=== mmio_byte_port ===
$ cat src/rtl/mmio_byte_port.sv
// Memory-mapped byte port: a 4-byte register window that bridges CPU bus accesses
// to a TX FIFO (drained by a valid/ready sink) and an RX FIFO (filled by a valid/ready source).
module mmio_byte_port #(
  parameter logic [15:0] BASE_ADDR  = 16'hFF00,
  parameter int          FIFO_DEPTH = 8
) (
  input  logic        clk,
  input  logic        reset,
  input  logic [15:0] address_bus,
  input  logic        mem_read,
  input  logic        mem_write,
  input  logic [7:0]  data_in,
  output logic [7:0]  data_out,
  output logic        data_oe,
  output logic [7:0]  tx_data,
  output logic        tx_valid,
  input  logic        tx_ready,
  input  logic [7:0]  rx_data,
  input  logic        rx_valid,
  output logic        rx_ready,
  output logic        irq
);

  localparam int PW = $clog2(FIFO_DEPTH);
  localparam int CW = PW + 1;
  localparam logic [CW-1:0] FULL_CNT = CW'(FIFO_DEPTH);

  logic [7:0]    tx_mem [FIFO_DEPTH];
  logic [7:0]    rx_mem [FIFO_DEPTH];
  logic [PW-1:0] tx_wr_ptr, tx_rd_ptr, rx_wr_ptr, rx_rd_ptr;
  logic [CW-1:0] tx_count, rx_count;
  logic [1:0]    ctrl;
  logic          tx_ovf, rx_unf;
  logic          irq_p1;

  logic       hit, bus_wr, bus_rd;
  logic       tx_full, tx_empty, rx_full, rx_nonempty;
  logic       tx_push_req, tx_push, tx_pop;
  logic       rx_pop_req, rx_pop, rx_push;
  logic       tx_ovf_set, rx_unf_set, ctrl_wr, clr_wr;
  logic [7:0] status, rd_val;

  function automatic logic [CW-1:0] next_count(logic [CW-1:0] cnt, logic inc, logic dec);
    case ({inc, dec})
      2'b10:   return cnt + 1'b1;
      2'b01:   return cnt - 1'b1;
      default: return cnt;
    endcase
  endfunction

  // A simultaneous read+write strobe is treated as a write only.
  assign hit    = (address_bus[15:2] == BASE_ADDR[15:2]);
  assign bus_wr = hit && mem_write;
  assign bus_rd = hit && mem_read && !mem_write;

  assign tx_full     = (tx_count == FULL_CNT);
  assign tx_empty    = (tx_count == '0);
  assign rx_full     = (rx_count == FULL_CNT);
  assign rx_nonempty = (rx_count != '0);

  assign tx_valid = !tx_empty;
  assign tx_data  = tx_mem[tx_rd_ptr];
  assign rx_ready = !rx_full;

  // A full TX FIFO still accepts a push when the sink frees a slot in the same cycle.
  assign tx_pop      = tx_valid && tx_ready;
  assign tx_push_req = bus_wr && (address_bus[1:0] == 2'd0);
  assign tx_push     = tx_push_req && (!tx_full || tx_pop);
  assign tx_ovf_set  = tx_push_req && !tx_push;

  assign rx_push    = rx_valid && rx_ready;
  assign rx_pop_req = bus_rd && (address_bus[1:0] == 2'd0);
  assign rx_pop     = rx_pop_req && rx_nonempty;
  assign rx_unf_set = rx_pop_req && !rx_nonempty;

  assign ctrl_wr = bus_wr && (address_bus[1:0] == 2'd2);
  assign clr_wr  = bus_wr && (address_bus[1:0] == 2'd3);

  assign status  = {3'b000, tx_ovf, rx_unf, tx_empty, tx_full, rx_nonempty};
  assign data_oe = bus_rd;
  assign irq     = irq_p1;

  always_comb begin
    rd_val = 8'h00;
    case (address_bus[1:0])
      2'd0:    rd_val = rx_nonempty ? rx_mem[rx_rd_ptr] : 8'h00;
      2'd1:    rd_val = status;
      2'd2:    rd_val = {6'b000000, ctrl};
      default: rd_val = 8'h00;
    endcase
    data_out = data_oe ? rd_val : 8'h00;
  end

  always_ff @(posedge clk) begin
    if (tx_push) tx_mem[tx_wr_ptr] <= data_in;
    if (rx_push) rx_mem[rx_wr_ptr] <= rx_data;
  end

  always_ff @(posedge clk) begin
    if (!reset) begin
      tx_wr_ptr <= '0;
      tx_rd_ptr <= '0;
      rx_wr_ptr <= '0;
      rx_rd_ptr <= '0;
      tx_count  <= '0;
      rx_count  <= '0;
      ctrl      <= 2'b00;
      tx_ovf    <= 1'b0;
      rx_unf    <= 1'b0;
      irq_p1    <= 1'b0;
    end else begin
      if (tx_push) tx_wr_ptr <= tx_wr_ptr + 1'b1;
      if (tx_pop)  tx_rd_ptr <= tx_rd_ptr + 1'b1;
      if (rx_push) rx_wr_ptr <= rx_wr_ptr + 1'b1;
      if (rx_pop)  rx_rd_ptr <= rx_rd_ptr + 1'b1;
      tx_count <= next_count(tx_count, tx_push, tx_pop);
      rx_count <= next_count(rx_count, rx_push, rx_pop);
      if (ctrl_wr) ctrl <= data_in[1:0];
      // Sticky flags: a set in the same cycle as a CLEAR wins.
      if (tx_ovf_set)                tx_ovf <= 1'b1;
      else if (clr_wr && data_in[1]) tx_ovf <= 1'b0;
      if (rx_unf_set)                rx_unf <= 1'b0 | 1'b1;
      else if (clr_wr && data_in[0]) rx_unf <= 1'b0;
      // irq_p1: registered one cycle behind the FIFO counts and enables
      irq_p1 <= (rx_nonempty && ctrl[0]) || (tx_empty && ctrl[1]);
    end
  end

endmodule

$ cat config.mk
export PLATFORM = sky130hd
export DESIGN_NAME = mmio_byte_port
export DESIGN_NICKNAME = d
export VERILOG_FILES = /design/src/rtl/mmio_byte_port.sv
export SDC_FILE = /design/constraint.sdc
export NUM_CORES = 1
export LEC_CHECK = 0
export ABC_AREA = 1
export CORE_MARGIN = 2
export CORE_UTILIZATION = 40
export CTS_CLUSTER_DIAMETER = 120
export CTS_CLUSTER_SIZE = 8
export DETAILED_ROUTE_END_ITERATION = 7
export GPL_TIMING_DRIVEN = 0
export HOLD_SLACK_MARGIN = 0.06
export PLACE_DENSITY = 0.57
export SETUP_SLACK_MARGIN = 0.05
export SYNTH_ARGS = -nofsm -noshare
export SYNTH_HDL_FRONTEND = slang
export SYNTH_SLANG_ARGS = --single-unit
$ cat constraint.sdc
create_clock -name clk -period 4.08 [get_ports clk]
set_clock_uncertainty 0.2 [all_clocks]
set_input_delay 0.408 -clock clk [delete_from_list [all_inputs] [get_ports clk]]
set_output_delay 0.408 -clock clk [all_outputs]
set_load 0.02 [all_outputs]
=== con_ff_unit ===
$ cat src/rtl/con_ff_unit.sv
// Conditional flip-flop unit: captures an operand and a 3-bit condition, derives z/n flags,
// then registers the branch-taken result. Optional outcome history via CON_FF_UNIT_HISTORY_EN.
module con_ff_unit #(
  parameter int DATA_W   = 32,
  parameter int COND_LSB = 19
) (
  input  logic              clk,
  input  logic              rst_n,
  input  logic [31:0]       ir,
  input  logic [DATA_W-1:0] bus_contents,
  input  logic              con_in,
  input  logic              clr_err,
  output logic              q,
  output logic              q_valid,
  output logic              busy,
  output logic              err,
  output logic [7:0]        hist
);

  typedef enum logic [1:0] {
    IDLE = 2'd0,
    CAP  = 2'd1,
    EVAL = 2'd2
  } state_t;

  state_t            state;
  logic [DATA_W-1:0] opnd;
  logic [2:0]        cond;
  logic              z;
  logic              n;
  logic              cond_true;
  logic              drop;

  // Only the condition field of ir matters; the rest is deliberately ignored.
  logic unused_ir;
  assign unused_ir = ^ir;

  assign drop = con_in && (state != IDLE);

  always_comb begin
    cond_true = 1'b0;
    case (cond)
      3'b000:  cond_true = z;
      3'b001:  cond_true = !z;
      3'b010:  cond_true = !n;
      3'b011:  cond_true = n;
      3'b100:  cond_true = !z && !n;
      3'b101:  cond_true = z || n;
      3'b110:  cond_true = 1'b1;
      default: cond_true = 1'b0;
    endcase
  end

  always_ff @(posedge clk or negedge rst_n) begin
    if (!rst_n) begin
      state   <= IDLE;
      opnd    <= '0;
      cond    <= '0;
      z       <= 1'b0;
      n       <= 1'b0;
      q       <= 1'b0;
      q_valid <= 1'b0;
      busy    <= 1'b0;
      err     <= 1'b0;
    end else begin
      q_valid <= 1'b0;
      // A drop in the same cycle as clr_err must leave err set.
      if (drop) begin
        err <= 1'b1;
      end else if (clr_err) begin
        err <= 1'b0;
      end
      case (state)
        IDLE: begin
          if (con_in) begin
            opnd  <= bus_contents;
            cond  <= ir[COND_LSB+2:COND_LSB];
            busy  <= 1'b1;
            state <= CAP;
          end
        end
        CAP: begin
          z     <= (opnd == '0);
          n     <= opnd[DATA_W-1];
          state <= EVAL;
        end
        EVAL: begin
          q       <= cond_true;
          q_valid <= 1'b1;
          busy    <= 1'b0;
          state   <= IDLE;
        end
        default: begin
          busy  <= 1'b0;
          state <= IDLE;
        end
      endcase
    end
  end

`ifdef CON_FF_UNIT_HISTORY_EN
  logic [7:0] hist_reg;

  always_ff @(posedge clk or negedge rst_n) begin
    if (!rst_n) begin
      hist_reg <= '0;
    end else if (state == EVAL) begin
      hist_reg <= {hist_reg[6:0], cond_true};
    end
  end

  assign hist = hist_reg;
`else
  assign hist = '0;
`endif

endmodule
$ cat config.mk
export PLATFORM = sky130hd
export DESIGN_NAME = con_ff_unit
export DESIGN_NICKNAME = d
export VERILOG_FILES = /design/src/rtl/con_ff_unit.sv
export SDC_FILE = /design/constraint.sdc
export NUM_CORES = 1
export LEC_CHECK = 0
export ABC_AREA = 1
export CAP_MARGIN = 20
export CORE_MARGIN = 2
export CORE_UTILIZATION = 38
export CTS_CLUSTER_DIAMETER = 100
export DETAILED_ROUTE_END_ITERATION = 8
export PLACE_DENSITY = 0.73
export SETUP_SLACK_MARGIN = 0.1
export SYNTH_ARGS = -nofsm -noshare
export SYNTH_HDL_FRONTEND = slang
export SYNTH_SLANG_ARGS = --single-unit
$ cat constraint.sdc
create_clock -name clk -period 1 [get_ports clk]
set_input_delay 0.25 -clock clk [delete_from_list [all_inputs] [get_ports clk]]
set_output_delay 0.25 -clock clk [all_outputs]
set_load 0.005 [all_outputs]
Fig. 1: con_ff_unit, register map, names as in the netlist
Scale bar: 20 um. Other sequential cells in the stronger gray, the rest of the logic in the fainter gray.
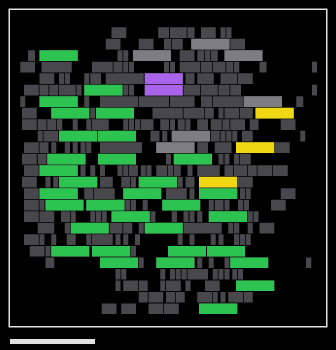
[green] opnd | placed flops: 32
[purple] state | placed flops: 2
[yellow] cond | placed flops: 3
register fraction of the total cell area: 37.85%
area occupied by registers: 1076 sq um
sequential-cell power consumption: 0.00237 W
final design utilization: 59.40%

==> notes.org, con_ff_unit <==
* Flow results

** Logic synthesis
- Area reported by Yosys stat :: 1901 sq um
- Area share, top type :: 56.62%
- Warnings reported by Yosys during synthesis add up to 0.

** Finish
- The largest registers in the layout are opnd x32, cond x3, state x2.
- The layout contains a multi-input combinational cell count of roughly 170.
- Non-clock inverter total of the final layout :: 9
- In the final layout, clock buffers and inverters account for 3.521% of the cell area.

** Worst setup path
- Number of logic stages on the critical path including buffering :: 5
- The largest single stage delay on the critical path is 0.39 ns.

** Clocking
- CTS saw around 43 sinks.
- In this run the number of H-tree levels came out at 2.

** Routing
- Highest routed layer :: met4
- Wl on met1 :: 1751 um

** Placement
- Worst slack at placement :: -0.3199 ns
- The placement stage leaves a total instance area of 2425 sq um.

** Outcome
- Run status :: finished, violations left
- The final reports fail on setup timing.

** Final timing
- The last timing report of the flow puts the setup violation total at roughly 41.
- Fin Clk Skew :: 0.002925 ns
- Setup repair after global routing missed its margin :: yes
- In the final report, the number of pins over their slew limit comes to 0.
- Across all setup checks in the final design, the least slack found is -0.09510 ns.

** Die
- Initial core utilization :: 39.71%
- Chip area :: 5583 sq um
- The design received a total of 67 well taps at floorplan.
- 80 I/O pins were placed.

** Power
- The script computed the net switching share of total power as 30.31%.
- Of all power groups, the one with the highest power is registers.
- Summing internal, switching and leakage power gives 0.005150 W.

** GRT
- Routing usage on met3 :: 4.953%
- met2 is the most crowded layer.

** Job
- In this run the maximum-capacitance check reported violations numbering 0.
Fig. 2: mmio_byte_port, a small window of the routed layout
Region (84, 18) to (114, 48) um. Cells in gray, sequential cells in the stronger gray; small squares are vias.
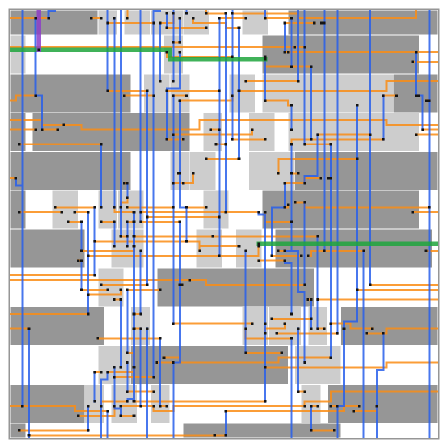
[blue] metal 2
[orange] metal 1
[purple] metal 4
[green] metal 3
sequential cells in the window: 14
netlist names of flops here include: tx_mem (14)
most frequent: edfxtp_1 (14), nor2_1 (8), o21ai_0 (8)
cells with their middle in the window: 48

==> notes.org, mmio_byte_port <==
* Flow results

** Outcome
- The run finished with clean final reports.

** Finish
- The library cell used most frequently in the layout, excluding fill and tap cells, is sky130_fd_sc_hd__edfxtp_1.
- Final design utilization :: 50.27%
- Clock distribution area overhead in the final layout :: 7.436%

** Routing
- The routed design shows a wire length per standard cell of ~17 um.
- Summed over all nets, wire length on met3 after detailed routing comes to a little over 600 um.
- 1st-pass router iterations :: 5

** Die
- Placeable core area :: 16000 sq um
- The share of the core area taken by cells at floorplan is 41.18%.
- During I/O placement, the number of pins put on the boundary was 58.

** Placement
- Number of instances in the placed design :: 868
- OpenSTA, run right after detailed placement, puts the worst setup slack at 0.5809 ns.
- The buffer_ports step reported a buffer count of between 50 and 60.

** Worst setup path
- Worst setup slack for register-to-register paths :: around 1.4 ns
- Along the critical path, the tally of buffer and inverter instances is 3.
- Crit path to :: data_out[1]

** Clocking
- Setup fix buffers added after clock tree synthesis :: 0
- After clock tree synthesis, the repair step resized 0 gates.

** Logic synthesis
- Area share of and/or/nand/nor cells after synthesis :: 14.00%
- According to the Yosys statistics, the synthesized design has a chip area of 6589 sq um.
- Counting the warning lines in the Yosys log gives 0.
- Mux frac, synth :: 0%
- Per the synthesis report, the AND-OR/OR-AND share of the synthesized area is 11.77%.

** Worst hold path
- Depth of the worst hold-timing path :: 1

** Power
- The flow reports that combinational logic draws between 10% and 20% of the design power.

==> layout pictures side by side <==
Cell sizes after repair.
panel A
Scale bar: 20 um.
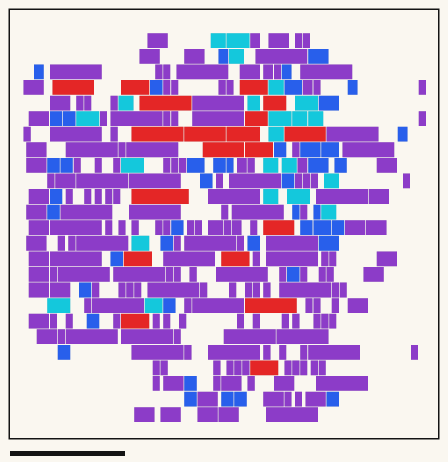
panel B
Scale bar: 50 um.
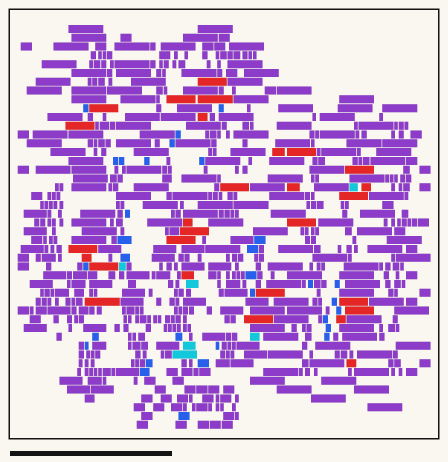
mmio_byte_port -> panel B
con_ff_unit -> panel A

Key to panel A:
[red] _6 and larger | cells: 19 | most used: clkbuf_8
[purple] _0 and _1 cells | cells: 206 | most used: nand2_1
[blue] _2 cells | cells: 45 | most used: nand2_2
[cyan] _3 and _4 cells | cells: 22 | most used: buf_4


=== rr_arbiter8_flat ===
Fig. 3: rr_arbiter8_flat, cell sizes after repair
Scale bar: 20 um.
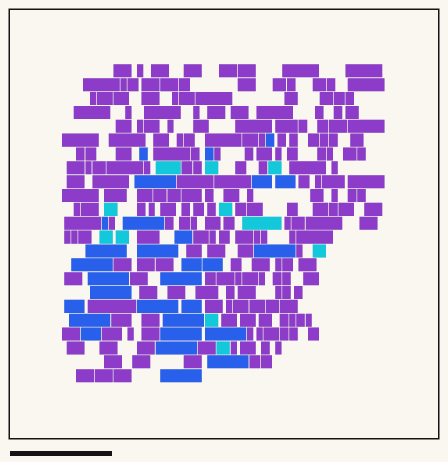

## src/rtl/rr_arbiter8_if.sv

```systemverilog
// rr_arbiter8_if: request/grant bundle between the requesters and the
// 8-way round-robin arbiter.
//   req       requester -> arbiter, bit k = requester k wants the resource
//   done      requester -> arbiter, one-cycle release pulse from the owner
//   gnt       arbiter -> requester, registered one-hot grant
//   gnt_id    arbiter -> requester, registered binary index of the owner
//   gnt_valid arbiter -> requester, high while any grant is asserted
//   timeout   arbiter -> requester, one-cycle pulse marking a forced release
interface rr_arbiter8_if;
  logic [7:0] req;
  logic       done;
  logic [7:0] gnt;
  logic [2:0] gnt_id;
  logic       gnt_valid;
  logic       timeout;

  // Requester side drives requests and release.
  modport master (
    output req, done,
    input  gnt, gnt_id, gnt_valid, timeout
  );

  // Arbiter side.
  modport slave (
    input  req, done,
    output gnt, gnt_id, gnt_valid, timeout
  );
endinterface

```

## src/rtl/rr_arbiter8.sv

```systemverilog
// rr_arbiter8: 8-requester round-robin arbiter with registered grants.
// The first asserted request at or after a rotating pointer wins; the grant
// is held until the owner pulses done, drops its request, or has held the
// grant for MAX_HOLD cycles (forced release, flagged by a timeout pulse).
// Every release is followed by at least one cycle with no grant.
// Ports:
//   clk  rising-edge clock
//   rst  synchronous active-high reset
//   bus  rr_arbiter8_if.slave (req, done in; gnt, gnt_id, gnt_valid, timeout out)
// Parameter:
//   MAX_HOLD  maximum grant length in cycles (0..255, 0 disables the timeout)
module rr_arbiter8 #(
  parameter int unsigned MAX_HOLD = 16
) (
  input  logic          clk,
  input  logic          rst,
  rr_arbiter8_if.slave  bus
);

  typedef enum logic {IDLE, GRANT} state_t;

  localparam logic [7:0] HOLD_LIM = 8'(MAX_HOLD);
  localparam logic       HOLD_EN  = (MAX_HOLD != 0);

  state_t     state, state_nxt;
  logic [2:0] ptr, ptr_nxt;
  logic [7:0] hold_cnt, hold_cnt_nxt;
  logic [7:0] gnt_q, gnt_nxt;
  logic [2:0] id_q, id_nxt;
  logic       tmo_q, tmo_nxt;
  logic [3:0] win;  // {found, index}

  // Rotating-priority encode: scan offsets high to low so the smallest
  // offset from the pointer is the last write and therefore wins.
  function automatic logic [3:0] pick(input logic [7:0] r, input logic [2:0] p);
    logic [3:0] res;
    logic [2:0] k;
    res = 4'b0000;
    for (int i = 7; i >= 0; i--) begin
      k = p + 3'(i);
      if (r[k]) res = {1'b1, k};
    end
    return res;
  endfunction

  assign win = pick(bus.req, ptr);

  always_ff @(posedge clk) begin
    if (rst) begin
      state    <= IDLE;
      ptr      <= 3'd0;
      hold_cnt <= 8'd0;
      gnt_q    <= 8'h00;
      id_q     <= 3'd0;
      tmo_q    <= 1'b0;
    end else begin
      state    <= state_nxt;
      ptr      <= ptr_nxt;
      hold_cnt <= hold_cnt_nxt;
      gnt_q    <= gnt_nxt;
      id_q     <= id_nxt;
      tmo_q    <= tmo_nxt;
    end
  end

  always_comb begin
    state_nxt    = state;
    ptr_nxt      = ptr;
    hold_cnt_nxt = hold_cnt;
    gnt_nxt      = gnt_q;
    id_nxt       = id_q;
    tmo_nxt      = 1'b0;
    case (state)
      IDLE: begin
        // done is deliberately ignored here; only requests start a grant.
        if (win[3]) begin
          state_nxt    = GRANT;
          gnt_nxt      = 8'b1 << win[2:0];
          id_nxt       = win[2:0];
          hold_cnt_nxt = 8'd1;
        end
      end
      GRANT: begin
        // Normal release outranks the timeout, so done on the last allowed
        // cycle releases without a timeout pulse. Other req bits are not
        // looked at while a grant is held.
        if (bus.done || !bus.req[id_q]) begin
          state_nxt    = IDLE;
          gnt_nxt      = 8'h00;
          ptr_nxt      = id_q + 3'd1;
          hold_cnt_nxt = 8'd0;
        end else if (HOLD_EN && hold_cnt == HOLD_LIM) begin
          state_nxt    = IDLE;
          gnt_nxt      = 8'h00;
          ptr_nxt      = id_q + 3'd1;
          hold_cnt_nxt = 8'd0;
          tmo_nxt      = 1'b1;
        end else if (hold_cnt != 8'hFF) begin
          // Saturates only when the timeout is disabled.
          hold_cnt_nxt = hold_cnt + 8'd1;
        end
      end
      default: state_nxt = IDLE;
    endcase
  end

  always_comb begin
    bus.gnt       = gnt_q;
    bus.gnt_id    = id_q;
    bus.gnt_valid = |gnt_q;
    bus.timeout   = tmo_q;
  end

endmodule

```

## src/flat_wrapper.sv

```systemverilog
// flat-port wrapper written by rule: the top's interface ports become plain ports
module rr_arbiter8_flat 
#(
  parameter int unsigned MAX_HOLD = 16
)
  (clk, rst, bus_req, bus_done, bus_gnt, bus_gnt_id, bus_gnt_valid, bus_timeout);
  rr_arbiter8_if bus_i ();
  input  logic clk;
  input  logic rst;
  input wire logic [$bits(bus_i.req)-1:0] bus_req;
  input wire logic [$bits(bus_i.done)-1:0] bus_done;
  output wire logic [$bits(bus_i.gnt)-1:0] bus_gnt;
  output wire logic [$bits(bus_i.gnt_id)-1:0] bus_gnt_id;
  output wire logic [$bits(bus_i.gnt_valid)-1:0] bus_gnt_valid;
  output wire logic [$bits(bus_i.timeout)-1:0] bus_timeout;
  assign bus_i.req = bus_req;
  assign bus_i.done = bus_done;
  assign bus_gnt = bus_i.gnt;
  assign bus_gnt_id = bus_i.gnt_id;
  assign bus_gnt_valid = bus_i.gnt_valid;
  assign bus_timeout = bus_i.timeout;
  rr_arbiter8 #(.MAX_HOLD(MAX_HOLD)) u_core (.clk(clk), .rst(rst), .bus(bus_i));
endmodule
```

## config.mk

```make
export PLATFORM = sky130hd
export DESIGN_NAME = rr_arbiter8_flat
export DESIGN_NICKNAME = d
export VERILOG_FILES = /design/src/rtl/rr_arbiter8_if.sv /design/src/rtl/rr_arbiter8.sv /design/src/flat_wrapper.sv
export SDC_FILE = /design/constraint.sdc
export NUM_CORES = 1
export LEC_CHECK = 0
export ABC_CLOCK_PERIOD_IN_PS = 3700
export CORE_MARGIN = 10
export CORE_UTILIZATION = 55
export CTS_BUF_LIST = sky130_fd_sc_hd__clkbuf_2
export CTS_CLUSTER_DIAMETER = 40
export DETAILED_ROUTE_END_ITERATION = 10
export HOLD_SLACK_MARGIN = 0.08
export PLACE_DENSITY = 0.78
export RECOVER_POWER = 50
export SLEW_MARGIN = 20
export SYNTH_ARGS = -nofsm -noshare
export SYNTH_HDL_FRONTEND = slang
export SYNTH_SLANG_ARGS = --single-unit
export TNS_END_PERCENT = 20
```

## constraint.sdc

```tcl
create_clock -name clk -period 3.7 [get_ports clk]
set_input_delay 0.74 -clock clk [delete_from_list [all_inputs] [get_ports clk]]
set_output_delay 0.74 -clock clk [all_outputs]
set_load 0.1 [all_outputs]
```

=== regfile ===
<file path="src/rtl/regfile_pkg.sv">
// regfile_pkg: shared sizing constants for the register file
//   DATA_W   - register / ALU operand width
//   ADDR_W   - register address width
//   NUM_REGS - number of architectural registers (2**ADDR_W)
//   REG_ZERO - index of the hard-wired zero register
package regfile_pkg;
    localparam int DATA_W   = 32;
    localparam int ADDR_W   = 5;
    localparam int NUM_REGS = 32;
    localparam int REG_ZERO = 0;
endpackage

</file>
<file path="src/rtl/reg_word.sv">
// reg_word: one W-bit register with async active-low clear and load enable
//   clk   - rising-edge clock
//   rst_n - asynchronous active-low clear
//   en    - load enable
//   d     - load data
//   q     - stored value
module reg_word #(
    parameter int W = 32
) (
    input  logic         clk,
    input  logic         rst_n,
    input  logic         en,
    input  logic [W-1:0] d,
    output logic [W-1:0] q
);
    always_ff @(posedge clk or negedge rst_n)
        if (!rst_n) q <= '0;
        else if (en) q <= d;
endmodule

</file>
<file path="src/rtl/regfile.sv">
// regfile: 2-read / 1-write register file with hard-wired zero register
//   clk              - rising-edge clock
//   rst_n            - asynchronous active-low reset, clears every register
//   we/waddr/wdata   - write port, registered on the rising edge
//   raddr_a/raddr_b  - read addresses
//   rdata_a/rdata_b  - combinational read data
// Macro REGFILE_BYPASS_EN: forward wdata to a read of the address being
// written in the same cycle (write-before-read); otherwise read-before-write.
module regfile #(
    parameter int DATA_W = regfile_pkg::DATA_W,
    parameter int ADDR_W = regfile_pkg::ADDR_W
) (
    input  logic              clk,
    input  logic              rst_n,
    input  logic              we,
    input  logic [ADDR_W-1:0] waddr,
    input  logic [DATA_W-1:0] wdata,
    input  logic [ADDR_W-1:0] raddr_a,
    input  logic [ADDR_W-1:0] raddr_b,
    output logic [DATA_W-1:0] rdata_a,
    output logic [DATA_W-1:0] rdata_b
);
    localparam int NUM_REGS = 2 ** ADDR_W;
    import regfile_pkg::REG_ZERO;

    logic [DATA_W-1:0] q [NUM_REGS];

    // Slot 0 has no storage, so writes to it vanish and it always reads zero.
    assign q[REG_ZERO] = '0;

    for (genvar i = 1; i < NUM_REGS; i++) begin : g_reg
        reg_word #(.W(DATA_W)) u_word (
            .clk  (clk),
            .rst_n(rst_n),
            .en   (we && waddr == ADDR_W'(i)),
            .d    (wdata),
            .q    (q[i])
        );
    end

`ifdef REGFILE_BYPASS_EN
    // Gated by rst_n so nothing but zeros appears on the read ports in reset.
    logic wr_live;
    assign wr_live = rst_n && we && waddr != ADDR_W'(REG_ZERO);
    assign rdata_a = (wr_live && waddr == raddr_a) ? wdata : q[raddr_a];
    assign rdata_b = (wr_live && waddr == raddr_b) ? wdata : q[raddr_b];
`else
    assign rdata_a = q[raddr_a];
    assign rdata_b = q[raddr_b];
`endif
endmodule

</file>
<file path="config.mk">
export PLATFORM = sky130hd
export DESIGN_NAME = regfile
export DESIGN_NICKNAME = d
export VERILOG_FILES = /design/src/rtl/regfile_pkg.sv /design/src/rtl/reg_word.sv /design/src/rtl/regfile.sv
export SDC_FILE = /design/constraint.sdc
export NUM_CORES = 2
export LEC_CHECK = 0
export CAP_MARGIN = 20
export CORE_MARGIN = 2
export CORE_UTILIZATION = 45
export DETAILED_ROUTE_END_ITERATION = 7
export PLACE_DENSITY = 0.74
export SKIP_CTS_REPAIR_TIMING = 1
export SLEW_MARGIN = 10
export SYNTH_ARGS = -nofsm -noshare
export SYNTH_HDL_FRONTEND = slang
export SYNTH_SLANG_ARGS = --single-unit
</file>
<file path="constraint.sdc">
create_clock -name clk -period 2.3 [get_ports clk]
set_clock_uncertainty 0.2 [all_clocks]
set_input_delay 0.345 -clock clk [delete_from_list [all_inputs] [get_ports clk]]
set_output_delay 0.345 -clock clk [all_outputs]
set_load 0.02 [all_outputs]
</file>
=== sp_rd_stream ===
[src/rtl/sp_rd_stream.sv]
// sp_rd_stream
// Streaming reader for the SuperMario chip. It generates the chip clock and
// reset, drives the configuration byte, samples the chip's byte bus on each
// rising SP_CLK, packs the bytes little-endian into OUT_W-bit words, and
// buffers the words in a show-ahead FIFO with a ready/valid output port.
//
// Ports
//   clk, nrst          system clock, asynchronous active-low reset
//   start, continuous  begin acquisition; continuous selects run-until-stop
//   stop               end continuous acquisition at the next frame end
//   din_cfg            configuration byte latched at start, driven on SP_DIN
//   dout, dout_last    FIFO head word and its end-of-frame flag
//   dout_valid/ready   output handshake (pop when both are 1)
//   busy               acquisition in progress (state is not IDLE)
//   overflow           sticky: a word was dropped because the FIFO was full
//   frame_cnt          frames completed since start
//   SP_CLK, SP_NRST    chip clock and active-low chip reset
//   SP_DIN             chip input bus
//   SP_DOUT, SP_UPDATE, SP_EOF   chip output bus, byte-valid, end-of-frame
module sp_rd_stream #(
   parameter int OUT_W      = 32,
   parameter int FIFO_DEPTH = 16,
   parameter int CLK_DIV    = 2,
   parameter int RST_CYC    = 8
) (
   input  logic             clk,
   input  logic             nrst,
   input  logic             start,
   input  logic             continuous,
   input  logic             stop,
   input  logic [7:0]       din_cfg,
   output logic [OUT_W-1:0] dout,
   output logic             dout_last,
   output logic             dout_valid,
   input  logic             dout_ready,
   output logic             busy,
   output logic             overflow,
   output logic [15:0]      frame_cnt,
   output logic             SP_CLK,
   output logic             SP_NRST,
   output logic [7:0]       SP_DIN,
   input  logic [7:0]       SP_DOUT,
   input  logic             SP_UPDATE,
   input  logic             SP_EOF
);

   localparam int NB = OUT_W / 8;
   localparam int AW = $clog2(FIFO_DEPTH);
   localparam logic [3:0]  LAST_BYTE = 4'(NB - 1);
   localparam logic [15:0] DIV_LAST  = 16'(CLK_DIV - 1);
   localparam logic [15:0] RST_LAST  = 16'((RST_CYC > 0) ? RST_CYC - 1 : 0);
   localparam logic [AW:0] DEPTH_W   = (AW + 1)'(FIFO_DEPTH);

   typedef enum logic [1:0] {IDLE, CRST, RUN, DRAIN} state_t;

   state_t           state;
   logic             cont_q;
   logic             stop_q;
   logic [15:0]      rst_cnt;
   logic [15:0]      div_cnt;
   logic [3:0]       byte_idx;
   logic [OUT_W-1:0] pack_word;
   logic             push_valid;
   logic             push_last;
   logic [OUT_W-1:0] push_data;

   logic [OUT_W:0]   mem [FIFO_DEPTH];
   logic [AW-1:0]    wr_ptr;
   logic [AW-1:0]    rd_ptr;
   logic [AW:0]      count;
   logic [OUT_W:0]   head;

   logic             sample_pt;
   logic             upd_beat;
   logic             frame_end;
   logic             full;
   logic             pop;
   logic             do_write;
   logic [OUT_W-1:0] merged;

   // The sample point is the clk cycle whose closing edge drives SP_CLK
   // from 0 to 1; the chip bus is captured on that same edge.
   assign sample_pt = (state == RUN) && !SP_CLK && (div_cnt == DIV_LAST);
   assign upd_beat  = sample_pt && SP_UPDATE;
   assign frame_end = upd_beat && SP_EOF;
   assign merged    = pack_word | (OUT_W'(SP_DOUT) << (8 * byte_idx));

   assign busy       = (state != IDLE);
   assign dout_valid = (count != '0);
   assign full       = (count == DEPTH_W);
   assign pop        = dout_valid && dout_ready;
   // A push into a full FIFO still lands if the head leaves on the same edge.
   assign do_write   = push_valid && (!full || pop);
   assign head       = mem[rd_ptr];
   assign dout       = dout_valid ? head[OUT_W-1:0] : '0;
   assign dout_last  = dout_valid && head[OUT_W];

   // Acquisition sequencer: chip reset, chip clock divider, byte packer and
   // frame accounting. A completed word is staged in push_* for one cycle
   // and written into the FIFO on the following edge. DRAIN also waits for
   // that staged word so the final word of a frame is never left behind.
   always_ff @(posedge clk or negedge nrst) begin
      if (!nrst) begin
         state      <= IDLE;
         cont_q     <= 1'b0;
         stop_q     <= 1'b0;
         rst_cnt    <= '0;
         div_cnt    <= '0;
         byte_idx   <= '0;
         pack_word  <= '0;
         push_valid <= 1'b0;
         push_last  <= 1'b0;
         push_data  <= '0;
         frame_cnt  <= '0;
         SP_CLK     <= 1'b0;
         SP_NRST    <= 1'b0;
         SP_DIN     <= '0;
      end else begin
         push_valid <= 1'b0;
         case (state)
            IDLE: begin
               if (start) begin
                  cont_q    <= continuous;
                  SP_DIN    <= din_cfg;
                  stop_q    <= 1'b0;
                  frame_cnt <= '0;
                  pack_word <= '0;
                  byte_idx  <= '0;
                  rst_cnt   <= '0;
                  state     <= CRST;
               end
            end
            CRST: begin
               if (rst_cnt == RST_LAST) begin
                  SP_NRST <= 1'b1;
                  SP_CLK  <= 1'b0;
                  div_cnt <= '0;
                  state   <= RUN;
               end else begin
                  rst_cnt <= rst_cnt + 16'd1;
               end
            end
            RUN: begin
               if (stop) begin
                  stop_q <= 1'b1;
               end
               if (div_cnt == DIV_LAST) begin
                  div_cnt <= '0;
                  SP_CLK  <= ~SP_CLK;
               end else begin
                  div_cnt <= div_cnt + 16'd1;
               end
               if (upd_beat) begin
                  if (SP_EOF || (byte_idx == LAST_BYTE)) begin
                     push_valid <= 1'b1;
                     push_data  <= merged;
                     push_last  <= SP_EOF;
                     pack_word  <= '0;
                     byte_idx   <= '0;
                  end else begin
                     pack_word <= merged;
                     byte_idx  <= byte_idx + 4'd1;
                  end
               end
               // A stop arriving on the frame-end cycle itself still counts.
               if (frame_end) begin
                  frame_cnt <= frame_cnt + 16'd1;
                  if (!cont_q || stop_q || stop) begin
                     SP_CLK <= 1'b0;
                     state  <= DRAIN;
                  end
               end
            end
            DRAIN: begin
               if (!push_valid && (count == '0)) begin
                  SP_NRST <= 1'b0;
                  state   <= IDLE;
               end
            end
            default: state <= IDLE;
         endcase
      end
   end

   // FIFO pointers, occupancy and the sticky overflow flag. Overflow is
   // cleared only when a new acquisition starts.
   always_ff @(posedge clk or negedge nrst) begin
      if (!nrst) begin
         wr_ptr   <= '0;
         rd_ptr   <= '0;
         count    <= '0;
         overflow <= 1'b0;
      end else begin
         if (do_write) begin
            wr_ptr <= wr_ptr + 1'b1;
         end
         if (pop) begin
            rd_ptr <= rd_ptr + 1'b1;
         end
         case ({do_write, pop})
            2'b10:   count <= count + 1'b1;
            2'b01:   count <= count - 1'b1;
            default: count <= count;
         endcase
         if ((state == IDLE) && start) begin
            overflow <= 1'b0;
         end else if (push_valid && full && !pop) begin
            overflow <= 1'b1;
         end
      end
   end

   // FIFO storage; contents need no reset because the pointers define
   // which entries are live and the outputs are masked while empty.
   always_ff @(posedge clk) begin
      if (do_write) begin
         mem[wr_ptr] <= {push_last, push_data};
      end
   end

endmodule

[config.mk]
export PLATFORM = sky130hd
export DESIGN_NAME = sp_rd_stream
export DESIGN_NICKNAME = d
export VERILOG_FILES = /design/src/rtl/sp_rd_stream.sv
export SDC_FILE = /design/constraint.sdc
export NUM_CORES = 1
export LEC_CHECK = 0
export CAP_MARGIN = 15
export CORE_MARGIN = 10
export CORE_UTILIZATION = 62
export DETAILED_ROUTE_END_ITERATION = 16
export PLACE_DENSITY = 0.8
export SKIP_CTS_REPAIR_TIMING = 1
export SYNTH_ARGS = -nofsm -noshare
export SYNTH_HDL_FRONTEND = slang
export SYNTH_SLANG_ARGS = --single-unit
[constraint.sdc]
create_clock -name clk -period 14 [get_ports clk]
set_clock_uncertainty 0.15 [all_clocks]
set_input_delay 4.2 -clock clk [delete_from_list [all_inputs] [get_ports clk]]
set_output_delay 4.2 -clock clk [all_outputs]
set_load 0.03 [all_outputs]
=== data_stream_source_flat ===
## src/rtl/data_stream_source_pkg.sv

```systemverilog
// data_stream_source_pkg: default sizing, index-counter width and FSM state
// encoding shared by the sample stream source and its buffer.
// Optional feature macro used by this slice: DATA_REPLAY_EN.
package data_stream_source_pkg;

   localparam int DATA_SIZE      = 32;
   localparam int NUMBER_OF_DATA = 10;
   localparam int INDEX_SIZE     = 8;

   localparam logic [1:0] ST_IDLE   = 2'b00;
   localparam logic [1:0] ST_STREAM = 2'b01;
   localparam logic [1:0] ST_DONE   = 2'b10;

   // The host may touch the buffer only while no stream is running.
   function automatic logic write_allowed(input logic [1:0] state, input logic in_range);
      return ((state == ST_IDLE) || (state == ST_DONE)) && in_range;
   endfunction

endpackage

```

## src/rtl/data_stream_source_if.sv

```systemverilog
// data_stream_source_if: host write port, go/replay requests and stream outputs
// of the sample stream source. replay_i exists only with DATA_REPLAY_EN.
interface data_stream_source_if
   import data_stream_source_pkg::*;
#(
   parameter int data_size      = DATA_SIZE,
   parameter int number_of_data = NUMBER_OF_DATA
);
   localparam int addr_size = $clog2(number_of_data);

   logic                 wr_en_i;
   logic [addr_size-1:0] wr_addr_i;
   logic [data_size-1:0] wr_data_i;
   logic                 go_i;
`ifdef DATA_REPLAY_EN
   logic                 replay_i;
`endif
   logic                 start_o;
   logic [data_size-1:0] data_o;
   logic                 busy_o;
   logic                 stream_done_o;
   logic                 wr_err_o;

`ifdef DATA_REPLAY_EN
   modport master (output wr_en_i, wr_addr_i, wr_data_i, go_i, replay_i,
                   input  start_o, data_o, busy_o, stream_done_o, wr_err_o);
   modport slave  (input  wr_en_i, wr_addr_i, wr_data_i, go_i, replay_i,
                   output start_o, data_o, busy_o, stream_done_o, wr_err_o);
`else
   modport master (output wr_en_i, wr_addr_i, wr_data_i, go_i,
                   input  start_o, data_o, busy_o, stream_done_o, wr_err_o);
   modport slave  (input  wr_en_i, wr_addr_i, wr_data_i, go_i,
                   output start_o, data_o, busy_o, stream_done_o, wr_err_o);
`endif

endinterface

```

## src/rtl/data_stream_source_stream_buffer.sv

```systemverilog
// data_stream_source_stream_buffer: number_of_data x data_size register file,
// one synchronous write port, one asynchronous read port, asynchronous clear.
module data_stream_source_stream_buffer #(
   parameter int data_size      = 32,
   parameter int number_of_data = 10,
   parameter int addr_size      = 4
) (
   input  logic                 clock_i,
   input  logic                 reset_n_i,
   input  logic                 wr_en,
   input  logic [addr_size-1:0] wr_addr,
   input  logic [data_size-1:0] wr_data,
   input  logic [addr_size-1:0] rd_addr,
   output logic [data_size-1:0] rd_data
);

   logic [data_size-1:0] mem [number_of_data];

   // Storage: cleared on reset, one sample committed per write strobe.
   always_ff @(posedge clock_i or negedge reset_n_i) begin
      if (!reset_n_i) begin
         for (int i = 0; i < number_of_data; i++) begin
            mem[i] <= {data_size{1'b0}};
         end
      end else if (wr_en) begin
         mem[wr_addr] <= wr_data;
      end
   end

   assign rd_data = mem[rd_addr];

endmodule

```

## src/rtl/data_stream_source.sv

```systemverilog
// data_stream_source: streams a host-written vector of samples in index order,
// one per cycle, with start_o held high for exactly number_of_data cycles.
// Optional feature macro: DATA_REPLAY_EN (re-stream the unchanged buffer).
module data_stream_source
   import data_stream_source_pkg::*;
#(
   parameter int data_size      = DATA_SIZE,
   parameter int number_of_data = NUMBER_OF_DATA
) (
   input logic                 clock_i,
   input logic                 reset_n_i,
   data_stream_source_if.slave bus
);
   localparam int addr_size = $clog2(number_of_data);
   localparam int last_int  = number_of_data - 1;
   localparam logic [addr_size:0]    ADDR_LIMIT = number_of_data[addr_size:0];
   localparam logic [INDEX_SIZE-1:0] LAST_IDX   = last_int[INDEX_SIZE-1:0];

   logic [1:0]            state;
   logic [INDEX_SIZE-1:0] index;
   logic                  start;
   logic [data_size-1:0]  data;
   logic                  busy;
   logic                  done;
   logic                  wr_err;

   logic                  in_range;
   logic                  wr_ok;
   logic                  wr_bad;
   logic                  go_ok;
   logic                  replay_go;
   logic                  launch;
   logic                  last;
   logic [INDEX_SIZE-1:0] index_inc;
   logic [addr_size-1:0]  rd_addr;
   logic [data_size-1:0]  rd_data;
   logic [data_size-1:0]  first_sample;

`ifdef DATA_REPLAY_EN
   logic                  replay_armed;
`endif

   // Request decode: write acceptance, stream launch and next read address.
   always_comb begin
      in_range  = ({1'b0, bus.wr_addr_i} < ADDR_LIMIT);
      wr_ok     = bus.wr_en_i && write_allowed(state, in_range);
      wr_bad    = bus.wr_en_i && !write_allowed(state, in_range);
      go_ok     = bus.go_i && ((state == ST_IDLE) || (state == ST_DONE));
`ifdef DATA_REPLAY_EN
      replay_go = bus.replay_i && replay_armed && (state == ST_DONE) && !bus.go_i && !wr_ok;
`else
      replay_go = 1'b0;
`endif
      launch    = go_ok || replay_go;
      last      = (index == LAST_IDX);
      index_inc = index + 8'd1;
      if (launch) begin
         rd_addr = {addr_size{1'b0}};
      end else if (last) begin
         rd_addr = index[addr_size-1:0];
      end else begin
         rd_addr = index_inc[addr_size-1:0];
      end
      // A same-cycle write to slot 0 has not reached the buffer yet.
      if (wr_ok && (bus.wr_addr_i == {addr_size{1'b0}})) begin
         first_sample = bus.wr_data_i;
      end else begin
         first_sample = rd_data;
      end
   end

   data_stream_source_stream_buffer #(
      .data_size      (data_size),
      .number_of_data (number_of_data),
      .addr_size      (addr_size)
   ) u_buffer (
      .clock_i   (clock_i),
      .reset_n_i (reset_n_i),
      .wr_en     (wr_ok),
      .wr_addr   (bus.wr_addr_i),
      .wr_data   (bus.wr_data_i),
      .rd_addr   (rd_addr),
      .rd_data   (rd_data)
   );

   // Stream FSM, index counter and registered outputs.
   always_ff @(posedge clock_i or negedge reset_n_i) begin
      if (!reset_n_i) begin
         state  <= ST_IDLE;
         index  <= {INDEX_SIZE{1'b0}};
         start  <= 1'b0;
         data   <= {data_size{1'b0}};
         busy   <= 1'b0;
         done   <= 1'b0;
         wr_err <= 1'b0;
      end else begin
         if (wr_bad) begin
            wr_err <= 1'b1;
         end
         case (state)
            ST_IDLE, ST_DONE: begin
               if (launch) begin
                  state <= ST_STREAM;
                  index <= {INDEX_SIZE{1'b0}};
                  start <= 1'b1;
                  data  <= first_sample;
                  busy  <= 1'b1;
                  done  <= 1'b0;
               end
            end
            ST_STREAM: begin
               if (last) begin
                  state <= ST_DONE;
                  index <= {INDEX_SIZE{1'b0}};
                  start <= 1'b0;
                  busy  <= 1'b0;
                  done  <= 1'b1;
               end else begin
                  index <= index_inc;
                  data  <= rd_data;
               end
            end
            default: begin
               state <= ST_IDLE;
               index <= {INDEX_SIZE{1'b0}};
               start <= 1'b0;
               busy  <= 1'b0;
            end
         endcase
      end
   end

`ifdef DATA_REPLAY_EN
   // Replay eligibility: armed by go_i, revoked by any accepted write.
   always_ff @(posedge clock_i or negedge reset_n_i) begin
      if (!reset_n_i) begin
         replay_armed <= 1'b0;
      end else if (go_ok) begin
         replay_armed <= 1'b1;
      end else if (wr_ok) begin
         replay_armed <= 1'b0;
      end
   end
`endif

   assign bus.start_o       = start;
   assign bus.data_o        = data;
   assign bus.busy_o        = busy;
   assign bus.stream_done_o = done;
   assign bus.wr_err_o      = wr_err;

endmodule

```

## src/flat_wrapper.sv

```systemverilog
// flat-port wrapper written by rule: the top's interface ports become plain ports
module data_stream_source_flat import data_stream_source_pkg::*;
#(
   parameter int data_size      = DATA_SIZE,
   parameter int number_of_data = NUMBER_OF_DATA
)
  (clock_i, reset_n_i, bus_wr_en_i, bus_wr_addr_i, bus_wr_data_i, bus_go_i, bus_start_o, bus_data_o, bus_busy_o, bus_stream_done_o, bus_wr_err_o);
  data_stream_source_if #(.data_size(data_size), .number_of_data(number_of_data)) bus_i ();
  input logic clock_i;
  input logic reset_n_i;
  input wire logic [$bits(bus_i.wr_en_i)-1:0] bus_wr_en_i;
  input wire logic [$bits(bus_i.wr_addr_i)-1:0] bus_wr_addr_i;
  input wire logic [$bits(bus_i.wr_data_i)-1:0] bus_wr_data_i;
  input wire logic [$bits(bus_i.go_i)-1:0] bus_go_i;
  output wire logic [$bits(bus_i.start_o)-1:0] bus_start_o;
  output wire logic [$bits(bus_i.data_o)-1:0] bus_data_o;
  output wire logic [$bits(bus_i.busy_o)-1:0] bus_busy_o;
  output wire logic [$bits(bus_i.stream_done_o)-1:0] bus_stream_done_o;
  output wire logic [$bits(bus_i.wr_err_o)-1:0] bus_wr_err_o;
  assign bus_i.wr_en_i = bus_wr_en_i;
  assign bus_i.wr_addr_i = bus_wr_addr_i;
  assign bus_i.wr_data_i = bus_wr_data_i;
  assign bus_i.go_i = bus_go_i;
  assign bus_start_o = bus_i.start_o;
  assign bus_data_o = bus_i.data_o;
  assign bus_busy_o = bus_i.busy_o;
  assign bus_stream_done_o = bus_i.stream_done_o;
  assign bus_wr_err_o = bus_i.wr_err_o;
  data_stream_source #(.data_size(data_size), .number_of_data(number_of_data)) u_core (.clock_i(clock_i), .reset_n_i(reset_n_i), .bus(bus_i));
endmodule
```

## config.mk

```make
export PLATFORM = sky130hd
export DESIGN_NAME = data_stream_source_flat
export DESIGN_NICKNAME = d
export VERILOG_FILES = /design/src/rtl/data_stream_source_pkg.sv /design/src/rtl/data_stream_source_if.sv /design/src/rtl/data_stream_source_stream_buffer.sv /design/src/rtl/data_stream_source.sv /design/src/flat_wrapper.sv
export SDC_FILE = /design/constraint.sdc
export NUM_CORES = 1
export LEC_CHECK = 0
export CORE_AREA = 2 2 188 190
export DETAILED_ROUTE_END_ITERATION = 12
export DIE_AREA = 0 0 190 192
export GPL_ROUTABILITY_DRIVEN = 0
export HOLD_SLACK_MARGIN = 0.08
export PLACE_DENSITY = 0.77
export SYNTH_ARGS = -nofsm -noshare
export SYNTH_HDL_FRONTEND = slang
export SYNTH_HIERARCHICAL = 1
export SYNTH_SLANG_ARGS = --single-unit
```

## constraint.sdc

```tcl
create_clock -name clock_i -period 2.7 [get_ports clock_i]
set_input_delay 0.27 -clock clock_i [delete_from_list [all_inputs] [get_ports clock_i]]
set_output_delay 0.27 -clock clock_i [all_outputs]
set_load 0.02 [all_outputs]
```

Fig. 4: sp_rd_stream, routed clock nets over the placement
Scale bar: 50 um.
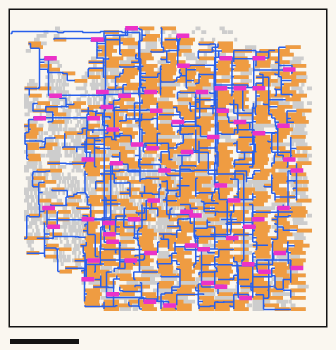
[magenta] clock drivers | count: 67
[orange] flip-flops | count: 674
[blue] clock wires | length: 7320 um
routed clock nets: 68
clock network power: 0.00182 W
insertion delay to the later sink of the worst-skew pair: 0.61 ns
clock network fraction of design power: 27.9%

Fig. 5: sp_rd_stream, register map, names as in the netlist
Scale bar: 50 um. Other sequential cells in the stronger gray, the rest of the logic in the fainter gray.
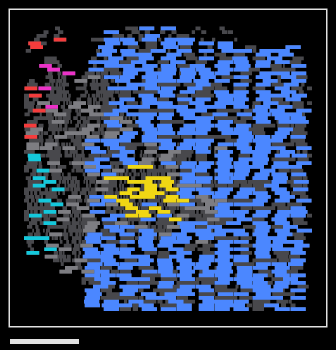
[yellow] pack_word | placed flops: 32 | where: center
[blue] mem | placed flops: 528
[cyan] frame_cnt | placed flops: 16 | where: middle left
[red] SP_DIN | placed flops: 8 | where: upper left
[magenta] count | placed flops: 5 | where: upper left
not colored: 85
sequential-cell power consumption: 0.00289 W
register fraction of the total cell area: 62.91%
area occupied by registers: 19520 sq um
final design utilization: 71.71%

==> notes.org, sp_rd_stream <==
* Flow results

** GRT
- Routing layer with the top usage in global route :: met2
- Number of antenna violations at the first check in global routing :: 0
- Global routing used 24.74% of the available tracks.
- Routing resource usage on met1 recorded by global route was 31.96%.

** Finish
- Per the layout area report, the combinational fraction of cell area is 23.75%.
- Top Layout Cells :: sky130_fd_sc_hd__edfxtp_1, sky130_fd_sc_hd__mux4_2, sky130_fd_sc_hd__dfrtp_1
- The flow measured a signed area growth from synthesis to layout of 13.94%.
- Biggest regs :: mem x528, pack_word x32, push_data x32
- With fillers left out, the area of the finished cells amounts to 31020 sq um.

** Clocking
- Maximum level of the CTS H-tree :: 3
- Looking at the clock tree report, the maximum root-to-sink buffer count equals 3.

** Final timing
- For the finished layout, the period the worst path requires is 8.946 ns.
- Slew HR :: 24.74%
- Setup repair after global routing missed its margin :: no
- In the final report, the number of hold violations comes to 0.
- Counting pins that exceed their max-slew limit in the final report gives 0.

** Routing
- Wire segments on met2 add up to between 30000 and 40000 um in the final route.
- Using the TritonRoute via totals, the vias-per-cell ratio works out to 6.606.

** Logic synthesis
- Summing the areas of all xor and xnor instances in the mapped netlist gives 0.6433% of the synthesized area.
- Synth warn :: 0
- Per the synthesis report, the adder-cell share of the synthesized area is 0.7352%.
- Measured against the total synthesized area, the mux share comes to 14.41%.
- Top logic family :: multiplexers

** Worst setup path
- The STA report counts the stages on the worst setup path as 5.
- Per STA, the startpoint of the critical path is rd_ptr[0]$_DFFE_PN0N_.
- Worst setup slack for register-to-register paths :: 10.19 ns

** Die
- For this floorplan the total number of well-tap instances is 585.

** Power
- Per the OpenROAD power report, leakage power amounts to ~11 nW.
- Ranked by power, first place goes to registers.

** Outcome
- The flow ran to the end, and the final reports show no timing, DRC or antenna violations.
Fig. 6: regfile, a small window of the routed layout
Region (246, 72) to (276, 102) um. Cells in gray, sequential cells in the stronger gray; small squares are vias.
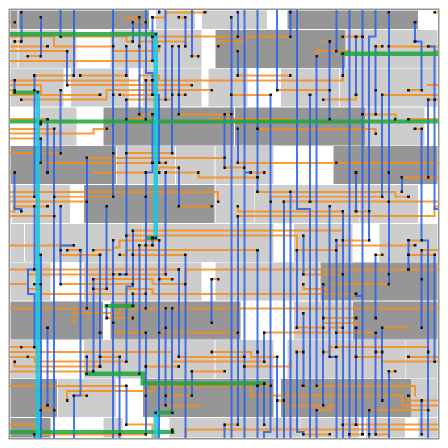
[cyan] metal 4
[blue] metal 2
[orange] metal 1
[green] metal 3
most frequent: mux2_2 (15), dfrtp_1 (12), buf_4 (6)
netlist names of flops here include: g_reg.u_word.q (12)
sequential cells in the window: 12
cells with their middle in the window: 49

Fig. 7: regfile, routed clock nets over the placement
Scale bar: 100 um.
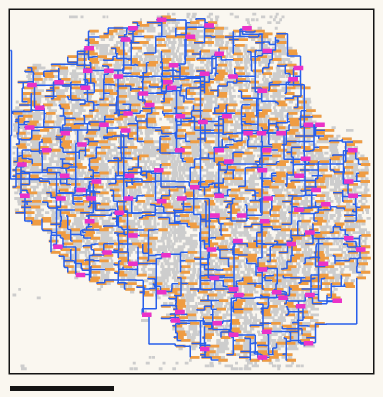
[blue] clock wires | length: 13100 um
[magenta] clock drivers | count: 106
[orange] flip-flops | count: 992
flops lie: spread over the die
insertion delay to the later sink of the worst-skew pair: 0.71 ns
clock network power: 0.0180 W
clock network fraction of design power: 33.2%

==> notes.org, regfile <==
* Flow results

** Die
- I/O pin count :: about 110
- Die span in y :: 348.0 um

** Routing
- DRT iter0 DRCs :: about 3200
- In the per-layer breakdown of the detailed-route log, met1 shows 66450 um.
- The highest layer touched by signal routing is met5.
- For this block, the routed nets add up to 168000 um of wire.
- Per the detail_route report, routed wire per instance is 29.91 um.
- Per-cell via count in the routed design :: 6.416

** Final timing
- Looking at the max-slew report, the worst-margin pin has a slew of 0.6701 ns.
- After layout, the minimum clock period comes to 3.033 ns.
- Total setup violations reported at the end of the flow :: 64
- Setup repair after global routing missed its margin :: yes
- Post-route worst setup slack :: -0.7326 ns

** Outcome
- Run status :: finished, violations left
- Violated checks :: setup timing

** Logic synthesis
- Netlist cell types :: 30
- Yosys instantiated no cell more often than sky130_fd_sc_hd__dfrtp_1.
- In the synthesized netlist the dominant register cell turns out to be sky130_fd_sc_hd__dfrtp_1.
- Post-Syn Area per Cell :: 14.77 sq um
- After Yosys synthesis, AND-OR and OR-AND compound gates account for roughly 6.3% of the synthesized area.
- Yosys Instances :: between 3000 and 4000
- For reference, full adder, half adder and majority cells occupy 0% of the area reported after synthesis.
- The warning tally printed by Yosys for this design is 0.

** Finish
- Registers :: 992
- Number of standard cells in the final layout excluding fillers :: 5617
- Area occupied by registers :: approximately 25000 sq um
- Top Layout Cells :: sky130_fd_sc_hd__dfrtp_1, sky130_fd_sc_hd__mux2_2, sky130_fd_sc_hd__buf_4
- Count of nets after finishing :: slightly above 4000
- By area, the class that comes first in the final layout consists of multi-input combinational cells.
- Antenna diode count :: 4

** GRT
- The initial antenna violation count is 5.
- Summed over all layers, the global routing overflow is 0.

** Worst setup path
- The critical path ends at rdata_a[12].
- Worst setup path startpoint :: g_reg[29].u_word.q[12]$_DFFE_PN0P_

** Placement
- After legalization and detailed placement, the total HPWL measured 111100 um.
- Post-DP Area :: 60530 sq um

** Power
- Final Power :: ~0.054 W
- Part of the total power dissipated in sequential elements :: approximately 43%

** Worst hold path
- The tightest min-delay check is of the primary input to async pin type.
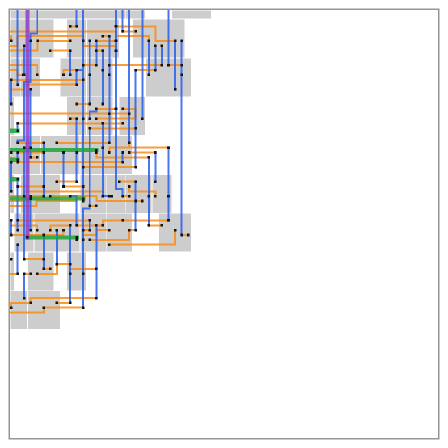
Fig. 8. A small window of the routed layout (rr_arbiter8_flat).
Region (48, 6) to (78, 36) um. Cells in gray, sequential cells in the stronger gray; small squares are vias.
[orange] metal 1
[green] metal 3
[blue] metal 2
[purple] metal 4
sequential cells in the window: 0
cells with their middle in the window: 28
most frequent: nor2_1 (4), a21oi_1 (4)

## Picture notes: Fig. 3
[cyan] _3 and _4 cells | cells: 11 | most used: buf_4
[blue] _2 cells | cells: 29 | most used: mux4_2
[purple] _0 and _1 cells | cells: 222 | most used: dfxtp_1
final cell area excluding filler cells: 2547 sq um
post-route worst setup slack: 0.4198 ns
Non-CTS buffers: 33
area grow syn2layout: 12.99%

==> notes.org, rr_arbiter8_flat <==
* Flow results

** Worst setup path
- The startpoint identified for the worst register-to-register timing path is u_core.ptr[0]$_SDFFE_PP0P_.
- STA classifies the critical path startpoint as a flip-flop.
- Among all stages on the critical path, the maximum delay recorded is 0.62 ns.
- Family with the most delay on the worst path :: multiplexers

** Finish
- For this run, the post-layout net count is 280.
- Share of post-route cells with drive strength above 1 :: 15.27%
- Area occupied by registers :: 480.5 sq um

** Placement
- For this run the detailed placement stage logged an HPWL of 4235 um.

** Logic synthesis
- Area share of and/or/nand/nor cells after synthesis :: about 15%
- In this run, the synthesized area fraction spent on xor and xnor cells is recorded as around 1.6%.
- Area share, top type :: 21.31%
- Top logic family :: multiplexers
- Biggest area consumer among synthesized cells :: sky130_fd_sc_hd__dfxtp_1

** Job
- In this run the maximum-capacitance check reported violations numbering 0.

** Die
- Per the OpenROAD floorplan log, the height of the die is approximately 84 um.

** Outcome
- Run status :: finished, final reports clean

** Routing
- For this run, the detailed router reports a per-instance via density of 6.641.
- The post-route report lists met1 wire length as roughly 2500 um.
- Nets still carrying antenna violations after routing amount to 0.

** Worst hold path
- Depth of the worst hold-timing path :: 2

** Clocking
- Clock Pin Slew Worst Setup and Hold Paths :: 0.20 ns

** GRT
- The first global-routing pass estimated 9218 um of wire.
Fig. 9: data_stream_source_flat, register map, names as in the netlist
Scale bar: 50 um. Other sequential cells in the stronger gray, the rest of the logic in the fainter gray.
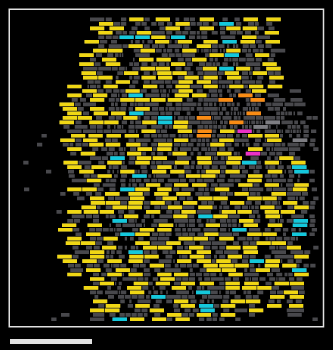
[yellow] u_core/u_buffer/mem | placed flops: 320
[cyan] u_core/bus.data_o | placed flops: 32
[magenta] u_core/state | placed flops: 2
[orange] u_core/index | placed flops: 8
not colored: 3
sequential-cell power consumption: 0.00776 W
register fraction of the total cell area: 43.74%

==> notes.org, data_stream_source_flat <==
* Flow results

** Worst setup path
- The capture point of the worst register-to-register path is recorded as u_core/bus.data_o[8]$_DFFE_PN0P_.
- Crit path to :: u_core/bus.data_o[8]$_DFFE_PN0P_
- Cell with the most instances on the worst path :: sky130_fd_sc_hd__buf_12
- The worst setup path is launched from a flip-flop.
- STA classifies the critical path endpoint as a flip-flop.
- The data required time reported for the critical path is 3.10 ns.

** Logic synthesis
- Leading post-synthesis cells by instance count :: sky130_fd_sc_hd__mux2_2, sky130_fd_sc_hd__dfrtp_1, sky130_fd_sc_hd__buf_2
- The synthesis report lists the Yosys warning total as 6.
- The synthesized design contains 365 register bits.
- Netlist cell types :: 44
- Adder Share, Synth :: 0.2206%
- Counting flops with an async set or reset pin after synthesis yields a share of 100.0%.
- sky130_fd_sc_hd__dfrtp_1 takes more of the synthesized area than any other cell.

** GRT
- Total Routing Usage GR :: a little under a quarter
- Global-route track usage on met1 :: a little under a third
- met3 track demand over resource after global routing is around 3.9%.
- Global route summary, busiest routing layer listed as met2.
- The first global-routing pass estimated ~66000 um of wire.

** Finish
- Largest register by flop count :: u_core/u_buffer/mem
- Fill cells in the final layout number approximately 2500.
- The largest cell class by area is flip-flops and latches.
- Across the whole layout, multi-input logic makes up 36.49% of the cell area.
- The area growth from synthesis to layout is 22.71%.
- The fraction of final cell area spent on clock buffers and inverters in this run is 6.123%.
- Leaving out the clock tree, the finished layout contains an inverter count of 6.

** Outcome
- Run status :: finished, violations left
- Violated checks :: setup timing

** Clocking
- TritonCTS built the clock tree.
- CTS root buffer :: sky130_fd_sc_hd__clkbuf_16
- Maximum level of the CTS H-tree :: 2

** Final timing
- Total setup violations reported at the end of the flow :: 29
- Post-route worst setup slack :: -0.1048 ns
- Fin. Hold Viols :: 0

** Die
- The initialized floorplan defines 68 standard-cell rows.
- The die is around 190 um tall.

** Routing
- Nets still carrying antenna violations after routing amount to 0.
- According to the report, the first pass of detailed routing completed in 5 iterations.
- In this run, the number of DRC markers left after iteration 0 of detailed routing was 830.

** Worst hold path
- Worst hold path class :: primary input to async pin

** Power
- IR analysis of the VDD net gives a maximum drop of about 0.63 mV.
- Clock network power :: 0.00529 W
- Power Internal :: around 0.016 W

** Job
- Max-cap violations in this run came to 0.

** Placement
- Worst slack at placement :: -0.1543 ns
- Post-DP Area :: 18850 sq um

==> screenshots <==
Clock wiring as the flow saved it.
shot_01.png
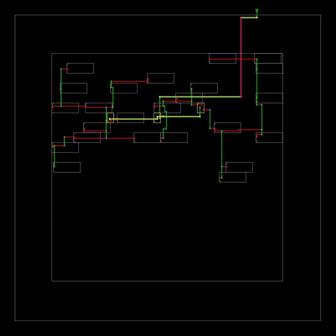
shot_02.png
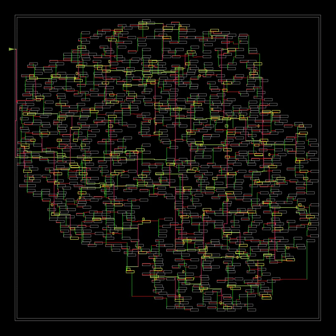
shot_03.png
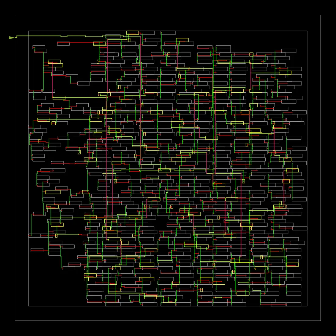
shot_04.png
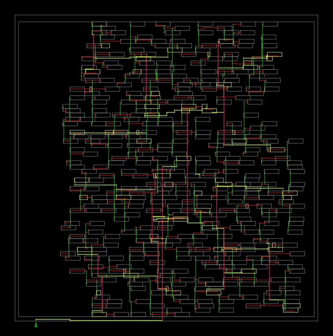
shot_03.png: sp_rd_stream
shot_02.png: regfile
shot_04.png: data_stream_source_flat
shot_01.png: rr_arbiter8_flat


=== zing_record_fifo ===
**src/rtl/zing_record_fifo_pkg.sv**
```systemverilog
// Shared s_ing/z_ing record definitions and the s_ing -> z_ing op transform.
package test_package;

  localparam int unsigned NUM = 6;
  localparam int unsigned OPW = 32;

  typedef struct packed {
    logic [OPW-1:0] op;
    logic [NUM-1:0] pl;
  } s_ing;

  typedef struct packed {
    logic [OPW-1:0] op;
    logic [NUM-1:0] pl;
  } z_ing;

  function automatic z_ing to_zing(input s_ing s);
    z_ing z;
    z.op    = s.op;
    z.op[9] = 1'b0;
    z.pl    = s.pl;
    return z;
  endfunction

endpackage

```
**src/rtl/zing_record_fifo_mem.sv**
```systemverilog
// Record storage for zing_record_fifo: entry array plus write/read pointers.
module zing_fifo_mem
  import test_package::*;
#(
  parameter int unsigned DEPTH = 4
) (
  input  logic clock,
  input  logic rst,
  input  logic wr_en,
  input  z_ing wr_data,
  input  logic rd_adv,
  output z_ing head
);

  localparam int unsigned AW = $clog2(DEPTH);

  z_ing          mem [DEPTH];
  logic [AW-1:0] wr_ptr;
  logic [AW-1:0] rd_ptr;

  // Entries are cleared on reset so the head reads as zero afterwards.
  always_ff @(posedge clock) begin
    if (rst) begin
      wr_ptr <= '0;
      rd_ptr <= '0;
      mem    <= '{default: '0};
    end else begin
      if (wr_en) begin
        mem[wr_ptr] <= wr_data;
        wr_ptr      <= wr_ptr + 1'b1;
      end
      if (rd_adv) begin
        rd_ptr <= rd_ptr + 1'b1;
      end
    end
  end

  assign head = mem[rd_ptr];

endmodule

```
**src/rtl/zing_record_fifo.sv**
```systemverilog
// s_ing -> z_ing record FIFO: clears op bit 9, drops all-zero pl records.
// Optional ZING_RECORD_FIFO_STATS_EN adds saturating acc_cnt/drop_cnt ports.
module zing_record_fifo
  import test_package::*;
#(
  parameter int unsigned NUM   = 6,
  parameter int unsigned DEPTH = 4,
  parameter int unsigned OPW   = 32
) (
  input  logic                       clock,
  input  logic                       rst,
  input  logic [OPW-1:0]             s_op,
  input  logic [NUM-1:0]             s_pl,
  input  logic                       s_valid,
  output logic                       s_ready,
  output logic [OPW-1:0]             z_op,
  output logic [NUM-1:0]             z_pl,
  output logic                       z_valid,
  input  logic                       z_ready,
  output logic [$clog2(DEPTH+1)-1:0] fill,
  output logic                       drop_pulse
`ifdef ZING_RECORD_FIFO_STATS_EN
  ,
  output logic [31:0]                acc_cnt,
  output logic [15:0]                drop_cnt
`endif
);

  localparam int unsigned FW = $clog2(DEPTH+1);

  s_ing in_rec;
  z_ing head;
  logic accept;
  logic is_drop;
  logic push;
  logic pop;

  assign in_rec  = '{op: s_op, pl: s_pl};

  // Readiness comes from registered fill only; a pop at full does not open it.
  assign s_ready = !rst && (fill < FW'(DEPTH));
  assign accept  = s_valid && s_ready;
  assign is_drop = accept && (s_pl == '0);
  assign push    = accept && (s_pl != '0);
  assign z_valid = (fill != '0);
  assign pop     = z_valid && z_ready;

  always_ff @(posedge clock) begin
    if (rst) begin
      fill       <= '0;
      drop_pulse <= 1'b0;
    end else begin
      drop_pulse <= is_drop;
      case ({push, pop})
        2'b10:   fill <= fill + 1'b1;
        2'b01:   fill <= fill - 1'b1;
        default: fill <= fill;
      endcase
    end
  end

  zing_fifo_mem #(
    .DEPTH(DEPTH)
  ) u_mem (
    .clock  (clock),
    .rst    (rst),
    .wr_en  (push),
    .wr_data(to_zing(in_rec)),
    .rd_adv (pop),
    .head   (head)
  );

  assign z_op = head.op;
  assign z_pl = head.pl;

`ifdef ZING_RECORD_FIFO_STATS_EN
  always_ff @(posedge clock) begin
    if (rst) begin
      acc_cnt  <= '0;
      drop_cnt <= '0;
    end else begin
      if (push && (acc_cnt != '1)) begin
        acc_cnt <= acc_cnt + 1'b1;
      end
      if (is_drop && (drop_cnt != '1)) begin
        drop_cnt <= drop_cnt + 1'b1;
      end
    end
  end
`endif

endmodule

```
**config.mk**
```make
export PLATFORM = sky130hd
export DESIGN_NAME = zing_record_fifo
export DESIGN_NICKNAME = d
export VERILOG_FILES = /design/src/rtl/zing_record_fifo_pkg.sv /design/src/rtl/zing_record_fifo_mem.sv /design/src/rtl/zing_record_fifo.sv
export SDC_FILE = /design/constraint.sdc
export NUM_CORES = 1
export LEC_CHECK = 0
export ABC_AREA = 1
export CAP_MARGIN = 20
export CORE_UTILIZATION = 42
export CTS_BUF_LIST = sky130_fd_sc_hd__clkbuf_8
export CTS_CLUSTER_SIZE = 28
export DETAILED_ROUTE_END_ITERATION = 8
export MAX_ROUTING_LAYER = met4
export PLACE_DENSITY = 0.64
export SKIP_LAST_GASP = 1
export SLEW_MARGIN = 20
export SYNTH_ARGS = -nofsm -noshare
export SYNTH_HDL_FRONTEND = slang
export SYNTH_SLANG_ARGS = --single-unit
```
**constraint.sdc**
```tcl
create_clock -name clock -period 2.1 [get_ports clock]
set_input_delay 0.42 -clock clock [delete_from_list [all_inputs] [get_ports clock]]
set_output_delay 0.42 -clock clock [all_outputs]
set_load 0.05 [all_outputs]
```
=== opcode_selector ===
File: src/rtl/opcode_selector.sv
// opcode_selector: operator-side encoder for the opcode display path.
// Three raw push-buttons (next/prev/confirm) are synchronized and edge
// detected. They step a display selection through codes 01..10 and commit
// the matching opcode index with a one-cycle valid pulse.
// Optional build macro: DEBOUNCE_EN inserts a per-button debouncer of
// DEBOUNCE_CYCLES stable cycles between the synchronizer and the edge
// detector. The default build has no debouncer.

module opcode_selector #(
  parameter int DEBOUNCE_CYCLES = 16
) (
  input  logic       clk_i,
  input  logic       rst_i,
  input  logic       next_i,
  input  logic       prev_i,
  input  logic       confirm_i,
  output logic [3:0] tens_o,
  output logic [3:0] units_o,
  output logic [3:0] opcode_o,
  output logic       opcode_valid_o,
  output logic       busy_o
);

  typedef enum logic [1:0] {
    ST_SELECT = 2'd0,
    ST_COMMIT = 2'd1,
    ST_HOLD   = 2'd2
  } state_e;

  // Button bit positions inside the conditioned vectors.
  localparam int BTN_NEXT = 0;
  localparam int BTN_PREV = 1;
  localparam int BTN_CONF = 2;

  // The arming counter covers the cycles after reset in which the
  // synchronizer pipeline is still refilling from the raw pins.
  localparam logic [1:0] ARM_DONE = 2'd2;

  // ---------------------------------------------------------------------------
  // Helper functions
  // ---------------------------------------------------------------------------

  // Display code (1..10) to opcode index. 8 and 10..13, 15 are never produced.
  function automatic logic [3:0] encode_opcode(input logic [3:0] sel);
    logic [3:0] idx;
    case (sel)
      4'd1:    idx = 4'd0;
      4'd2:    idx = 4'd1;
      4'd3:    idx = 4'd2;
      4'd4:    idx = 4'd3;
      4'd5:    idx = 4'd4;
      4'd6:    idx = 4'd5;
      4'd7:    idx = 4'd6;
      4'd8:    idx = 4'd7;
      4'd9:    idx = 4'd9;
      4'd10:   idx = 4'd14;
      default: idx = 4'd0;
    endcase
    return idx;
  endfunction

  // Step up with wrap 10 -> 1. Out-of-range values recover to 1.
  function automatic logic [3:0] sel_inc(input logic [3:0] sel);
    logic [3:0] res;
    if ((sel >= 4'd10) || (sel == 4'd0)) begin
      res = 4'd1;
    end else begin
      res = sel + 4'd1;
    end
    return res;
  endfunction

  // Step down with wrap 1 -> 10. Out-of-range values recover to 10.
  function automatic logic [3:0] sel_dec(input logic [3:0] sel);
    logic [3:0] res;
    if ((sel <= 4'd1) || (sel > 4'd10)) begin
      res = 4'd10;
    end else begin
      res = sel - 4'd1;
    end
    return res;
  endfunction

  // Tens digit of a selection in 1..10.
  function automatic logic [3:0] tens_of(input logic [3:0] sel);
    logic [3:0] res;
    if (sel >= 4'd10) begin
      res = 4'd1;
    end else begin
      res = 4'd0;
    end
    return res;
  endfunction

  // Units digit of a selection in 1..10.
  function automatic logic [3:0] units_of(input logic [3:0] sel);
    logic [3:0] res;
    if (sel >= 4'd10) begin
      res = sel - 4'd10;
    end else begin
      res = sel;
    end
    return res;
  endfunction

  // ---------------------------------------------------------------------------
  // Input conditioning
  // ---------------------------------------------------------------------------

  logic [2:0] raw_s;
  logic [2:0] sync1_q, sync1_d;
  logic [2:0] sync2_q, sync2_d;
  logic [2:0] dly_q, dly_d;
  logic [1:0] arm_q, arm_d;
  logic       arming_s;
  logic [2:0] level_s;      // level seen by the edge detector this cycle
  logic [2:0] level_next_s; // value level_s takes after the next edge
  logic [2:0] edge_s;

  assign raw_s    = {confirm_i, prev_i, next_i};
  assign arming_s = (arm_q != ARM_DONE);

`ifdef DEBOUNCE_EN
  localparam int CNT_W = (DEBOUNCE_CYCLES > 2) ? $clog2(DEBOUNCE_CYCLES) : 1;
  localparam logic [CNT_W-1:0] CNT_LIMIT = CNT_W'(DEBOUNCE_CYCLES - 1);

  logic [2:0]            filt_q, filt_d;
  logic [2:0][CNT_W-1:0] db_cnt_q, db_cnt_d;

  // Debouncer: accept a new level only after it differs for the full window.
  always_comb begin
    filt_d   = filt_q;
    db_cnt_d = db_cnt_q;
    for (int i = 0; i < 3; i++) begin
      if (arming_s) begin
        // Track the pipeline while it refills so a held button is not seen
        // as a fresh press once reset is released.
        filt_d[i]   = sync1_q[i];
        db_cnt_d[i] = '0;
      end else if (sync2_q[i] != filt_q[i]) begin
        if (db_cnt_q[i] == CNT_LIMIT) begin
          filt_d[i]   = sync2_q[i];
          db_cnt_d[i] = '0;
        end else begin
          filt_d[i]   = filt_q[i];
          db_cnt_d[i] = db_cnt_q[i] + CNT_W'(1);
        end
      end else begin
        filt_d[i]   = filt_q[i];
        db_cnt_d[i] = '0;
      end
    end
  end

  // Debouncer state registers.
  always_ff @(posedge clk_i) begin
    if (rst_i) begin
      filt_q   <= 3'b000;
      db_cnt_q <= '0;
    end else begin
      filt_q   <= filt_d;
      db_cnt_q <= db_cnt_d;
    end
  end

  assign level_s      = filt_q;
  assign level_next_s = filt_d;
`else
  assign level_s      = sync2_q;
  assign level_next_s = sync2_d;
`endif

  assign edge_s = level_s & ~dly_q;

  // Synchronizer, delayed copy and post-reset arming next-state.
  always_comb begin
    sync1_d = raw_s;
    sync2_d = sync1_q;
    if (arming_s) begin
      // Delay copy follows the level it will be compared with, so no edge
      // can appear while the pipeline refills after reset.
      arm_d = arm_q + 2'd1;
      dly_d = level_next_s;
    end else begin
      arm_d = arm_q;
      dly_d = level_s;
    end
  end

  // Synchronizer, delay and arming registers.
  always_ff @(posedge clk_i) begin
    if (rst_i) begin
      sync1_q <= 3'b000;
      sync2_q <= 3'b000;
      dly_q   <= 3'b000;
      arm_q   <= 2'd0;
    end else begin
      sync1_q <= sync1_d;
      sync2_q <= sync2_d;
      dly_q   <= dly_d;
      arm_q   <= arm_d;
    end
  end

  // ---------------------------------------------------------------------------
  // Selection FSM and registered outputs
  // ---------------------------------------------------------------------------

  state_e     state_q, state_d;
  logic [3:0] sel_q, sel_d;
  logic [3:0] tens_q, tens_d;
  logic [3:0] units_q, units_d;
  logic [3:0] opcode_q, opcode_d;
  logic       valid_q, valid_d;
  logic       busy_q, busy_d;

  // Next state and selection stepping.
  always_comb begin
    state_d = state_q;
    sel_d   = sel_q;
    case (state_q)
      ST_SELECT: begin
        if (edge_s[BTN_CONF]) begin
          // Confirm wins over any step edge arriving in the same cycle.
          state_d = ST_COMMIT;
          sel_d   = sel_q;
        end else if (edge_s[BTN_NEXT] && !edge_s[BTN_PREV]) begin
          state_d = ST_SELECT;
          sel_d   = sel_inc(sel_q);
        end else if (edge_s[BTN_PREV] && !edge_s[BTN_NEXT]) begin
          state_d = ST_SELECT;
          sel_d   = sel_dec(sel_q);
        end else begin
          state_d = ST_SELECT;
          sel_d   = sel_q;
        end
      end
      ST_COMMIT: begin
        state_d = ST_HOLD;
        sel_d   = sel_q;
      end
      ST_HOLD: begin
        // Step edges here are dropped; leave once confirm is released.
        sel_d = sel_q;
        if (!level_s[BTN_CONF]) begin
          state_d = ST_SELECT;
        end else begin
          state_d = ST_HOLD;
        end
      end
      default: begin
        state_d = ST_SELECT;
        sel_d   = 4'd1;
      end
    endcase
  end

  // Output next values derived from the upcoming state and selection.
  always_comb begin
    tens_d  = tens_of(sel_d);
    units_d = units_of(sel_d);
    valid_d = (state_d == ST_COMMIT);
    busy_d  = (state_d == ST_COMMIT) || (state_d == ST_HOLD);
    if (state_d == ST_COMMIT) begin
      opcode_d = encode_opcode(sel_q);
    end else begin
      opcode_d = opcode_q;
    end
  end

  // FSM state, selection and all registered outputs.
  always_ff @(posedge clk_i) begin
    if (rst_i) begin
      state_q  <= ST_SELECT;
      sel_q    <= 4'd1;
      tens_q   <= 4'd0;
      units_q  <= 4'd1;
      opcode_q <= 4'd0;
      valid_q  <= 1'b0;
      busy_q   <= 1'b0;
    end else begin
      state_q  <= state_d;
      sel_q    <= sel_d;
      tens_q   <= tens_d;
      units_q  <= units_d;
      opcode_q <= opcode_d;
      valid_q  <= valid_d;
      busy_q   <= busy_d;
    end
  end

  assign tens_o         = tens_q;
  assign units_o        = units_q;
  assign opcode_o       = opcode_q;
  assign opcode_valid_o = valid_q;
  assign busy_o         = busy_q;

endmodule

File: config.mk
export PLATFORM = sky130hd
export DESIGN_NAME = opcode_selector
export DESIGN_NICKNAME = d
export VERILOG_FILES = /design/src/rtl/opcode_selector.sv
export SDC_FILE = /design/constraint.sdc
export NUM_CORES = 1
export LEC_CHECK = 0
export CAP_MARGIN = 20
export CORE_ASPECT_RATIO = 1.1
export CORE_UTILIZATION = 60
export CTS_BUF_LIST = sky130_fd_sc_hd__clkbuf_8
export DETAILED_ROUTE_END_ITERATION = 16
export GPL_TIMING_DRIVEN = 0
export PLACE_DENSITY_LB_ADDON = 0.25
export RECOVER_POWER = 100
export SETUP_SLACK_MARGIN = 0.05
export SLEW_MARGIN = 20
export SYNTH_ARGS = -nofsm -noshare
export SYNTH_HDL_FRONTEND = slang
export SYNTH_SLANG_ARGS = --single-unit
File: constraint.sdc
create_clock -name clk_i -period 6.98 [get_ports clk_i]
set_clock_uncertainty 0.2 [all_clocks]
set_input_delay 0.698 -clock clk_i [delete_from_list [all_inputs] [get_ports clk_i]]
set_output_delay 0.698 -clock clk_i [all_outputs]
set_load 0.03 [all_outputs]
=== ahb_master_mux_pipe_flat ===
## config.mk

```make
export PLATFORM = sky130hd
export DESIGN_NAME = ahb_master_mux_pipe_flat
export DESIGN_NICKNAME = d
export VERILOG_FILES = /design/src/rtl/ahb_pkg.sv /design/src/rtl/ahb_master_mux_pipe_if.sv /design/src/rtl/ahb_onehot_enc.sv /design/src/rtl/ahb_master_mux_pipe.sv /design/src/flat_wrapper.sv
export SDC_FILE = /design/constraint.sdc
export NUM_CORES = 1
export LEC_CHECK = 0
export CAP_MARGIN = 15
export CORE_AREA = 5 5 156 158
export DETAILED_ROUTE_END_ITERATION = 8
export DIE_AREA = 0 0 161 163
export PLACE_DENSITY = 0.44
export SYNTH_ARGS = -nofsm -noshare
export SYNTH_HDL_FRONTEND = slang
export SYNTH_SLANG_ARGS = --single-unit
```

## constraint.sdc

```tcl
create_clock -name hclk -period 1.9 [get_ports hclk]
set_clock_uncertainty 0.1 [all_clocks]
set_input_delay 0.38 -clock hclk [delete_from_list [all_inputs] [get_ports hclk]]
set_output_delay 0.38 -clock hclk [all_outputs]
set_load 0.1 [all_outputs]
```

## src/rtl/ahb_pkg.sv

```systemverilog
// Shared AHB encodings and field types used by the master-side multiplexor.
package ahb_pkg;

    typedef logic [1:0] htrans_t;
    typedef logic [2:0] hburst_t;
    typedef logic [2:0] hsize_t;

    localparam htrans_t HTRANS_IDLE   = 2'b00;
    localparam htrans_t HTRANS_BUSY   = 2'b01;
    localparam htrans_t HTRANS_NONSEQ = 2'b10;
    localparam htrans_t HTRANS_SEQ    = 2'b11;

    localparam hburst_t HBURST_SINGLE = 3'b000;
    localparam hburst_t HBURST_INCR   = 3'b001;
    localparam hburst_t HBURST_WRAP4  = 3'b010;
    localparam hburst_t HBURST_INCR4  = 3'b011;
    localparam hburst_t HBURST_WRAP8  = 3'b100;
    localparam hburst_t HBURST_INCR8  = 3'b101;
    localparam hburst_t HBURST_WRAP16 = 3'b110;
    localparam hburst_t HBURST_INCR16 = 3'b111;

    localparam hsize_t HSIZE_BYTE  = 3'b000;
    localparam hsize_t HSIZE_HALF  = 3'b001;
    localparam hsize_t HSIZE_WORD  = 3'b010;
    localparam hsize_t HSIZE_DWORD = 3'b011;

endpackage

```

## src/rtl/ahb_master_mux_pipe_if.sv

```systemverilog
// Bus bundle between N AHB masters, the master mux and the downstream slave decoder.
interface ahb_master_mux_pipe_if
    import ahb_pkg::*;
#(
    parameter int MASTERS_NUM = 4,
    parameter int ADDR_WIDTH  = 32,
    parameter int DATA_WIDTH  = 32,
    parameter int SLAVES_NUM  = 4
);
    localparam int MW = $clog2(MASTERS_NUM);
    localparam int SW = $clog2(SLAVES_NUM);

    logic [MASTERS_NUM-1:0]            grant;
    logic                              hready;
    logic [MASTERS_NUM*ADDR_WIDTH-1:0] haddr_m;
    logic [MASTERS_NUM-1:0]            hwrite_m;
    logic [MASTERS_NUM*3-1:0]          hsize_m;
    logic [MASTERS_NUM*3-1:0]          hburst_m;
    logic [MASTERS_NUM*4-1:0]          hprot_m;
    logic [MASTERS_NUM*2-1:0]          htrans_m;
    logic [MASTERS_NUM-1:0]            hlock_m;
    logic [MASTERS_NUM*SW-1:0]         hsel_m;
    logic [MASTERS_NUM*DATA_WIDTH-1:0] hwdata_m;

    logic [ADDR_WIDTH-1:0]             haddr;
    logic                              hwrite;
    hsize_t                            hsize;
    hburst_t                           hburst;
    logic [3:0]                        hprot;
    htrans_t                           htrans;
    logic                              hlock;
    logic [SW-1:0]                     hsel;
    logic [DATA_WIDTH-1:0]             hwdata;
    logic [MW-1:0]                     hmaster;
    logic [MW-1:0]                     hmaster_data;
    logic                              grant_err;

    modport master (
        input  grant, hready, haddr_m, hwrite_m, hsize_m, hburst_m, hprot_m,
               htrans_m, hlock_m, hsel_m, hwdata_m,
        output haddr, hwrite, hsize, hburst, hprot, htrans, hlock, hsel,
               hwdata, hmaster, hmaster_data, grant_err
    );

    modport slave (
        output grant, hready, haddr_m, hwrite_m, hsize_m, hburst_m, hprot_m,
               htrans_m, hlock_m, hsel_m, hwdata_m,
        input  haddr, hwrite, hsize, hburst, hprot, htrans, hlock, hsel,
               hwdata, hmaster, hmaster_data, grant_err
    );

endinterface

```

## src/rtl/ahb_onehot_enc.sv

```systemverilog
// One-hot to binary index encoder; valid only when exactly one bit is set.
module ahb_onehot_enc #(
    parameter int MASTERS_NUM = 4
) (
    input  logic [MASTERS_NUM-1:0]         onehot,
    output logic [$clog2(MASTERS_NUM)-1:0] idx,
    output logic                           valid
);
    localparam int MW = $clog2(MASTERS_NUM);

    // OR of set-bit indices; only meaningful when valid is high.
    always_comb begin
        idx = '0;
        for (int i = 0; i < MASTERS_NUM; i++) begin
            if (onehot[i]) idx = idx | MW'(i);
        end
    end

    assign valid = (onehot != '0) &&
                   ((onehot & (onehot - MASTERS_NUM'(1))) == '0);

endmodule

```

## src/rtl/ahb_master_mux_pipe.sv

```systemverilog
// AHB master-side mux: registered address-phase owner routes address/control,
// a data-phase owner lagging one accepted transfer routes hwdata.
module ahb_master_mux_pipe
    import ahb_pkg::*;
#(
    parameter int MASTERS_NUM    = 4,
    parameter int ADDR_WIDTH     = 32,
    parameter int DATA_WIDTH     = 32,
    parameter int SLAVES_NUM     = 4,
    parameter int DEFAULT_MASTER = 0
) (
    input  logic                  hclk,
    input  logic                  hresetn,
    ahb_master_mux_pipe_if.master bus
);
    localparam int MW = $clog2(MASTERS_NUM);
    localparam int SW = $clog2(SLAVES_NUM);
    localparam logic [MW-1:0] DFLT = MW'(DEFAULT_MASTER);

    logic [MW-1:0] addr_owner;
    logic [MW-1:0] data_owner;
    logic [MW-1:0] grant_idx;
    logic          grant_vld;
    logic          lock_hold;
    logic          dflt_forced;
    logic          grant_err_q;
    htrans_t       owner_trans;

    ahb_onehot_enc #(.MASTERS_NUM(MASTERS_NUM)) u_enc (
        .onehot (bus.grant),
        .idx    (grant_idx),
        .valid  (grant_vld)
    );

    // A locked owner mid-transfer keeps the bus regardless of the arbiter.
    assign owner_trans = bus.htrans_m[int'(addr_owner)*2 +: 2];
    assign lock_hold   = bus.hlock_m[addr_owner] && (owner_trans != HTRANS_IDLE);

    always_ff @(posedge hclk or negedge hresetn) begin
        if (!hresetn) begin
            addr_owner  <= DFLT;
            data_owner  <= DFLT;
            dflt_forced <= 1'b0;
            grant_err_q <= 1'b0;
        end else if (bus.hready) begin
            data_owner <= addr_owner;
            if (lock_hold) begin
                grant_err_q <= 1'b0;
            end else if (grant_vld) begin
                addr_owner  <= grant_idx;
                dflt_forced <= 1'b0;
                grant_err_q <= 1'b0;
            end else begin
                addr_owner  <= DFLT;
                dflt_forced <= 1'b1;
                grant_err_q <= 1'b1;
            end
        end else begin
            grant_err_q <= 1'b0;
        end
    end

    // Fallback ownership must not issue transfers the default master never requested.
    assign bus.haddr        = bus.haddr_m[int'(addr_owner)*ADDR_WIDTH +: ADDR_WIDTH];
    assign bus.hwrite       = bus.hwrite_m[addr_owner];
    assign bus.hsize        = bus.hsize_m[int'(addr_owner)*3 +: 3];
    assign bus.hburst       = bus.hburst_m[int'(addr_owner)*3 +: 3];
    assign bus.hprot        = bus.hprot_m[int'(addr_owner)*4 +: 4];
    assign bus.htrans       = dflt_forced ? HTRANS_IDLE : owner_trans;
    assign bus.hlock        = bus.hlock_m[addr_owner];
    assign bus.hsel         = bus.hsel_m[int'(addr_owner)*SW +: SW];
    assign bus.hwdata       = bus.hwdata_m[int'(data_owner)*DATA_WIDTH +: DATA_WIDTH];
    assign bus.hmaster      = addr_owner;
    assign bus.hmaster_data = data_owner;
    assign bus.grant_err    = grant_err_q;

endmodule

```

## src/flat_wrapper.sv

```systemverilog
// flat-port wrapper written by rule: the top's interface ports become plain ports
module ahb_master_mux_pipe_flat import ahb_pkg::*;
#(
    parameter int MASTERS_NUM    = 4,
    parameter int ADDR_WIDTH     = 32,
    parameter int DATA_WIDTH     = 32,
    parameter int SLAVES_NUM     = 4,
    parameter int DEFAULT_MASTER = 0
)
  (hclk, hresetn, bus_grant, bus_hready, bus_haddr_m, bus_hwrite_m, bus_hsize_m, bus_hburst_m, bus_hprot_m, bus_htrans_m, bus_hlock_m, bus_hsel_m, bus_hwdata_m, bus_haddr, bus_hwrite, bus_hsize, bus_hburst, bus_hprot, bus_htrans, bus_hlock, bus_hsel, bus_hwdata, bus_hmaster, bus_hmaster_data, bus_grant_err);
  ahb_master_mux_pipe_if #(.MASTERS_NUM(MASTERS_NUM), .ADDR_WIDTH(ADDR_WIDTH), .DATA_WIDTH(DATA_WIDTH), .SLAVES_NUM(SLAVES_NUM)) bus_i ();
  input  logic hclk;
  input  logic hresetn;
  input wire logic [$bits(bus_i.grant)-1:0] bus_grant;
  input wire logic [$bits(bus_i.hready)-1:0] bus_hready;
  input wire logic [$bits(bus_i.haddr_m)-1:0] bus_haddr_m;
  input wire logic [$bits(bus_i.hwrite_m)-1:0] bus_hwrite_m;
  input wire logic [$bits(bus_i.hsize_m)-1:0] bus_hsize_m;
  input wire logic [$bits(bus_i.hburst_m)-1:0] bus_hburst_m;
  input wire logic [$bits(bus_i.hprot_m)-1:0] bus_hprot_m;
  input wire logic [$bits(bus_i.htrans_m)-1:0] bus_htrans_m;
  input wire logic [$bits(bus_i.hlock_m)-1:0] bus_hlock_m;
  input wire logic [$bits(bus_i.hsel_m)-1:0] bus_hsel_m;
  input wire logic [$bits(bus_i.hwdata_m)-1:0] bus_hwdata_m;
  output wire logic [$bits(bus_i.haddr)-1:0] bus_haddr;
  output wire logic [$bits(bus_i.hwrite)-1:0] bus_hwrite;
  output wire logic [$bits(bus_i.hsize)-1:0] bus_hsize;
  output wire logic [$bits(bus_i.hburst)-1:0] bus_hburst;
  output wire logic [$bits(bus_i.hprot)-1:0] bus_hprot;
  output wire logic [$bits(bus_i.htrans)-1:0] bus_htrans;
  output wire logic [$bits(bus_i.hlock)-1:0] bus_hlock;
  output wire logic [$bits(bus_i.hsel)-1:0] bus_hsel;
  output wire logic [$bits(bus_i.hwdata)-1:0] bus_hwdata;
  output wire logic [$bits(bus_i.hmaster)-1:0] bus_hmaster;
  output wire logic [$bits(bus_i.hmaster_data)-1:0] bus_hmaster_data;
  output wire logic [$bits(bus_i.grant_err)-1:0] bus_grant_err;
  assign bus_i.grant = bus_grant;
  assign bus_i.hready = bus_hready;
  assign bus_i.haddr_m = bus_haddr_m;
  assign bus_i.hwrite_m = bus_hwrite_m;
  assign bus_i.hsize_m = bus_hsize_m;
  assign bus_i.hburst_m = bus_hburst_m;
  assign bus_i.hprot_m = bus_hprot_m;
  assign bus_i.htrans_m = bus_htrans_m;
  assign bus_i.hlock_m = bus_hlock_m;
  assign bus_i.hsel_m = bus_hsel_m;
  assign bus_i.hwdata_m = bus_hwdata_m;
  assign bus_haddr = bus_i.haddr;
  assign bus_hwrite = bus_i.hwrite;
  assign bus_hsize = bus_i.hsize;
  assign bus_hburst = bus_i.hburst;
  assign bus_hprot = bus_i.hprot;
  assign bus_htrans = bus_i.htrans;
  assign bus_hlock = bus_i.hlock;
  assign bus_hsel = bus_i.hsel;
  assign bus_hwdata = bus_i.hwdata;
  assign bus_hmaster = bus_i.hmaster;
  assign bus_hmaster_data = bus_i.hmaster_data;
  assign bus_grant_err = bus_i.grant_err;
  ahb_master_mux_pipe #(.MASTERS_NUM(MASTERS_NUM), .ADDR_WIDTH(ADDR_WIDTH), .DATA_WIDTH(DATA_WIDTH), .SLAVES_NUM(SLAVES_NUM), .DEFAULT_MASTER(DEFAULT_MASTER)) u_core (.hclk(hclk), .hresetn(hresetn), .bus(bus_i));
endmodule
```

Fig. 10: zing_record_fifo, routed clock nets over the placement
Scale bar: 50 um.
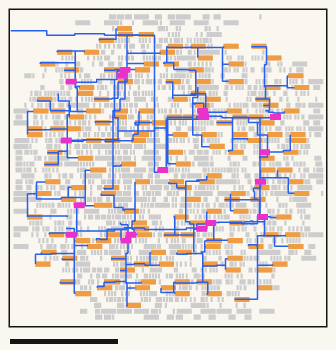
[magenta] clock drivers | count: 17
[orange] flip-flops | count: 156
[blue] clock wires | length: 2080 um
flops lie: spread over the die
clock network fraction of design power: 23.0%
insertion delay to the later sink of the worst-skew pair: 0.47 ns
clock network power: 0.00237 W
Fin Clk Skew: 0.008263 ns

==> notes.org, zing_record_fifo <==
* Flow results

** Worst setup path
- Number of buffers and inverters on the critical path :: 3
- Cell count of the worst reg-to-reg path :: 8
- STA lists the startpoint of the worst register-to-register path as fill[2]$_SDFFE_PP0P_.
- Tracing the worst setup path back leads to its startpoint at u_mem.rd_ptr[0]$_SDFFE_PP0P_.
- Type of the setup path with the least slack :: flip-flop to primary output
- Crit path to :: z_op[21]

** Final timing
- The final critical path takes up 103.8% of the cycle.
- Across all hold checks on the routed design, the worst slack comes to 0.5107 ns.
- Per the finish-stage timing summary, setup violations number 32.
- Post-layout minimum cycle time :: 2.179 ns
- Per the final report, max-transition violations number 0.
- Setup TNS :: -1.084 ns
- Post-route worst setup slack :: -0.07949 ns

** Worst hold path
- STA shows the worst min-delay path finishing at u_mem.mem[17]$_SDFFE_PP0P_.
- The number of cells on the worst hold path is listed as 4.

** Power
- The power report lists cell-internal power as about 0.0062 W.
- For this design the ratio of total power to cell area is 888.5 nW/um^2.
- Part of the total power dissipated in sequential elements :: 31.7%
- Static Leak :: 5.434 nW
- The script extracted a net switching power of 0.004038 W.

** Placement
- As logged by OpenROAD, the buffers inserted on ports number between 80 and 90.
- Once detailed placement completed, the half-perimeter wirelength came to 14090 um.

** GRT
- The initial antenna violation count came to 0.
- The first global-routing pass estimated 40380 um of wire.

** Finish
- Largest register by flop count :: u_mem.mem
- Leaving out filler cells and counting taps, the final layout contains 1783.
- Non-clock buffers in the final layout number 156.
- Share of post-route cells with drive strength above 1 :: 16.46%
- Counting only logic cells after layout, the most numerous master is sky130_fd_sc_hd__inv_1.
- Of the total standard cell area in the layout, the sequential portion is 27.07%.

** Outcome
- The final reports fail on setup timing.
- The run finished, with violations left.

** Routing
- In this run the top signal layer used is met4.
- Post-route ant nets :: 0
- Per the log, the first TritonRoute iteration ended with a DRC count of just under 800.

** Logic synthesis
- Yosys Instances :: 1427
- Biggest area cells :: sky130_fd_sc_hd__dfxtp_1, sky130_fd_sc_hd__inv_1, sky130_fd_sc_hd__nand2_1, sky130_fd_sc_hd__nand4_1, sky130_fd_sc_hd__nor2_1
- Post-Syn Area per Cell :: ~6.1 sq um
- The cell area that synthesis handed to floorplanning was 8705 sq um.
- At floorplan, the net count of the design was reported as 1475.

** Clocking
- Per the post-CTS timing run, clock transition at the registers of the reported paths is 0.08 ns.
- TritonCTS built the clock tree.
- Clock tree buffer depth :: 2
Fig. 11: ahb_master_mux_pipe_flat, clock wiring as the flow saved it
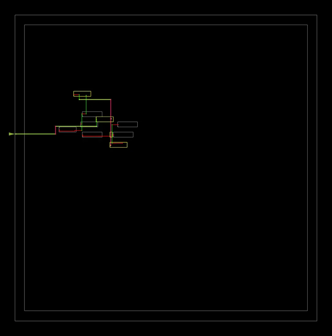
count of clock buffers in the final design: 4
registers: 6
CTS Sinks: 6
insertion delay to the later sink of the worst-skew pair: 0.23 ns
Inserted Clock Buffers: 3

==> notes.org, ahb_master_mux_pipe_flat <==
* Flow results

** Worst setup path
- Maximum fanout count along the critical path :: 19
- The longest incremental delay of any stage on the critical path is reported as 0.58 ns.
- STA classifies the critical path endpoint as a primary output.

** Finish
- From synthesis to final layout, the design area changed by 257.9%.
- In the final layout, the fill cell count is 2220.
- Multi-input comb cells :: 102
- Non-clock inverter total of the final layout :: 1

** Routing
- For this sky-water flow run, the detailed-routed wirelength per cell is reported as 23.05 um.
- According to the report, the first pass of detailed routing completed in 4 iterations.
- Per-cell via count in the routed design :: 3.964

** Outcome
- The flow ran to the end, but the final reports show violations.
- The final reports fail on setup timing.

** GRT
- Number of global-route vias before repair :: 3819

** Power
- Switching power as a fraction of the total was reported as 54.44%.
- Summing internal, switching and leakage power gives approximately 0.007 W.

** Logic synthesis
- The synthesized design spends more area on one cell type than any other, namely sky130_fd_sc_hd__mux4_2.
- Nets at Floorplan :: roughly 460
- The synth_stat.txt file lists the number of cells as 129.

** Final timing
- Post-route worst setup slack :: -0.3212 ns
- Setup repair after global routing could not meet its margin everywhere.
- Setup violations remaining at the end of the flow were counted as roughly 84.

** Job
- The logs give a warning total of 29.
- Tally of max-capacitance violations :: 0
Fig. 12: opcode_selector, clock wiring as the flow saved it
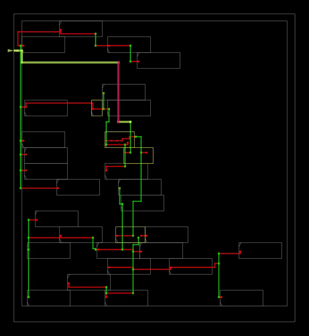
insertion delay to the later sink of the worst-skew pair: 0.26 ns
clock network power: 0.0000849 W

==> notes.org, opcode_selector <==
* Flow results

** Worst hold path
- Depth of the worst hold-timing path :: 1

** Clocking
- After clock tree synthesis, the clock-pin slew on the worst setup and hold paths is 0.09 ns.
- Inserted Clock Buffers :: 3

** Outcome
- The flow ran to the end, and the final reports show no timing, DRC or antenna violations.

** Power
- Final Power :: 0.0003619 W
- Cell internal power was estimated by the tool at 0.0002497 W.
- Peak supply drop :: 0.2117 mV

** Routing
- The detailed router reports a met2 wire length of between 1000 and 1500 um.
- Per the detail_route report, DRC violations left total 0.

** Logic synthesis
- A synthesized cell averages between 8 and 9 sq um.
- Adder Share, Synth :: between 10% and 20%
- Ys flops :: 27
- Area share, top type :: 38.26%

** Placement
- Worst slack at placement :: 4.022 ns
- Routability Congestion :: approximately 0.9

** Final timing
- The routed design could run at a clock period as short as 3.038 ns.
- Pins over their slew limit in the final report were tallied at 0.
- After routing, the total negative slack on setup checks comes to 0 ns.

** GRT
- The initial antenna violation count is 0.

** Job
- Number of warnings in the stage logs :: 32

** Finish
- The final layout contains a sequential cell count of 27.
- Per the layout report, the design carries 3 clock buffers.
- Top Layout Cells :: sky130_fd_sc_hd__dfxtp_1, sky130_fd_sc_hd__nor2_1, sky130_fd_sc_hd__ha_1, sky130_fd_sc_hd__dlygate4sd3_1

** Worst setup path
- Reg-to-reg critical path endpoint :: units_o[2]$_SDFF_PP0_

==> notes/layouts.md <==
Pictures saved along the way, in no particular order.

Cell sizes after repair.
(a)
Scale bar: 50 um.
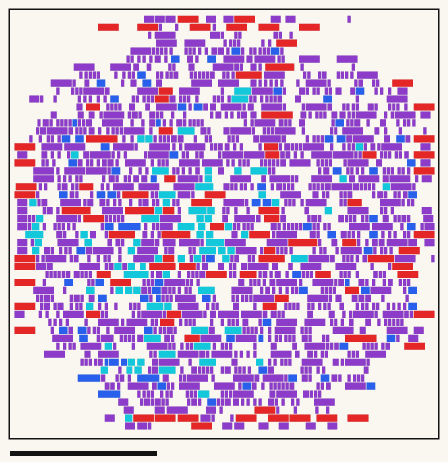
(b)
Scale bar: 50 um.
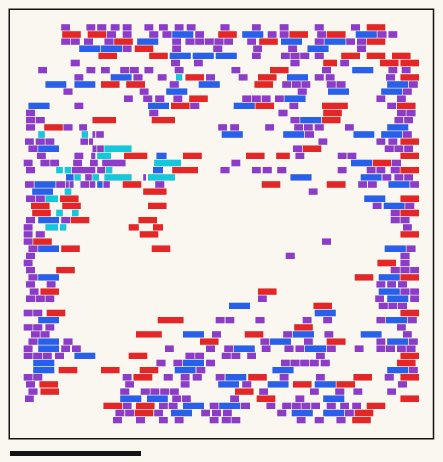
(c)
Scale bar: 10 um.
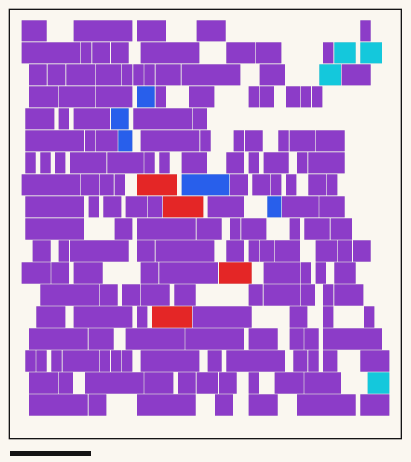
(c) is opcode_selector.
(a) is zing_record_fifo.
(b) is ahb_master_mux_pipe_flat.
- most cells: (a)


=== uart_tx_engine ===
Fig. 13: uart_tx_engine, cell sizes after repair
Scale bar: 20 um.
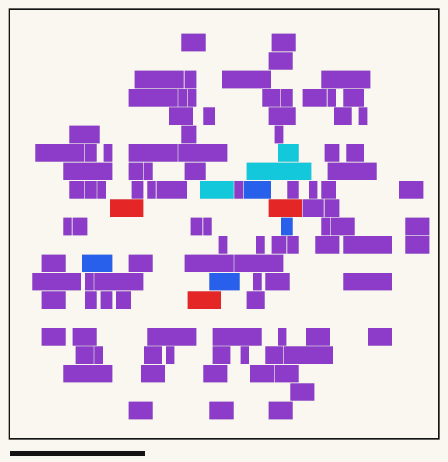

[config.mk]
export PLATFORM = sky130hd
export DESIGN_NAME = uart_tx_engine
export DESIGN_NICKNAME = d
export VERILOG_FILES = /design/src/rtl/uart_pkg.sv /design/src/rtl/baud_edge_detect.sv /design/src/rtl/uart_tx_engine.sv
export SDC_FILE = /design/constraint.sdc
export NUM_CORES = 1
export LEC_CHECK = 0
export CORE_UTILIZATION = 25
export CTS_CLUSTER_DIAMETER = 80
export DETAILED_ROUTE_END_ITERATION = 16
export PLACE_DENSITY_LB_ADDON = 0.1
export SYNTH_ARGS = -nofsm -noshare
export SYNTH_HDL_FRONTEND = slang
export SYNTH_SLANG_ARGS = --single-unit
export TNS_END_PERCENT = 20
[constraint.sdc]
create_clock -name clkSys -period 5 [get_ports clkSys]
set_input_delay 0.5 -clock clkSys [delete_from_list [all_inputs] [get_ports clkSys]]
set_output_delay 0.5 -clock clkSys [all_outputs]
set_load 0.02 [all_outputs]
[src/rtl/uart_pkg.sv]
// uart_pkg: shared UART definitions (transmitter FSM states, parity modes)
//   Used by uart_tx_engine and intended for reuse by the future uart_rx.
package uart_pkg;
    typedef enum logic [2:0] {
        ST_IDLE,
        ST_ALIGN,
        ST_START,
        ST_DATA,
        ST_PARITY,
        ST_STOP
    } txState_t;

    localparam int PAR_NONE = 0;
    localparam int PAR_ODD  = 1;
    localparam int PAR_EVEN = 2;
endpackage

[src/rtl/baud_edge_detect.sv]
// baud_edge_detect: turns the divider's baud square wave into a one-cycle tick
//   clkSys  in  system clock
//   rst     in  synchronous active-high reset
//   baudClk in  baud square wave, already synchronous to clkSys
//   tick    out high for one clkSys cycle on each rising edge of baudClk
module baud_edge_detect
    import uart_pkg::*;
(
    input  logic clkSys,
    input  logic rst,
    input  logic baudClk,
    output logic tick
);
    logic baudQ;

    always_ff @(posedge clkSys) begin
        if (rst) baudQ <= 1'b0;
        else     baudQ <= baudClk;
    end

    assign tick = baudClk & ~baudQ;
endmodule

[src/rtl/uart_tx_engine.sv]
// uart_tx_engine: serialises one byte per valid/ready handshake into a UART frame
//   clkSys   in  system clock
//   rst      in  synchronous active-high reset
//   baudClk  in  baud square wave (data signal, one rising edge per bit period)
//   dataIn   in  word to send, sampled on accept
//   validIn  in  upstream has dataIn valid
//   readyOut out engine can accept (accept = validIn & readyOut)
//   txOut    out serial line, idle high
//   busy     out frame in progress
//   txDone   out one-cycle pulse when the final stop bit period ends
module uart_tx_engine
    import uart_pkg::*;
#(
    parameter int DATA_BITS = 8,
    parameter int PARITY    = 0,
    parameter int STOP_BITS = 1
) (
    input  logic                 clkSys,
    input  logic                 rst,
    input  logic                 baudClk,
    input  logic [DATA_BITS-1:0] dataIn,
    input  logic                 validIn,
    output logic                 readyOut,
    output logic                 txOut,
    output logic                 busy,
    output logic                 txDone
);
    localparam int IDX_W = $clog2(DATA_BITS);
    localparam logic [IDX_W-1:0] LAST_IDX = IDX_W'(DATA_BITS - 1);
    localparam logic STOP_LAST = 1'(STOP_BITS - 1);

    txState_t state, stateNxt;
    logic [DATA_BITS-1:0] shiftReg, shiftNxt;
    logic [IDX_W-1:0] bitIdx, bitIdxNxt;
    logic stopCnt, stopCntNxt;
    logic parBit, parBitNxt;
    logic txNxt, doneNxt, tick, accept;

    baud_edge_detect uEdge (
        .clkSys  (clkSys),
        .rst     (rst),
        .baudClk (baudClk),
        .tick    (tick)
    );

    // readyOut is only high while idle, so this is also the IDLE-state accept
    assign accept = validIn & readyOut;

    always_comb begin
        stateNxt   = state;
        shiftNxt   = shiftReg;
        bitIdxNxt  = bitIdx;
        stopCntNxt = stopCnt;
        parBitNxt  = parBit;
        txNxt      = txOut;
        doneNxt    = 1'b0;
        case (state)
            ST_IDLE: if (accept) begin
                shiftNxt  = dataIn;
                parBitNxt = (PARITY == PAR_ODD) ? ~^dataIn : ^dataIn;
                stateNxt  = ST_ALIGN;
            end
            // waits for the first tick after accept so the start bit is a full period
            ST_ALIGN: if (tick) begin
                txNxt    = 1'b0;
                stateNxt = ST_START;
            end
            ST_START: if (tick) begin
                txNxt     = shiftReg[0];
                bitIdxNxt = '0;
                stateNxt  = ST_DATA;
            end
            ST_DATA: if (tick) begin
                if (bitIdx == LAST_IDX) begin
                    if (PARITY != PAR_NONE) begin
                        txNxt    = parBit;
                        stateNxt = ST_PARITY;
                    end else begin
                        txNxt      = 1'b1;
                        stopCntNxt = 1'b0;
                        stateNxt   = ST_STOP;
                    end
                end else begin
                    shiftNxt  = shiftReg >> 1;
                    bitIdxNxt = bitIdx + 1'b1;
                    txNxt     = shiftReg[1];
                end
            end
            ST_PARITY: if (tick) begin
                txNxt      = 1'b1;
                stopCntNxt = 1'b0;
                stateNxt   = ST_STOP;
            end
            ST_STOP: if (tick) begin
                if (stopCnt == STOP_LAST) begin
                    stateNxt = ST_IDLE;
                    doneNxt  = 1'b1;
                end else begin
                    stopCntNxt = 1'b1;
                end
            end
            default: stateNxt = ST_IDLE;
        endcase
    end

    always_ff @(posedge clkSys) begin
        if (rst) begin
            state    <= ST_IDLE;
            shiftReg <= '0;
            bitIdx   <= '0;
            stopCnt  <= 1'b0;
            parBit   <= 1'b0;
            txOut    <= 1'b1;
            readyOut <= 1'b1;
            busy     <= 1'b0;
            txDone   <= 1'b0;
        end else begin
            state    <= stateNxt;
            shiftReg <= shiftNxt;
            bitIdx   <= bitIdxNxt;
            stopCnt  <= stopCntNxt;
            parBit   <= parBitNxt;
            txOut    <= txNxt;
            // ready lags IDLE entry by one cycle, so it rises the cycle after txDone
            readyOut <= (state == ST_IDLE) & ~accept;
            busy     <= stateNxt != ST_IDLE;
            txDone   <= doneNxt;
        end
    end
endmodule

=== colisor_tiro ===
==> src/rtl/batalha_pkg.sv <==
// Shared constants, FSM state encoding and helpers for the battleship shot-resolution datapath.
package batalha_pkg;

  localparam int unsigned ADDR_W = 5;
  localparam int unsigned WORD_W = 64;
  localparam int unsigned COL_W  = 6;
  localparam int unsigned CNT_W  = 3;
  localparam int unsigned HITS_W = 7;

  // Controller timing: arbitration latency, read latency, write strobe width.
  localparam int unsigned GRANT_WAIT = 2;
  localparam int unsigned READ_LAT   = 2;
  localparam int unsigned WRITE_HOLD = 1;

  localparam logic P1 = 1'b0;
  localparam logic P2 = 1'b1;

  typedef enum logic [2:0] {
    IDLE  = 3'd0,
    REQ   = 3'd1,
    READ  = 3'd2,
    WRITE = 3'd3,
    DONE  = 3'd4
  } state_e;

  // Full-width mask is formed before inversion so column 63 is not truncated.
  function automatic logic [WORD_W-1:0] clear_bit(input logic [WORD_W-1:0] w,
                                                  input logic [COL_W-1:0]  c);
    return w & ~(WORD_W'(1) << c);
  endfunction

endpackage

==> src/rtl/colisor_tiro.sv <==
// Shot resolution: claims the controller collision path, reads a board row, clears a hit cell.
// Optional per-player hit counters are enabled with the HIT_COUNT_EN macro.
module colisor_tiro
  import batalha_pkg::*;
(
  input  logic              clk,
  input  logic              resetGeral,
  input  logic              shot_valid,
  output logic              shot_ready,
  input  logic              shot_player,
  input  logic [ADDR_W-1:0] shot_row,
  input  logic [COL_W-1:0]  shot_col,
  output logic              res_valid,
  output logic              res_hit,
  output logic              res_row_empty,
  output logic              readyColisor,
  output logic              jogadorColisor,
  output logic [ADDR_W-1:0] colisor_addr,
  output logic [WORD_W-1:0] colisor_data,
  output logic              colisor_wrep1,
  output logic              colisor_wrep2,
  input  logic [WORD_W-1:0] dataReadColisor
`ifdef HIT_COUNT_EN
  ,
  output logic [HITS_W-1:0] hits_p1,
  output logic [HITS_W-1:0] hits_p2
`endif
);

  state_e              state_q, state_d;
  logic [CNT_W-1:0]    cnt_q, cnt_d;
  logic                player_q, player_d;
  logic [ADDR_W-1:0]   row_q, row_d;
  logic [COL_W-1:0]    col_q, col_d;
  logic [WORD_W-1:0]   word_q, word_d;
  logic                hit_q, hit_d;

  logic                shot_ready_q, shot_ready_d;
  logic                res_valid_q, res_valid_d;
  logic                res_hit_q, res_hit_d;
  logic                res_empty_q, res_empty_d;
  logic                ready_q, ready_d;
  logic                jog_q, jog_d;
  logic [ADDR_W-1:0]   addr_q, addr_d;
  logic [WORD_W-1:0]   data_q, data_d;
  logic                wr1_q, wr1_d;
  logic                wr2_q, wr2_d;

`ifdef HIT_COUNT_EN
  logic [HITS_W-1:0]   hits_p1_q, hits_p1_d;
  logic [HITS_W-1:0]   hits_p2_q, hits_p2_d;
`endif

  always_ff @(posedge clk) begin
    if (resetGeral) begin
      state_q      <= IDLE;
      cnt_q        <= '0;
      player_q     <= 1'b0;
      row_q        <= '0;
      col_q        <= '0;
      word_q       <= '0;
      hit_q        <= 1'b0;
      shot_ready_q <= 1'b0;
      res_valid_q  <= 1'b0;
      res_hit_q    <= 1'b0;
      res_empty_q  <= 1'b0;
      ready_q      <= 1'b0;
      jog_q        <= 1'b0;
      addr_q       <= '0;
      data_q       <= '0;
      wr1_q        <= 1'b0;
      wr2_q        <= 1'b0;
`ifdef HIT_COUNT_EN
      hits_p1_q    <= '0;
      hits_p2_q    <= '0;
`endif
    end else begin
      state_q      <= state_d;
      cnt_q        <= cnt_d;
      player_q     <= player_d;
      row_q        <= row_d;
      col_q        <= col_d;
      word_q       <= word_d;
      hit_q        <= hit_d;
      shot_ready_q <= shot_ready_d;
      res_valid_q  <= res_valid_d;
      res_hit_q    <= res_hit_d;
      res_empty_q  <= res_empty_d;
      ready_q      <= ready_d;
      jog_q        <= jog_d;
      addr_q       <= addr_d;
      data_q       <= data_d;
      wr1_q        <= wr1_d;
      wr2_q        <= wr2_d;
`ifdef HIT_COUNT_EN
      hits_p1_q    <= hits_p1_d;
      hits_p2_q    <= hits_p2_d;
`endif
    end
  end

  // Next state plus registered outputs derived from the state being entered.
  always_comb begin
    state_d  = state_q;
    cnt_d    = cnt_q;
    player_d = player_q;
    row_d    = row_q;
    col_d    = col_q;
    word_d   = word_q;
    hit_d    = hit_q;

    unique case (state_q)
      IDLE: begin
        if (shot_valid && shot_ready_q) begin
          player_d = shot_player;
          row_d    = shot_row;
          col_d    = shot_col;
          state_d  = REQ;
          cnt_d    = CNT_W'(GRANT_WAIT - 1);
        end
      end
      REQ: begin
        if (cnt_q == '0) begin
          state_d = READ;
          cnt_d   = CNT_W'(READ_LAT - 1);
        end else begin
          cnt_d = cnt_q - CNT_W'(1);
        end
      end
      READ: begin
        if (cnt_q == '0) begin
          hit_d = dataReadColisor[col_q];
          if (dataReadColisor[col_q]) begin
            word_d  = clear_bit(dataReadColisor, col_q);
            state_d = WRITE;
            cnt_d   = CNT_W'(WRITE_HOLD - 1);
          end else begin
            word_d  = dataReadColisor;
            state_d = DONE;
          end
        end else begin
          cnt_d = cnt_q - CNT_W'(1);
        end
      end
      WRITE: begin
        if (cnt_q == '0) begin
          state_d = DONE;
        end else begin
          cnt_d = cnt_q - CNT_W'(1);
        end
      end
      DONE: begin
        state_d = IDLE;
      end
      default: begin
        state_d = IDLE;
      end
    endcase

    // word_q holds the written-back row on a hit and the raw row on a miss.
    shot_ready_d = (state_d == IDLE);
    ready_d      = (state_d == REQ) || (state_d == READ) || (state_d == WRITE);
    jog_d        = player_d;
    addr_d       = row_d;
    data_d       = (state_d == WRITE) ? word_d : data_q;
    wr1_d        = (state_d == WRITE) && (player_d == P1);
    wr2_d        = (state_d == WRITE) && (player_d == P2);
    res_valid_d  = (state_d == DONE);
    res_hit_d    = (state_d == DONE) && hit_d;
    res_empty_d  = (state_d == DONE) && (word_d == '0);
  end

`ifdef HIT_COUNT_EN
  // Saturating hit tally, bumped while the hit result is being reported.
  always_comb begin
    hits_p1_d = hits_p1_q;
    hits_p2_d = hits_p2_q;
    if ((state_q == DONE) && res_hit_q) begin
      if ((player_q == P1) && (hits_p1_q != {HITS_W{1'b1}})) begin
        hits_p1_d = hits_p1_q + HITS_W'(1);
      end
      if ((player_q == P2) && (hits_p2_q != {HITS_W{1'b1}})) begin
        hits_p2_d = hits_p2_q + HITS_W'(1);
      end
    end
  end

  assign hits_p1 = hits_p1_q;
  assign hits_p2 = hits_p2_q;
`endif

  assign shot_ready     = shot_ready_q;
  assign res_valid      = res_valid_q;
  assign res_hit        = res_hit_q;
  assign res_row_empty  = res_empty_q;
  assign readyColisor   = ready_q;
  assign jogadorColisor = jog_q;
  assign colisor_addr   = addr_q;
  assign colisor_data   = data_q;
  assign colisor_wrep1  = wr1_q;
  assign colisor_wrep2  = wr2_q;

endmodule

==> config.mk <==
export PLATFORM = sky130hd
export DESIGN_NAME = colisor_tiro
export DESIGN_NICKNAME = d
export VERILOG_FILES = /design/src/rtl/batalha_pkg.sv /design/src/rtl/colisor_tiro.sv
export SDC_FILE = /design/constraint.sdc
export NUM_CORES = 1
export LEC_CHECK = 0
export ABC_AREA = 1
export CAP_MARGIN = 20
export CORE_AREA = 5 5 145 147
export CTS_BUF_LIST = sky130_fd_sc_hd__clkbuf_4 sky130_fd_sc_hd__clkbuf_8 sky130_fd_sc_hd__clkbuf_16
export DETAILED_ROUTE_END_ITERATION = 6
export DIE_AREA = 0 0 150 152
export GPL_TIMING_DRIVEN = 0
export PLACE_DENSITY = 0.7
export SLEW_MARGIN = 0
export SYNTH_ARGS = -nofsm -noshare
export SYNTH_HDL_FRONTEND = slang
export SYNTH_SLANG_ARGS = --single-unit
export TNS_END_PERCENT = 1
==> constraint.sdc <==
create_clock -name clk -period 3.4 [get_ports clk]
set_input_delay 0.68 -clock clk [delete_from_list [all_inputs] [get_ports clk]]
set_output_delay 0.68 -clock clk [all_outputs]
set_load 0.01 [all_outputs]
Fig. 14: uart_tx_engine, clock wiring as the flow saved it
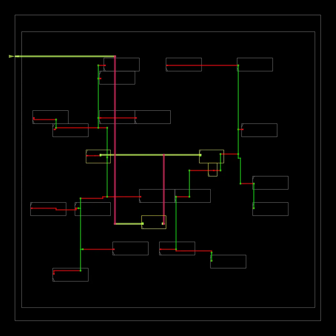
count of clock buffers in the final design: 3
insertion delay to the later sink of the worst-skew pair: 0.26 ns
Fin Clk Skew: 0.002121 ns

Fig. 15: uart_tx_engine, routed clock nets over the placement
Scale bar: 20 um.
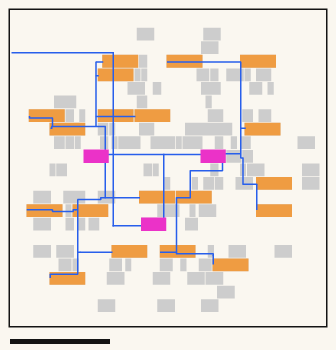
[magenta] clock drivers | count: 3
[blue] clock wires | length: 300 um
[orange] flip-flops | count: 19
flops lie: spread over the die
routed clock nets: 4
clock network power: 0.000109 W
clock network fraction of design power: 32.0%

Notes on Fig. 13 above:
[purple] _0 and _1 cells | cells: 101 | most used: dfxtp_1
[red] _6 and larger | cells: 3 | most used: clkbuf_8
[cyan] _3 and _4 cells | cells: 3
[blue] _2 cells | cells: 4 | most used: a211oi_2
Non-CTS buffers: 15
final cell area excluding filler cells: 1146 sq um

==> notes.org, uart_tx_engine <==
* Flow results

** Worst setup path
- Crit path to :: shiftReg[6]$_SDFFE_PP0P_
- The timing report shows the most common cell along the critical path to be sky130_fd_sc_hd__ha_1.
- In this run the critical register-to-register path is launched from bitIdx[0]$_SDFFE_PP0P_.
- Crit path launch type :: flip-flop

** GRT
- Number of antenna violations at the first check in global routing :: 0
- After global routing the overflow that remains totals 0.
- Total Routing Usage GR :: 10.84%

** Power
- Switch Pwr :: 0.00009189 W
- Group drawing the most power :: registers
- The worst VDD IR drop from the latest analysis is 0.1259 mV.

** Final timing
- Static timing analysis puts the maximum clock frequency at between 400 and 500 MHz.
- Final-report max-slew violation count :: 0
- Worst Max-Slew Pin Slew :: 0.7544 ns

** Clocking
- Post-CTS timing repair inserted 0 buffers for setup.

** Routing
- The final layout contains routed wiring with a total length of 1864 um.
- The routed design uses between 800 and 900 um of met2 wire.
- Post-route ant nets :: 0
- The final route contains 724 vias.

** Finish
- The layout report lists the multi-input gate area as roughly 500 sq um.
- Layout buffering overhead excluding clock cells :: 13.10%
- Count of nets after finishing :: 126
- Tally of filler cells in the layout :: 375
- Biggest regs :: shiftReg x8, bitIdx x3, state x3
- Multi-input combinational cells in the finished layout were counted as 70.

** Worst hold path
- Depth of the worst hold-timing path :: 2

** Placement
- In the placement report, post-DP HPWL is listed as 1254 um.

** Outcome
- The flow ran to the end, and the final reports show no timing, DRC or antenna violations.

** Logic synthesis
- Post-Syn Area per Cell :: ~9.5 sq um

** Die
- Die X-Extent :: ~63 um
Fig. 16: colisor_tiro, clock wiring as the flow saved it
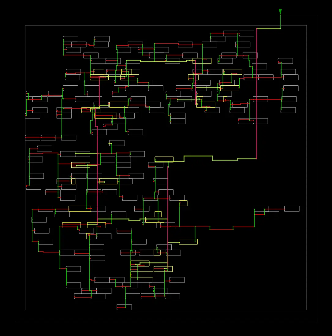
insertion delay to the later sink of the worst-skew pair: 0.43 ns
count of clock buffers in the final design: 20
Inserted Clock Buffers: 17
Fin Clk Skew: 0.01115 ns
clock network power: 0.00197 W

==> notes.org, colisor_tiro <==
* Flow results

** Logic synthesis
- After synthesis, the design contains between 1000 and 1500 cells according to Yosys.
- Summed over its instances, the top area cell type makes up roughly two fifths of the synthesized netlist area.
- The synthesized netlist devotes 39.89% of its cell area to simple gates.
- For this run, the register share of the synthesized area comes to 39.25%.
- Per the synthesis report, the adder-cell share of the synthesized area is less than 1%.
- Aoi share :: a little over a tenth
- By count the netlist is led by sky130_fd_sc_hd__nand2_1, sky130_fd_sc_hd__nor2_1, sky130_fd_sc_hd__dfxtp_1.
- Ys flops :: 154

** Clocking
- CTS Sinks :: 154
- Clock Pin Slew Worst Setup and Hold Paths :: 0.06 ns
- In this run the deepest clock path goes through 2 buffers.

** Worst setup path
- In this design, the largest share of critical-path delay is due to simple AND/OR/NAND/NOR gates.
- Required time of the critical path :: 3.73 ns
- Kind of end point of the critical path :: flip-flop
- Maximum fanout count along the critical path :: 10

** Finish
- Layout buffering overhead excluding clock cells :: 19.77%
- The area taken by sequential standard cells is reported as 3083 sq um.
- The post-route netlist has a little under 7% of its cells at a drive strength greater than 1.
- Register fraction of the total cell area :: 29.78%

** Final timing
- Of the available clock period, the critical path in the final layout requires 82.87%.
- After routing, the total negative slack on setup checks comes to 0 ns.
- The final timing report gives a worst setup slack of 0.5824 ns.
- Fin. Hold Viols :: 0
- Post-layout minimum cycle time :: 2.818 ns
- For this run, the top clock speed supported by timing is 354.9 MHz.

** Outcome
- Run status :: finished, final reports clean

** Power
- Combinational Power :: 0.00232 W
- Switching Share :: between 30 and 40%
- Sequential power for this build is between 0.002 and 0.0025 W.
- In the power breakdown, the internal column shows approximately 0.004 W.

** Worst hold path
- Worst hold endpoint :: cnt_q[0]$_SDFFE_PP0P_
- Min-Delay Startpoint :: cnt_q[0]$_SDFFE_PP0P_

** GRT
- Number of antenna violations at the first check in global routing :: 0
- In the global route stage, overall resource usage came out at 25.39%.

** Routing
- Per the log, the first TritonRoute iteration ended with a DRC count of 959.

==> gallery <==
Register map, names as in the netlist.
picture 1
Scale bar: 50 um. Other sequential cells in the stronger gray, the rest of the logic in the fainter gray.
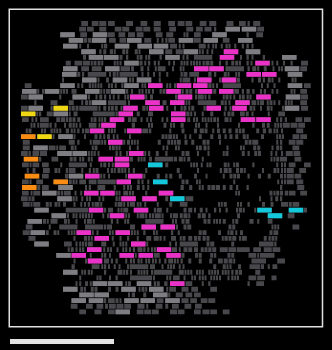
picture 2
Scale bar: 20 um. Other sequential cells in the stronger gray, the rest of the logic in the fainter gray.
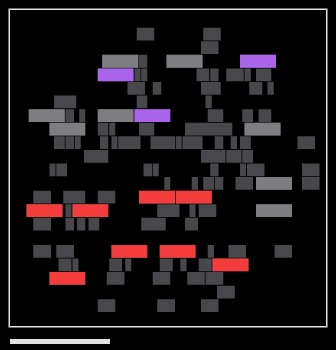
For uart_tx_engine, see picture 2.
For colisor_tiro, see picture 1.
Of these, most cells: picture 1
Of these, most sequential cells: picture 1



==> gallery <==
A small window of the routed layout.
image #1
Region (18, 0) to (48, 30) um. Cells in gray, sequential cells in the stronger gray; small squares are vias.
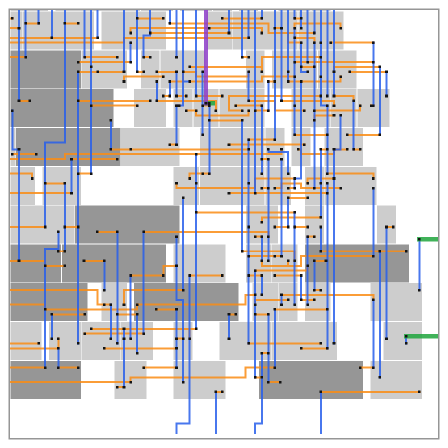
image #2
Region (94, 21) to (124, 51) um. Cells in gray, sequential cells in the stronger gray; small squares are vias.
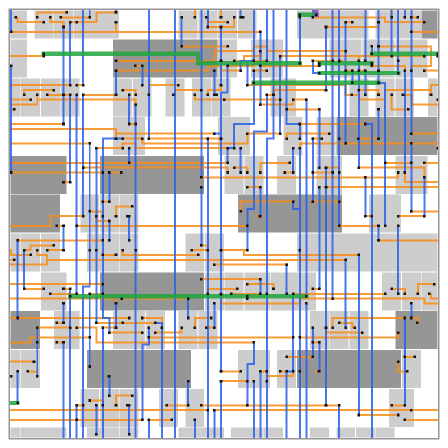
image #3
Region (128, 33) to (158, 63) um. Cells in gray, sequential cells in the stronger gray; small squares are vias.
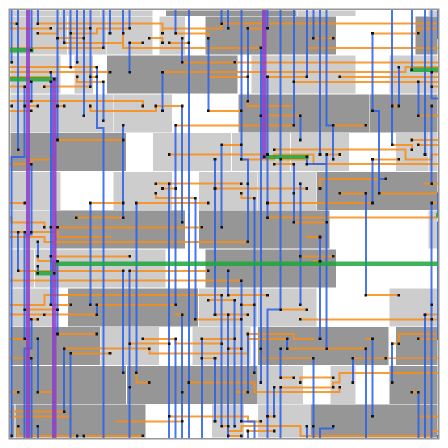
image #4
Region (41, 4) to (71, 34) um. Cells in gray, sequential cells in the stronger gray; small squares are vias.
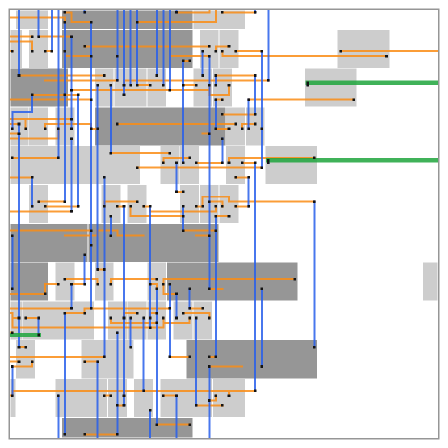
image #5
Region (98, 23) to (128, 53) um. Cells in gray, sequential cells in the stronger gray; small squares are vias.
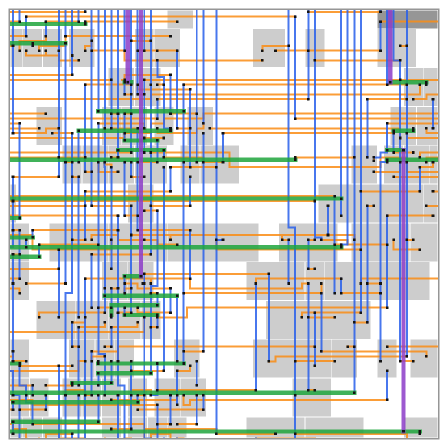
image #6
Region (106, 26) to (136, 56) um. Cells in gray, sequential cells in the stronger gray; small squares are vias.
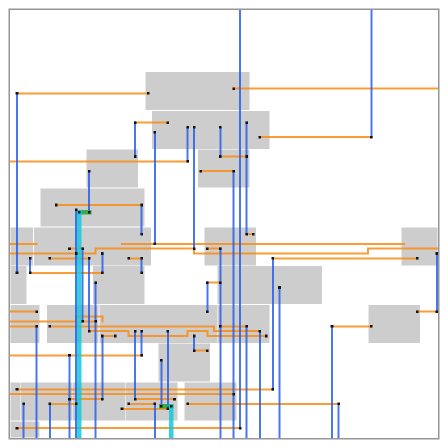
- opcode_selector = image #1
- zing_record_fifo = image #2
- ahb_master_mux_pipe_flat = image #6
- colisor_tiro = image #5
- data_stream_source_flat = image #3
- con_ff_unit = image #4

Key to image #5:
[orange] metal 1
[green] metal 3
[blue] metal 2
[purple] metal 4
sequential cells in the window: 0
most frequent: nand2_1 (25), nand3_1 (19), buf_4 (6)
cells with their middle in the window: 77


==> gallery <==
Cell sizes after repair.
Scale bar: 50 um.
Plate I
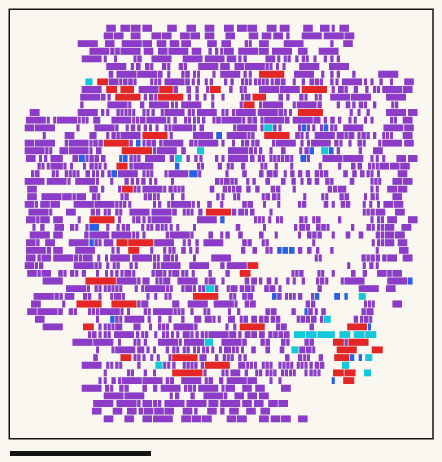
Plate II
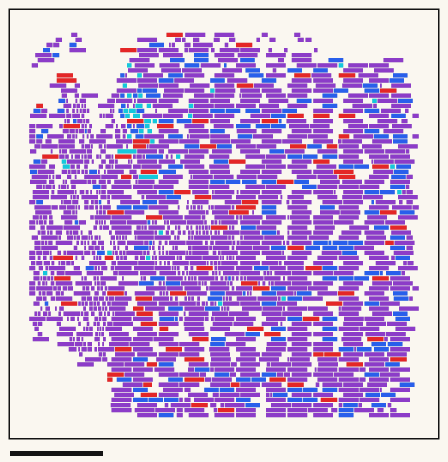
Plate III
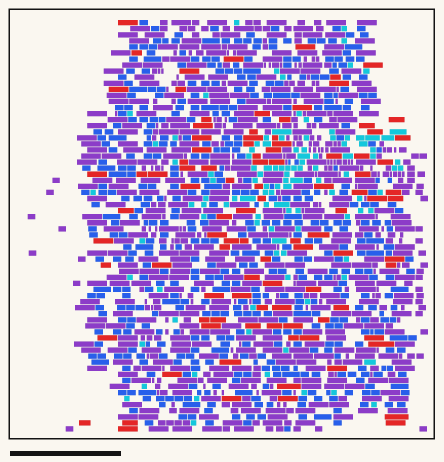
data_stream_source_flat is Plate III.
sp_rd_stream is Plate II.
colisor_tiro is Plate I.
The one with the most cells is Plate II.
The one with the largest die is Plate II.

Power figures rest on the tool's default switching activity, not on a simulated workload.
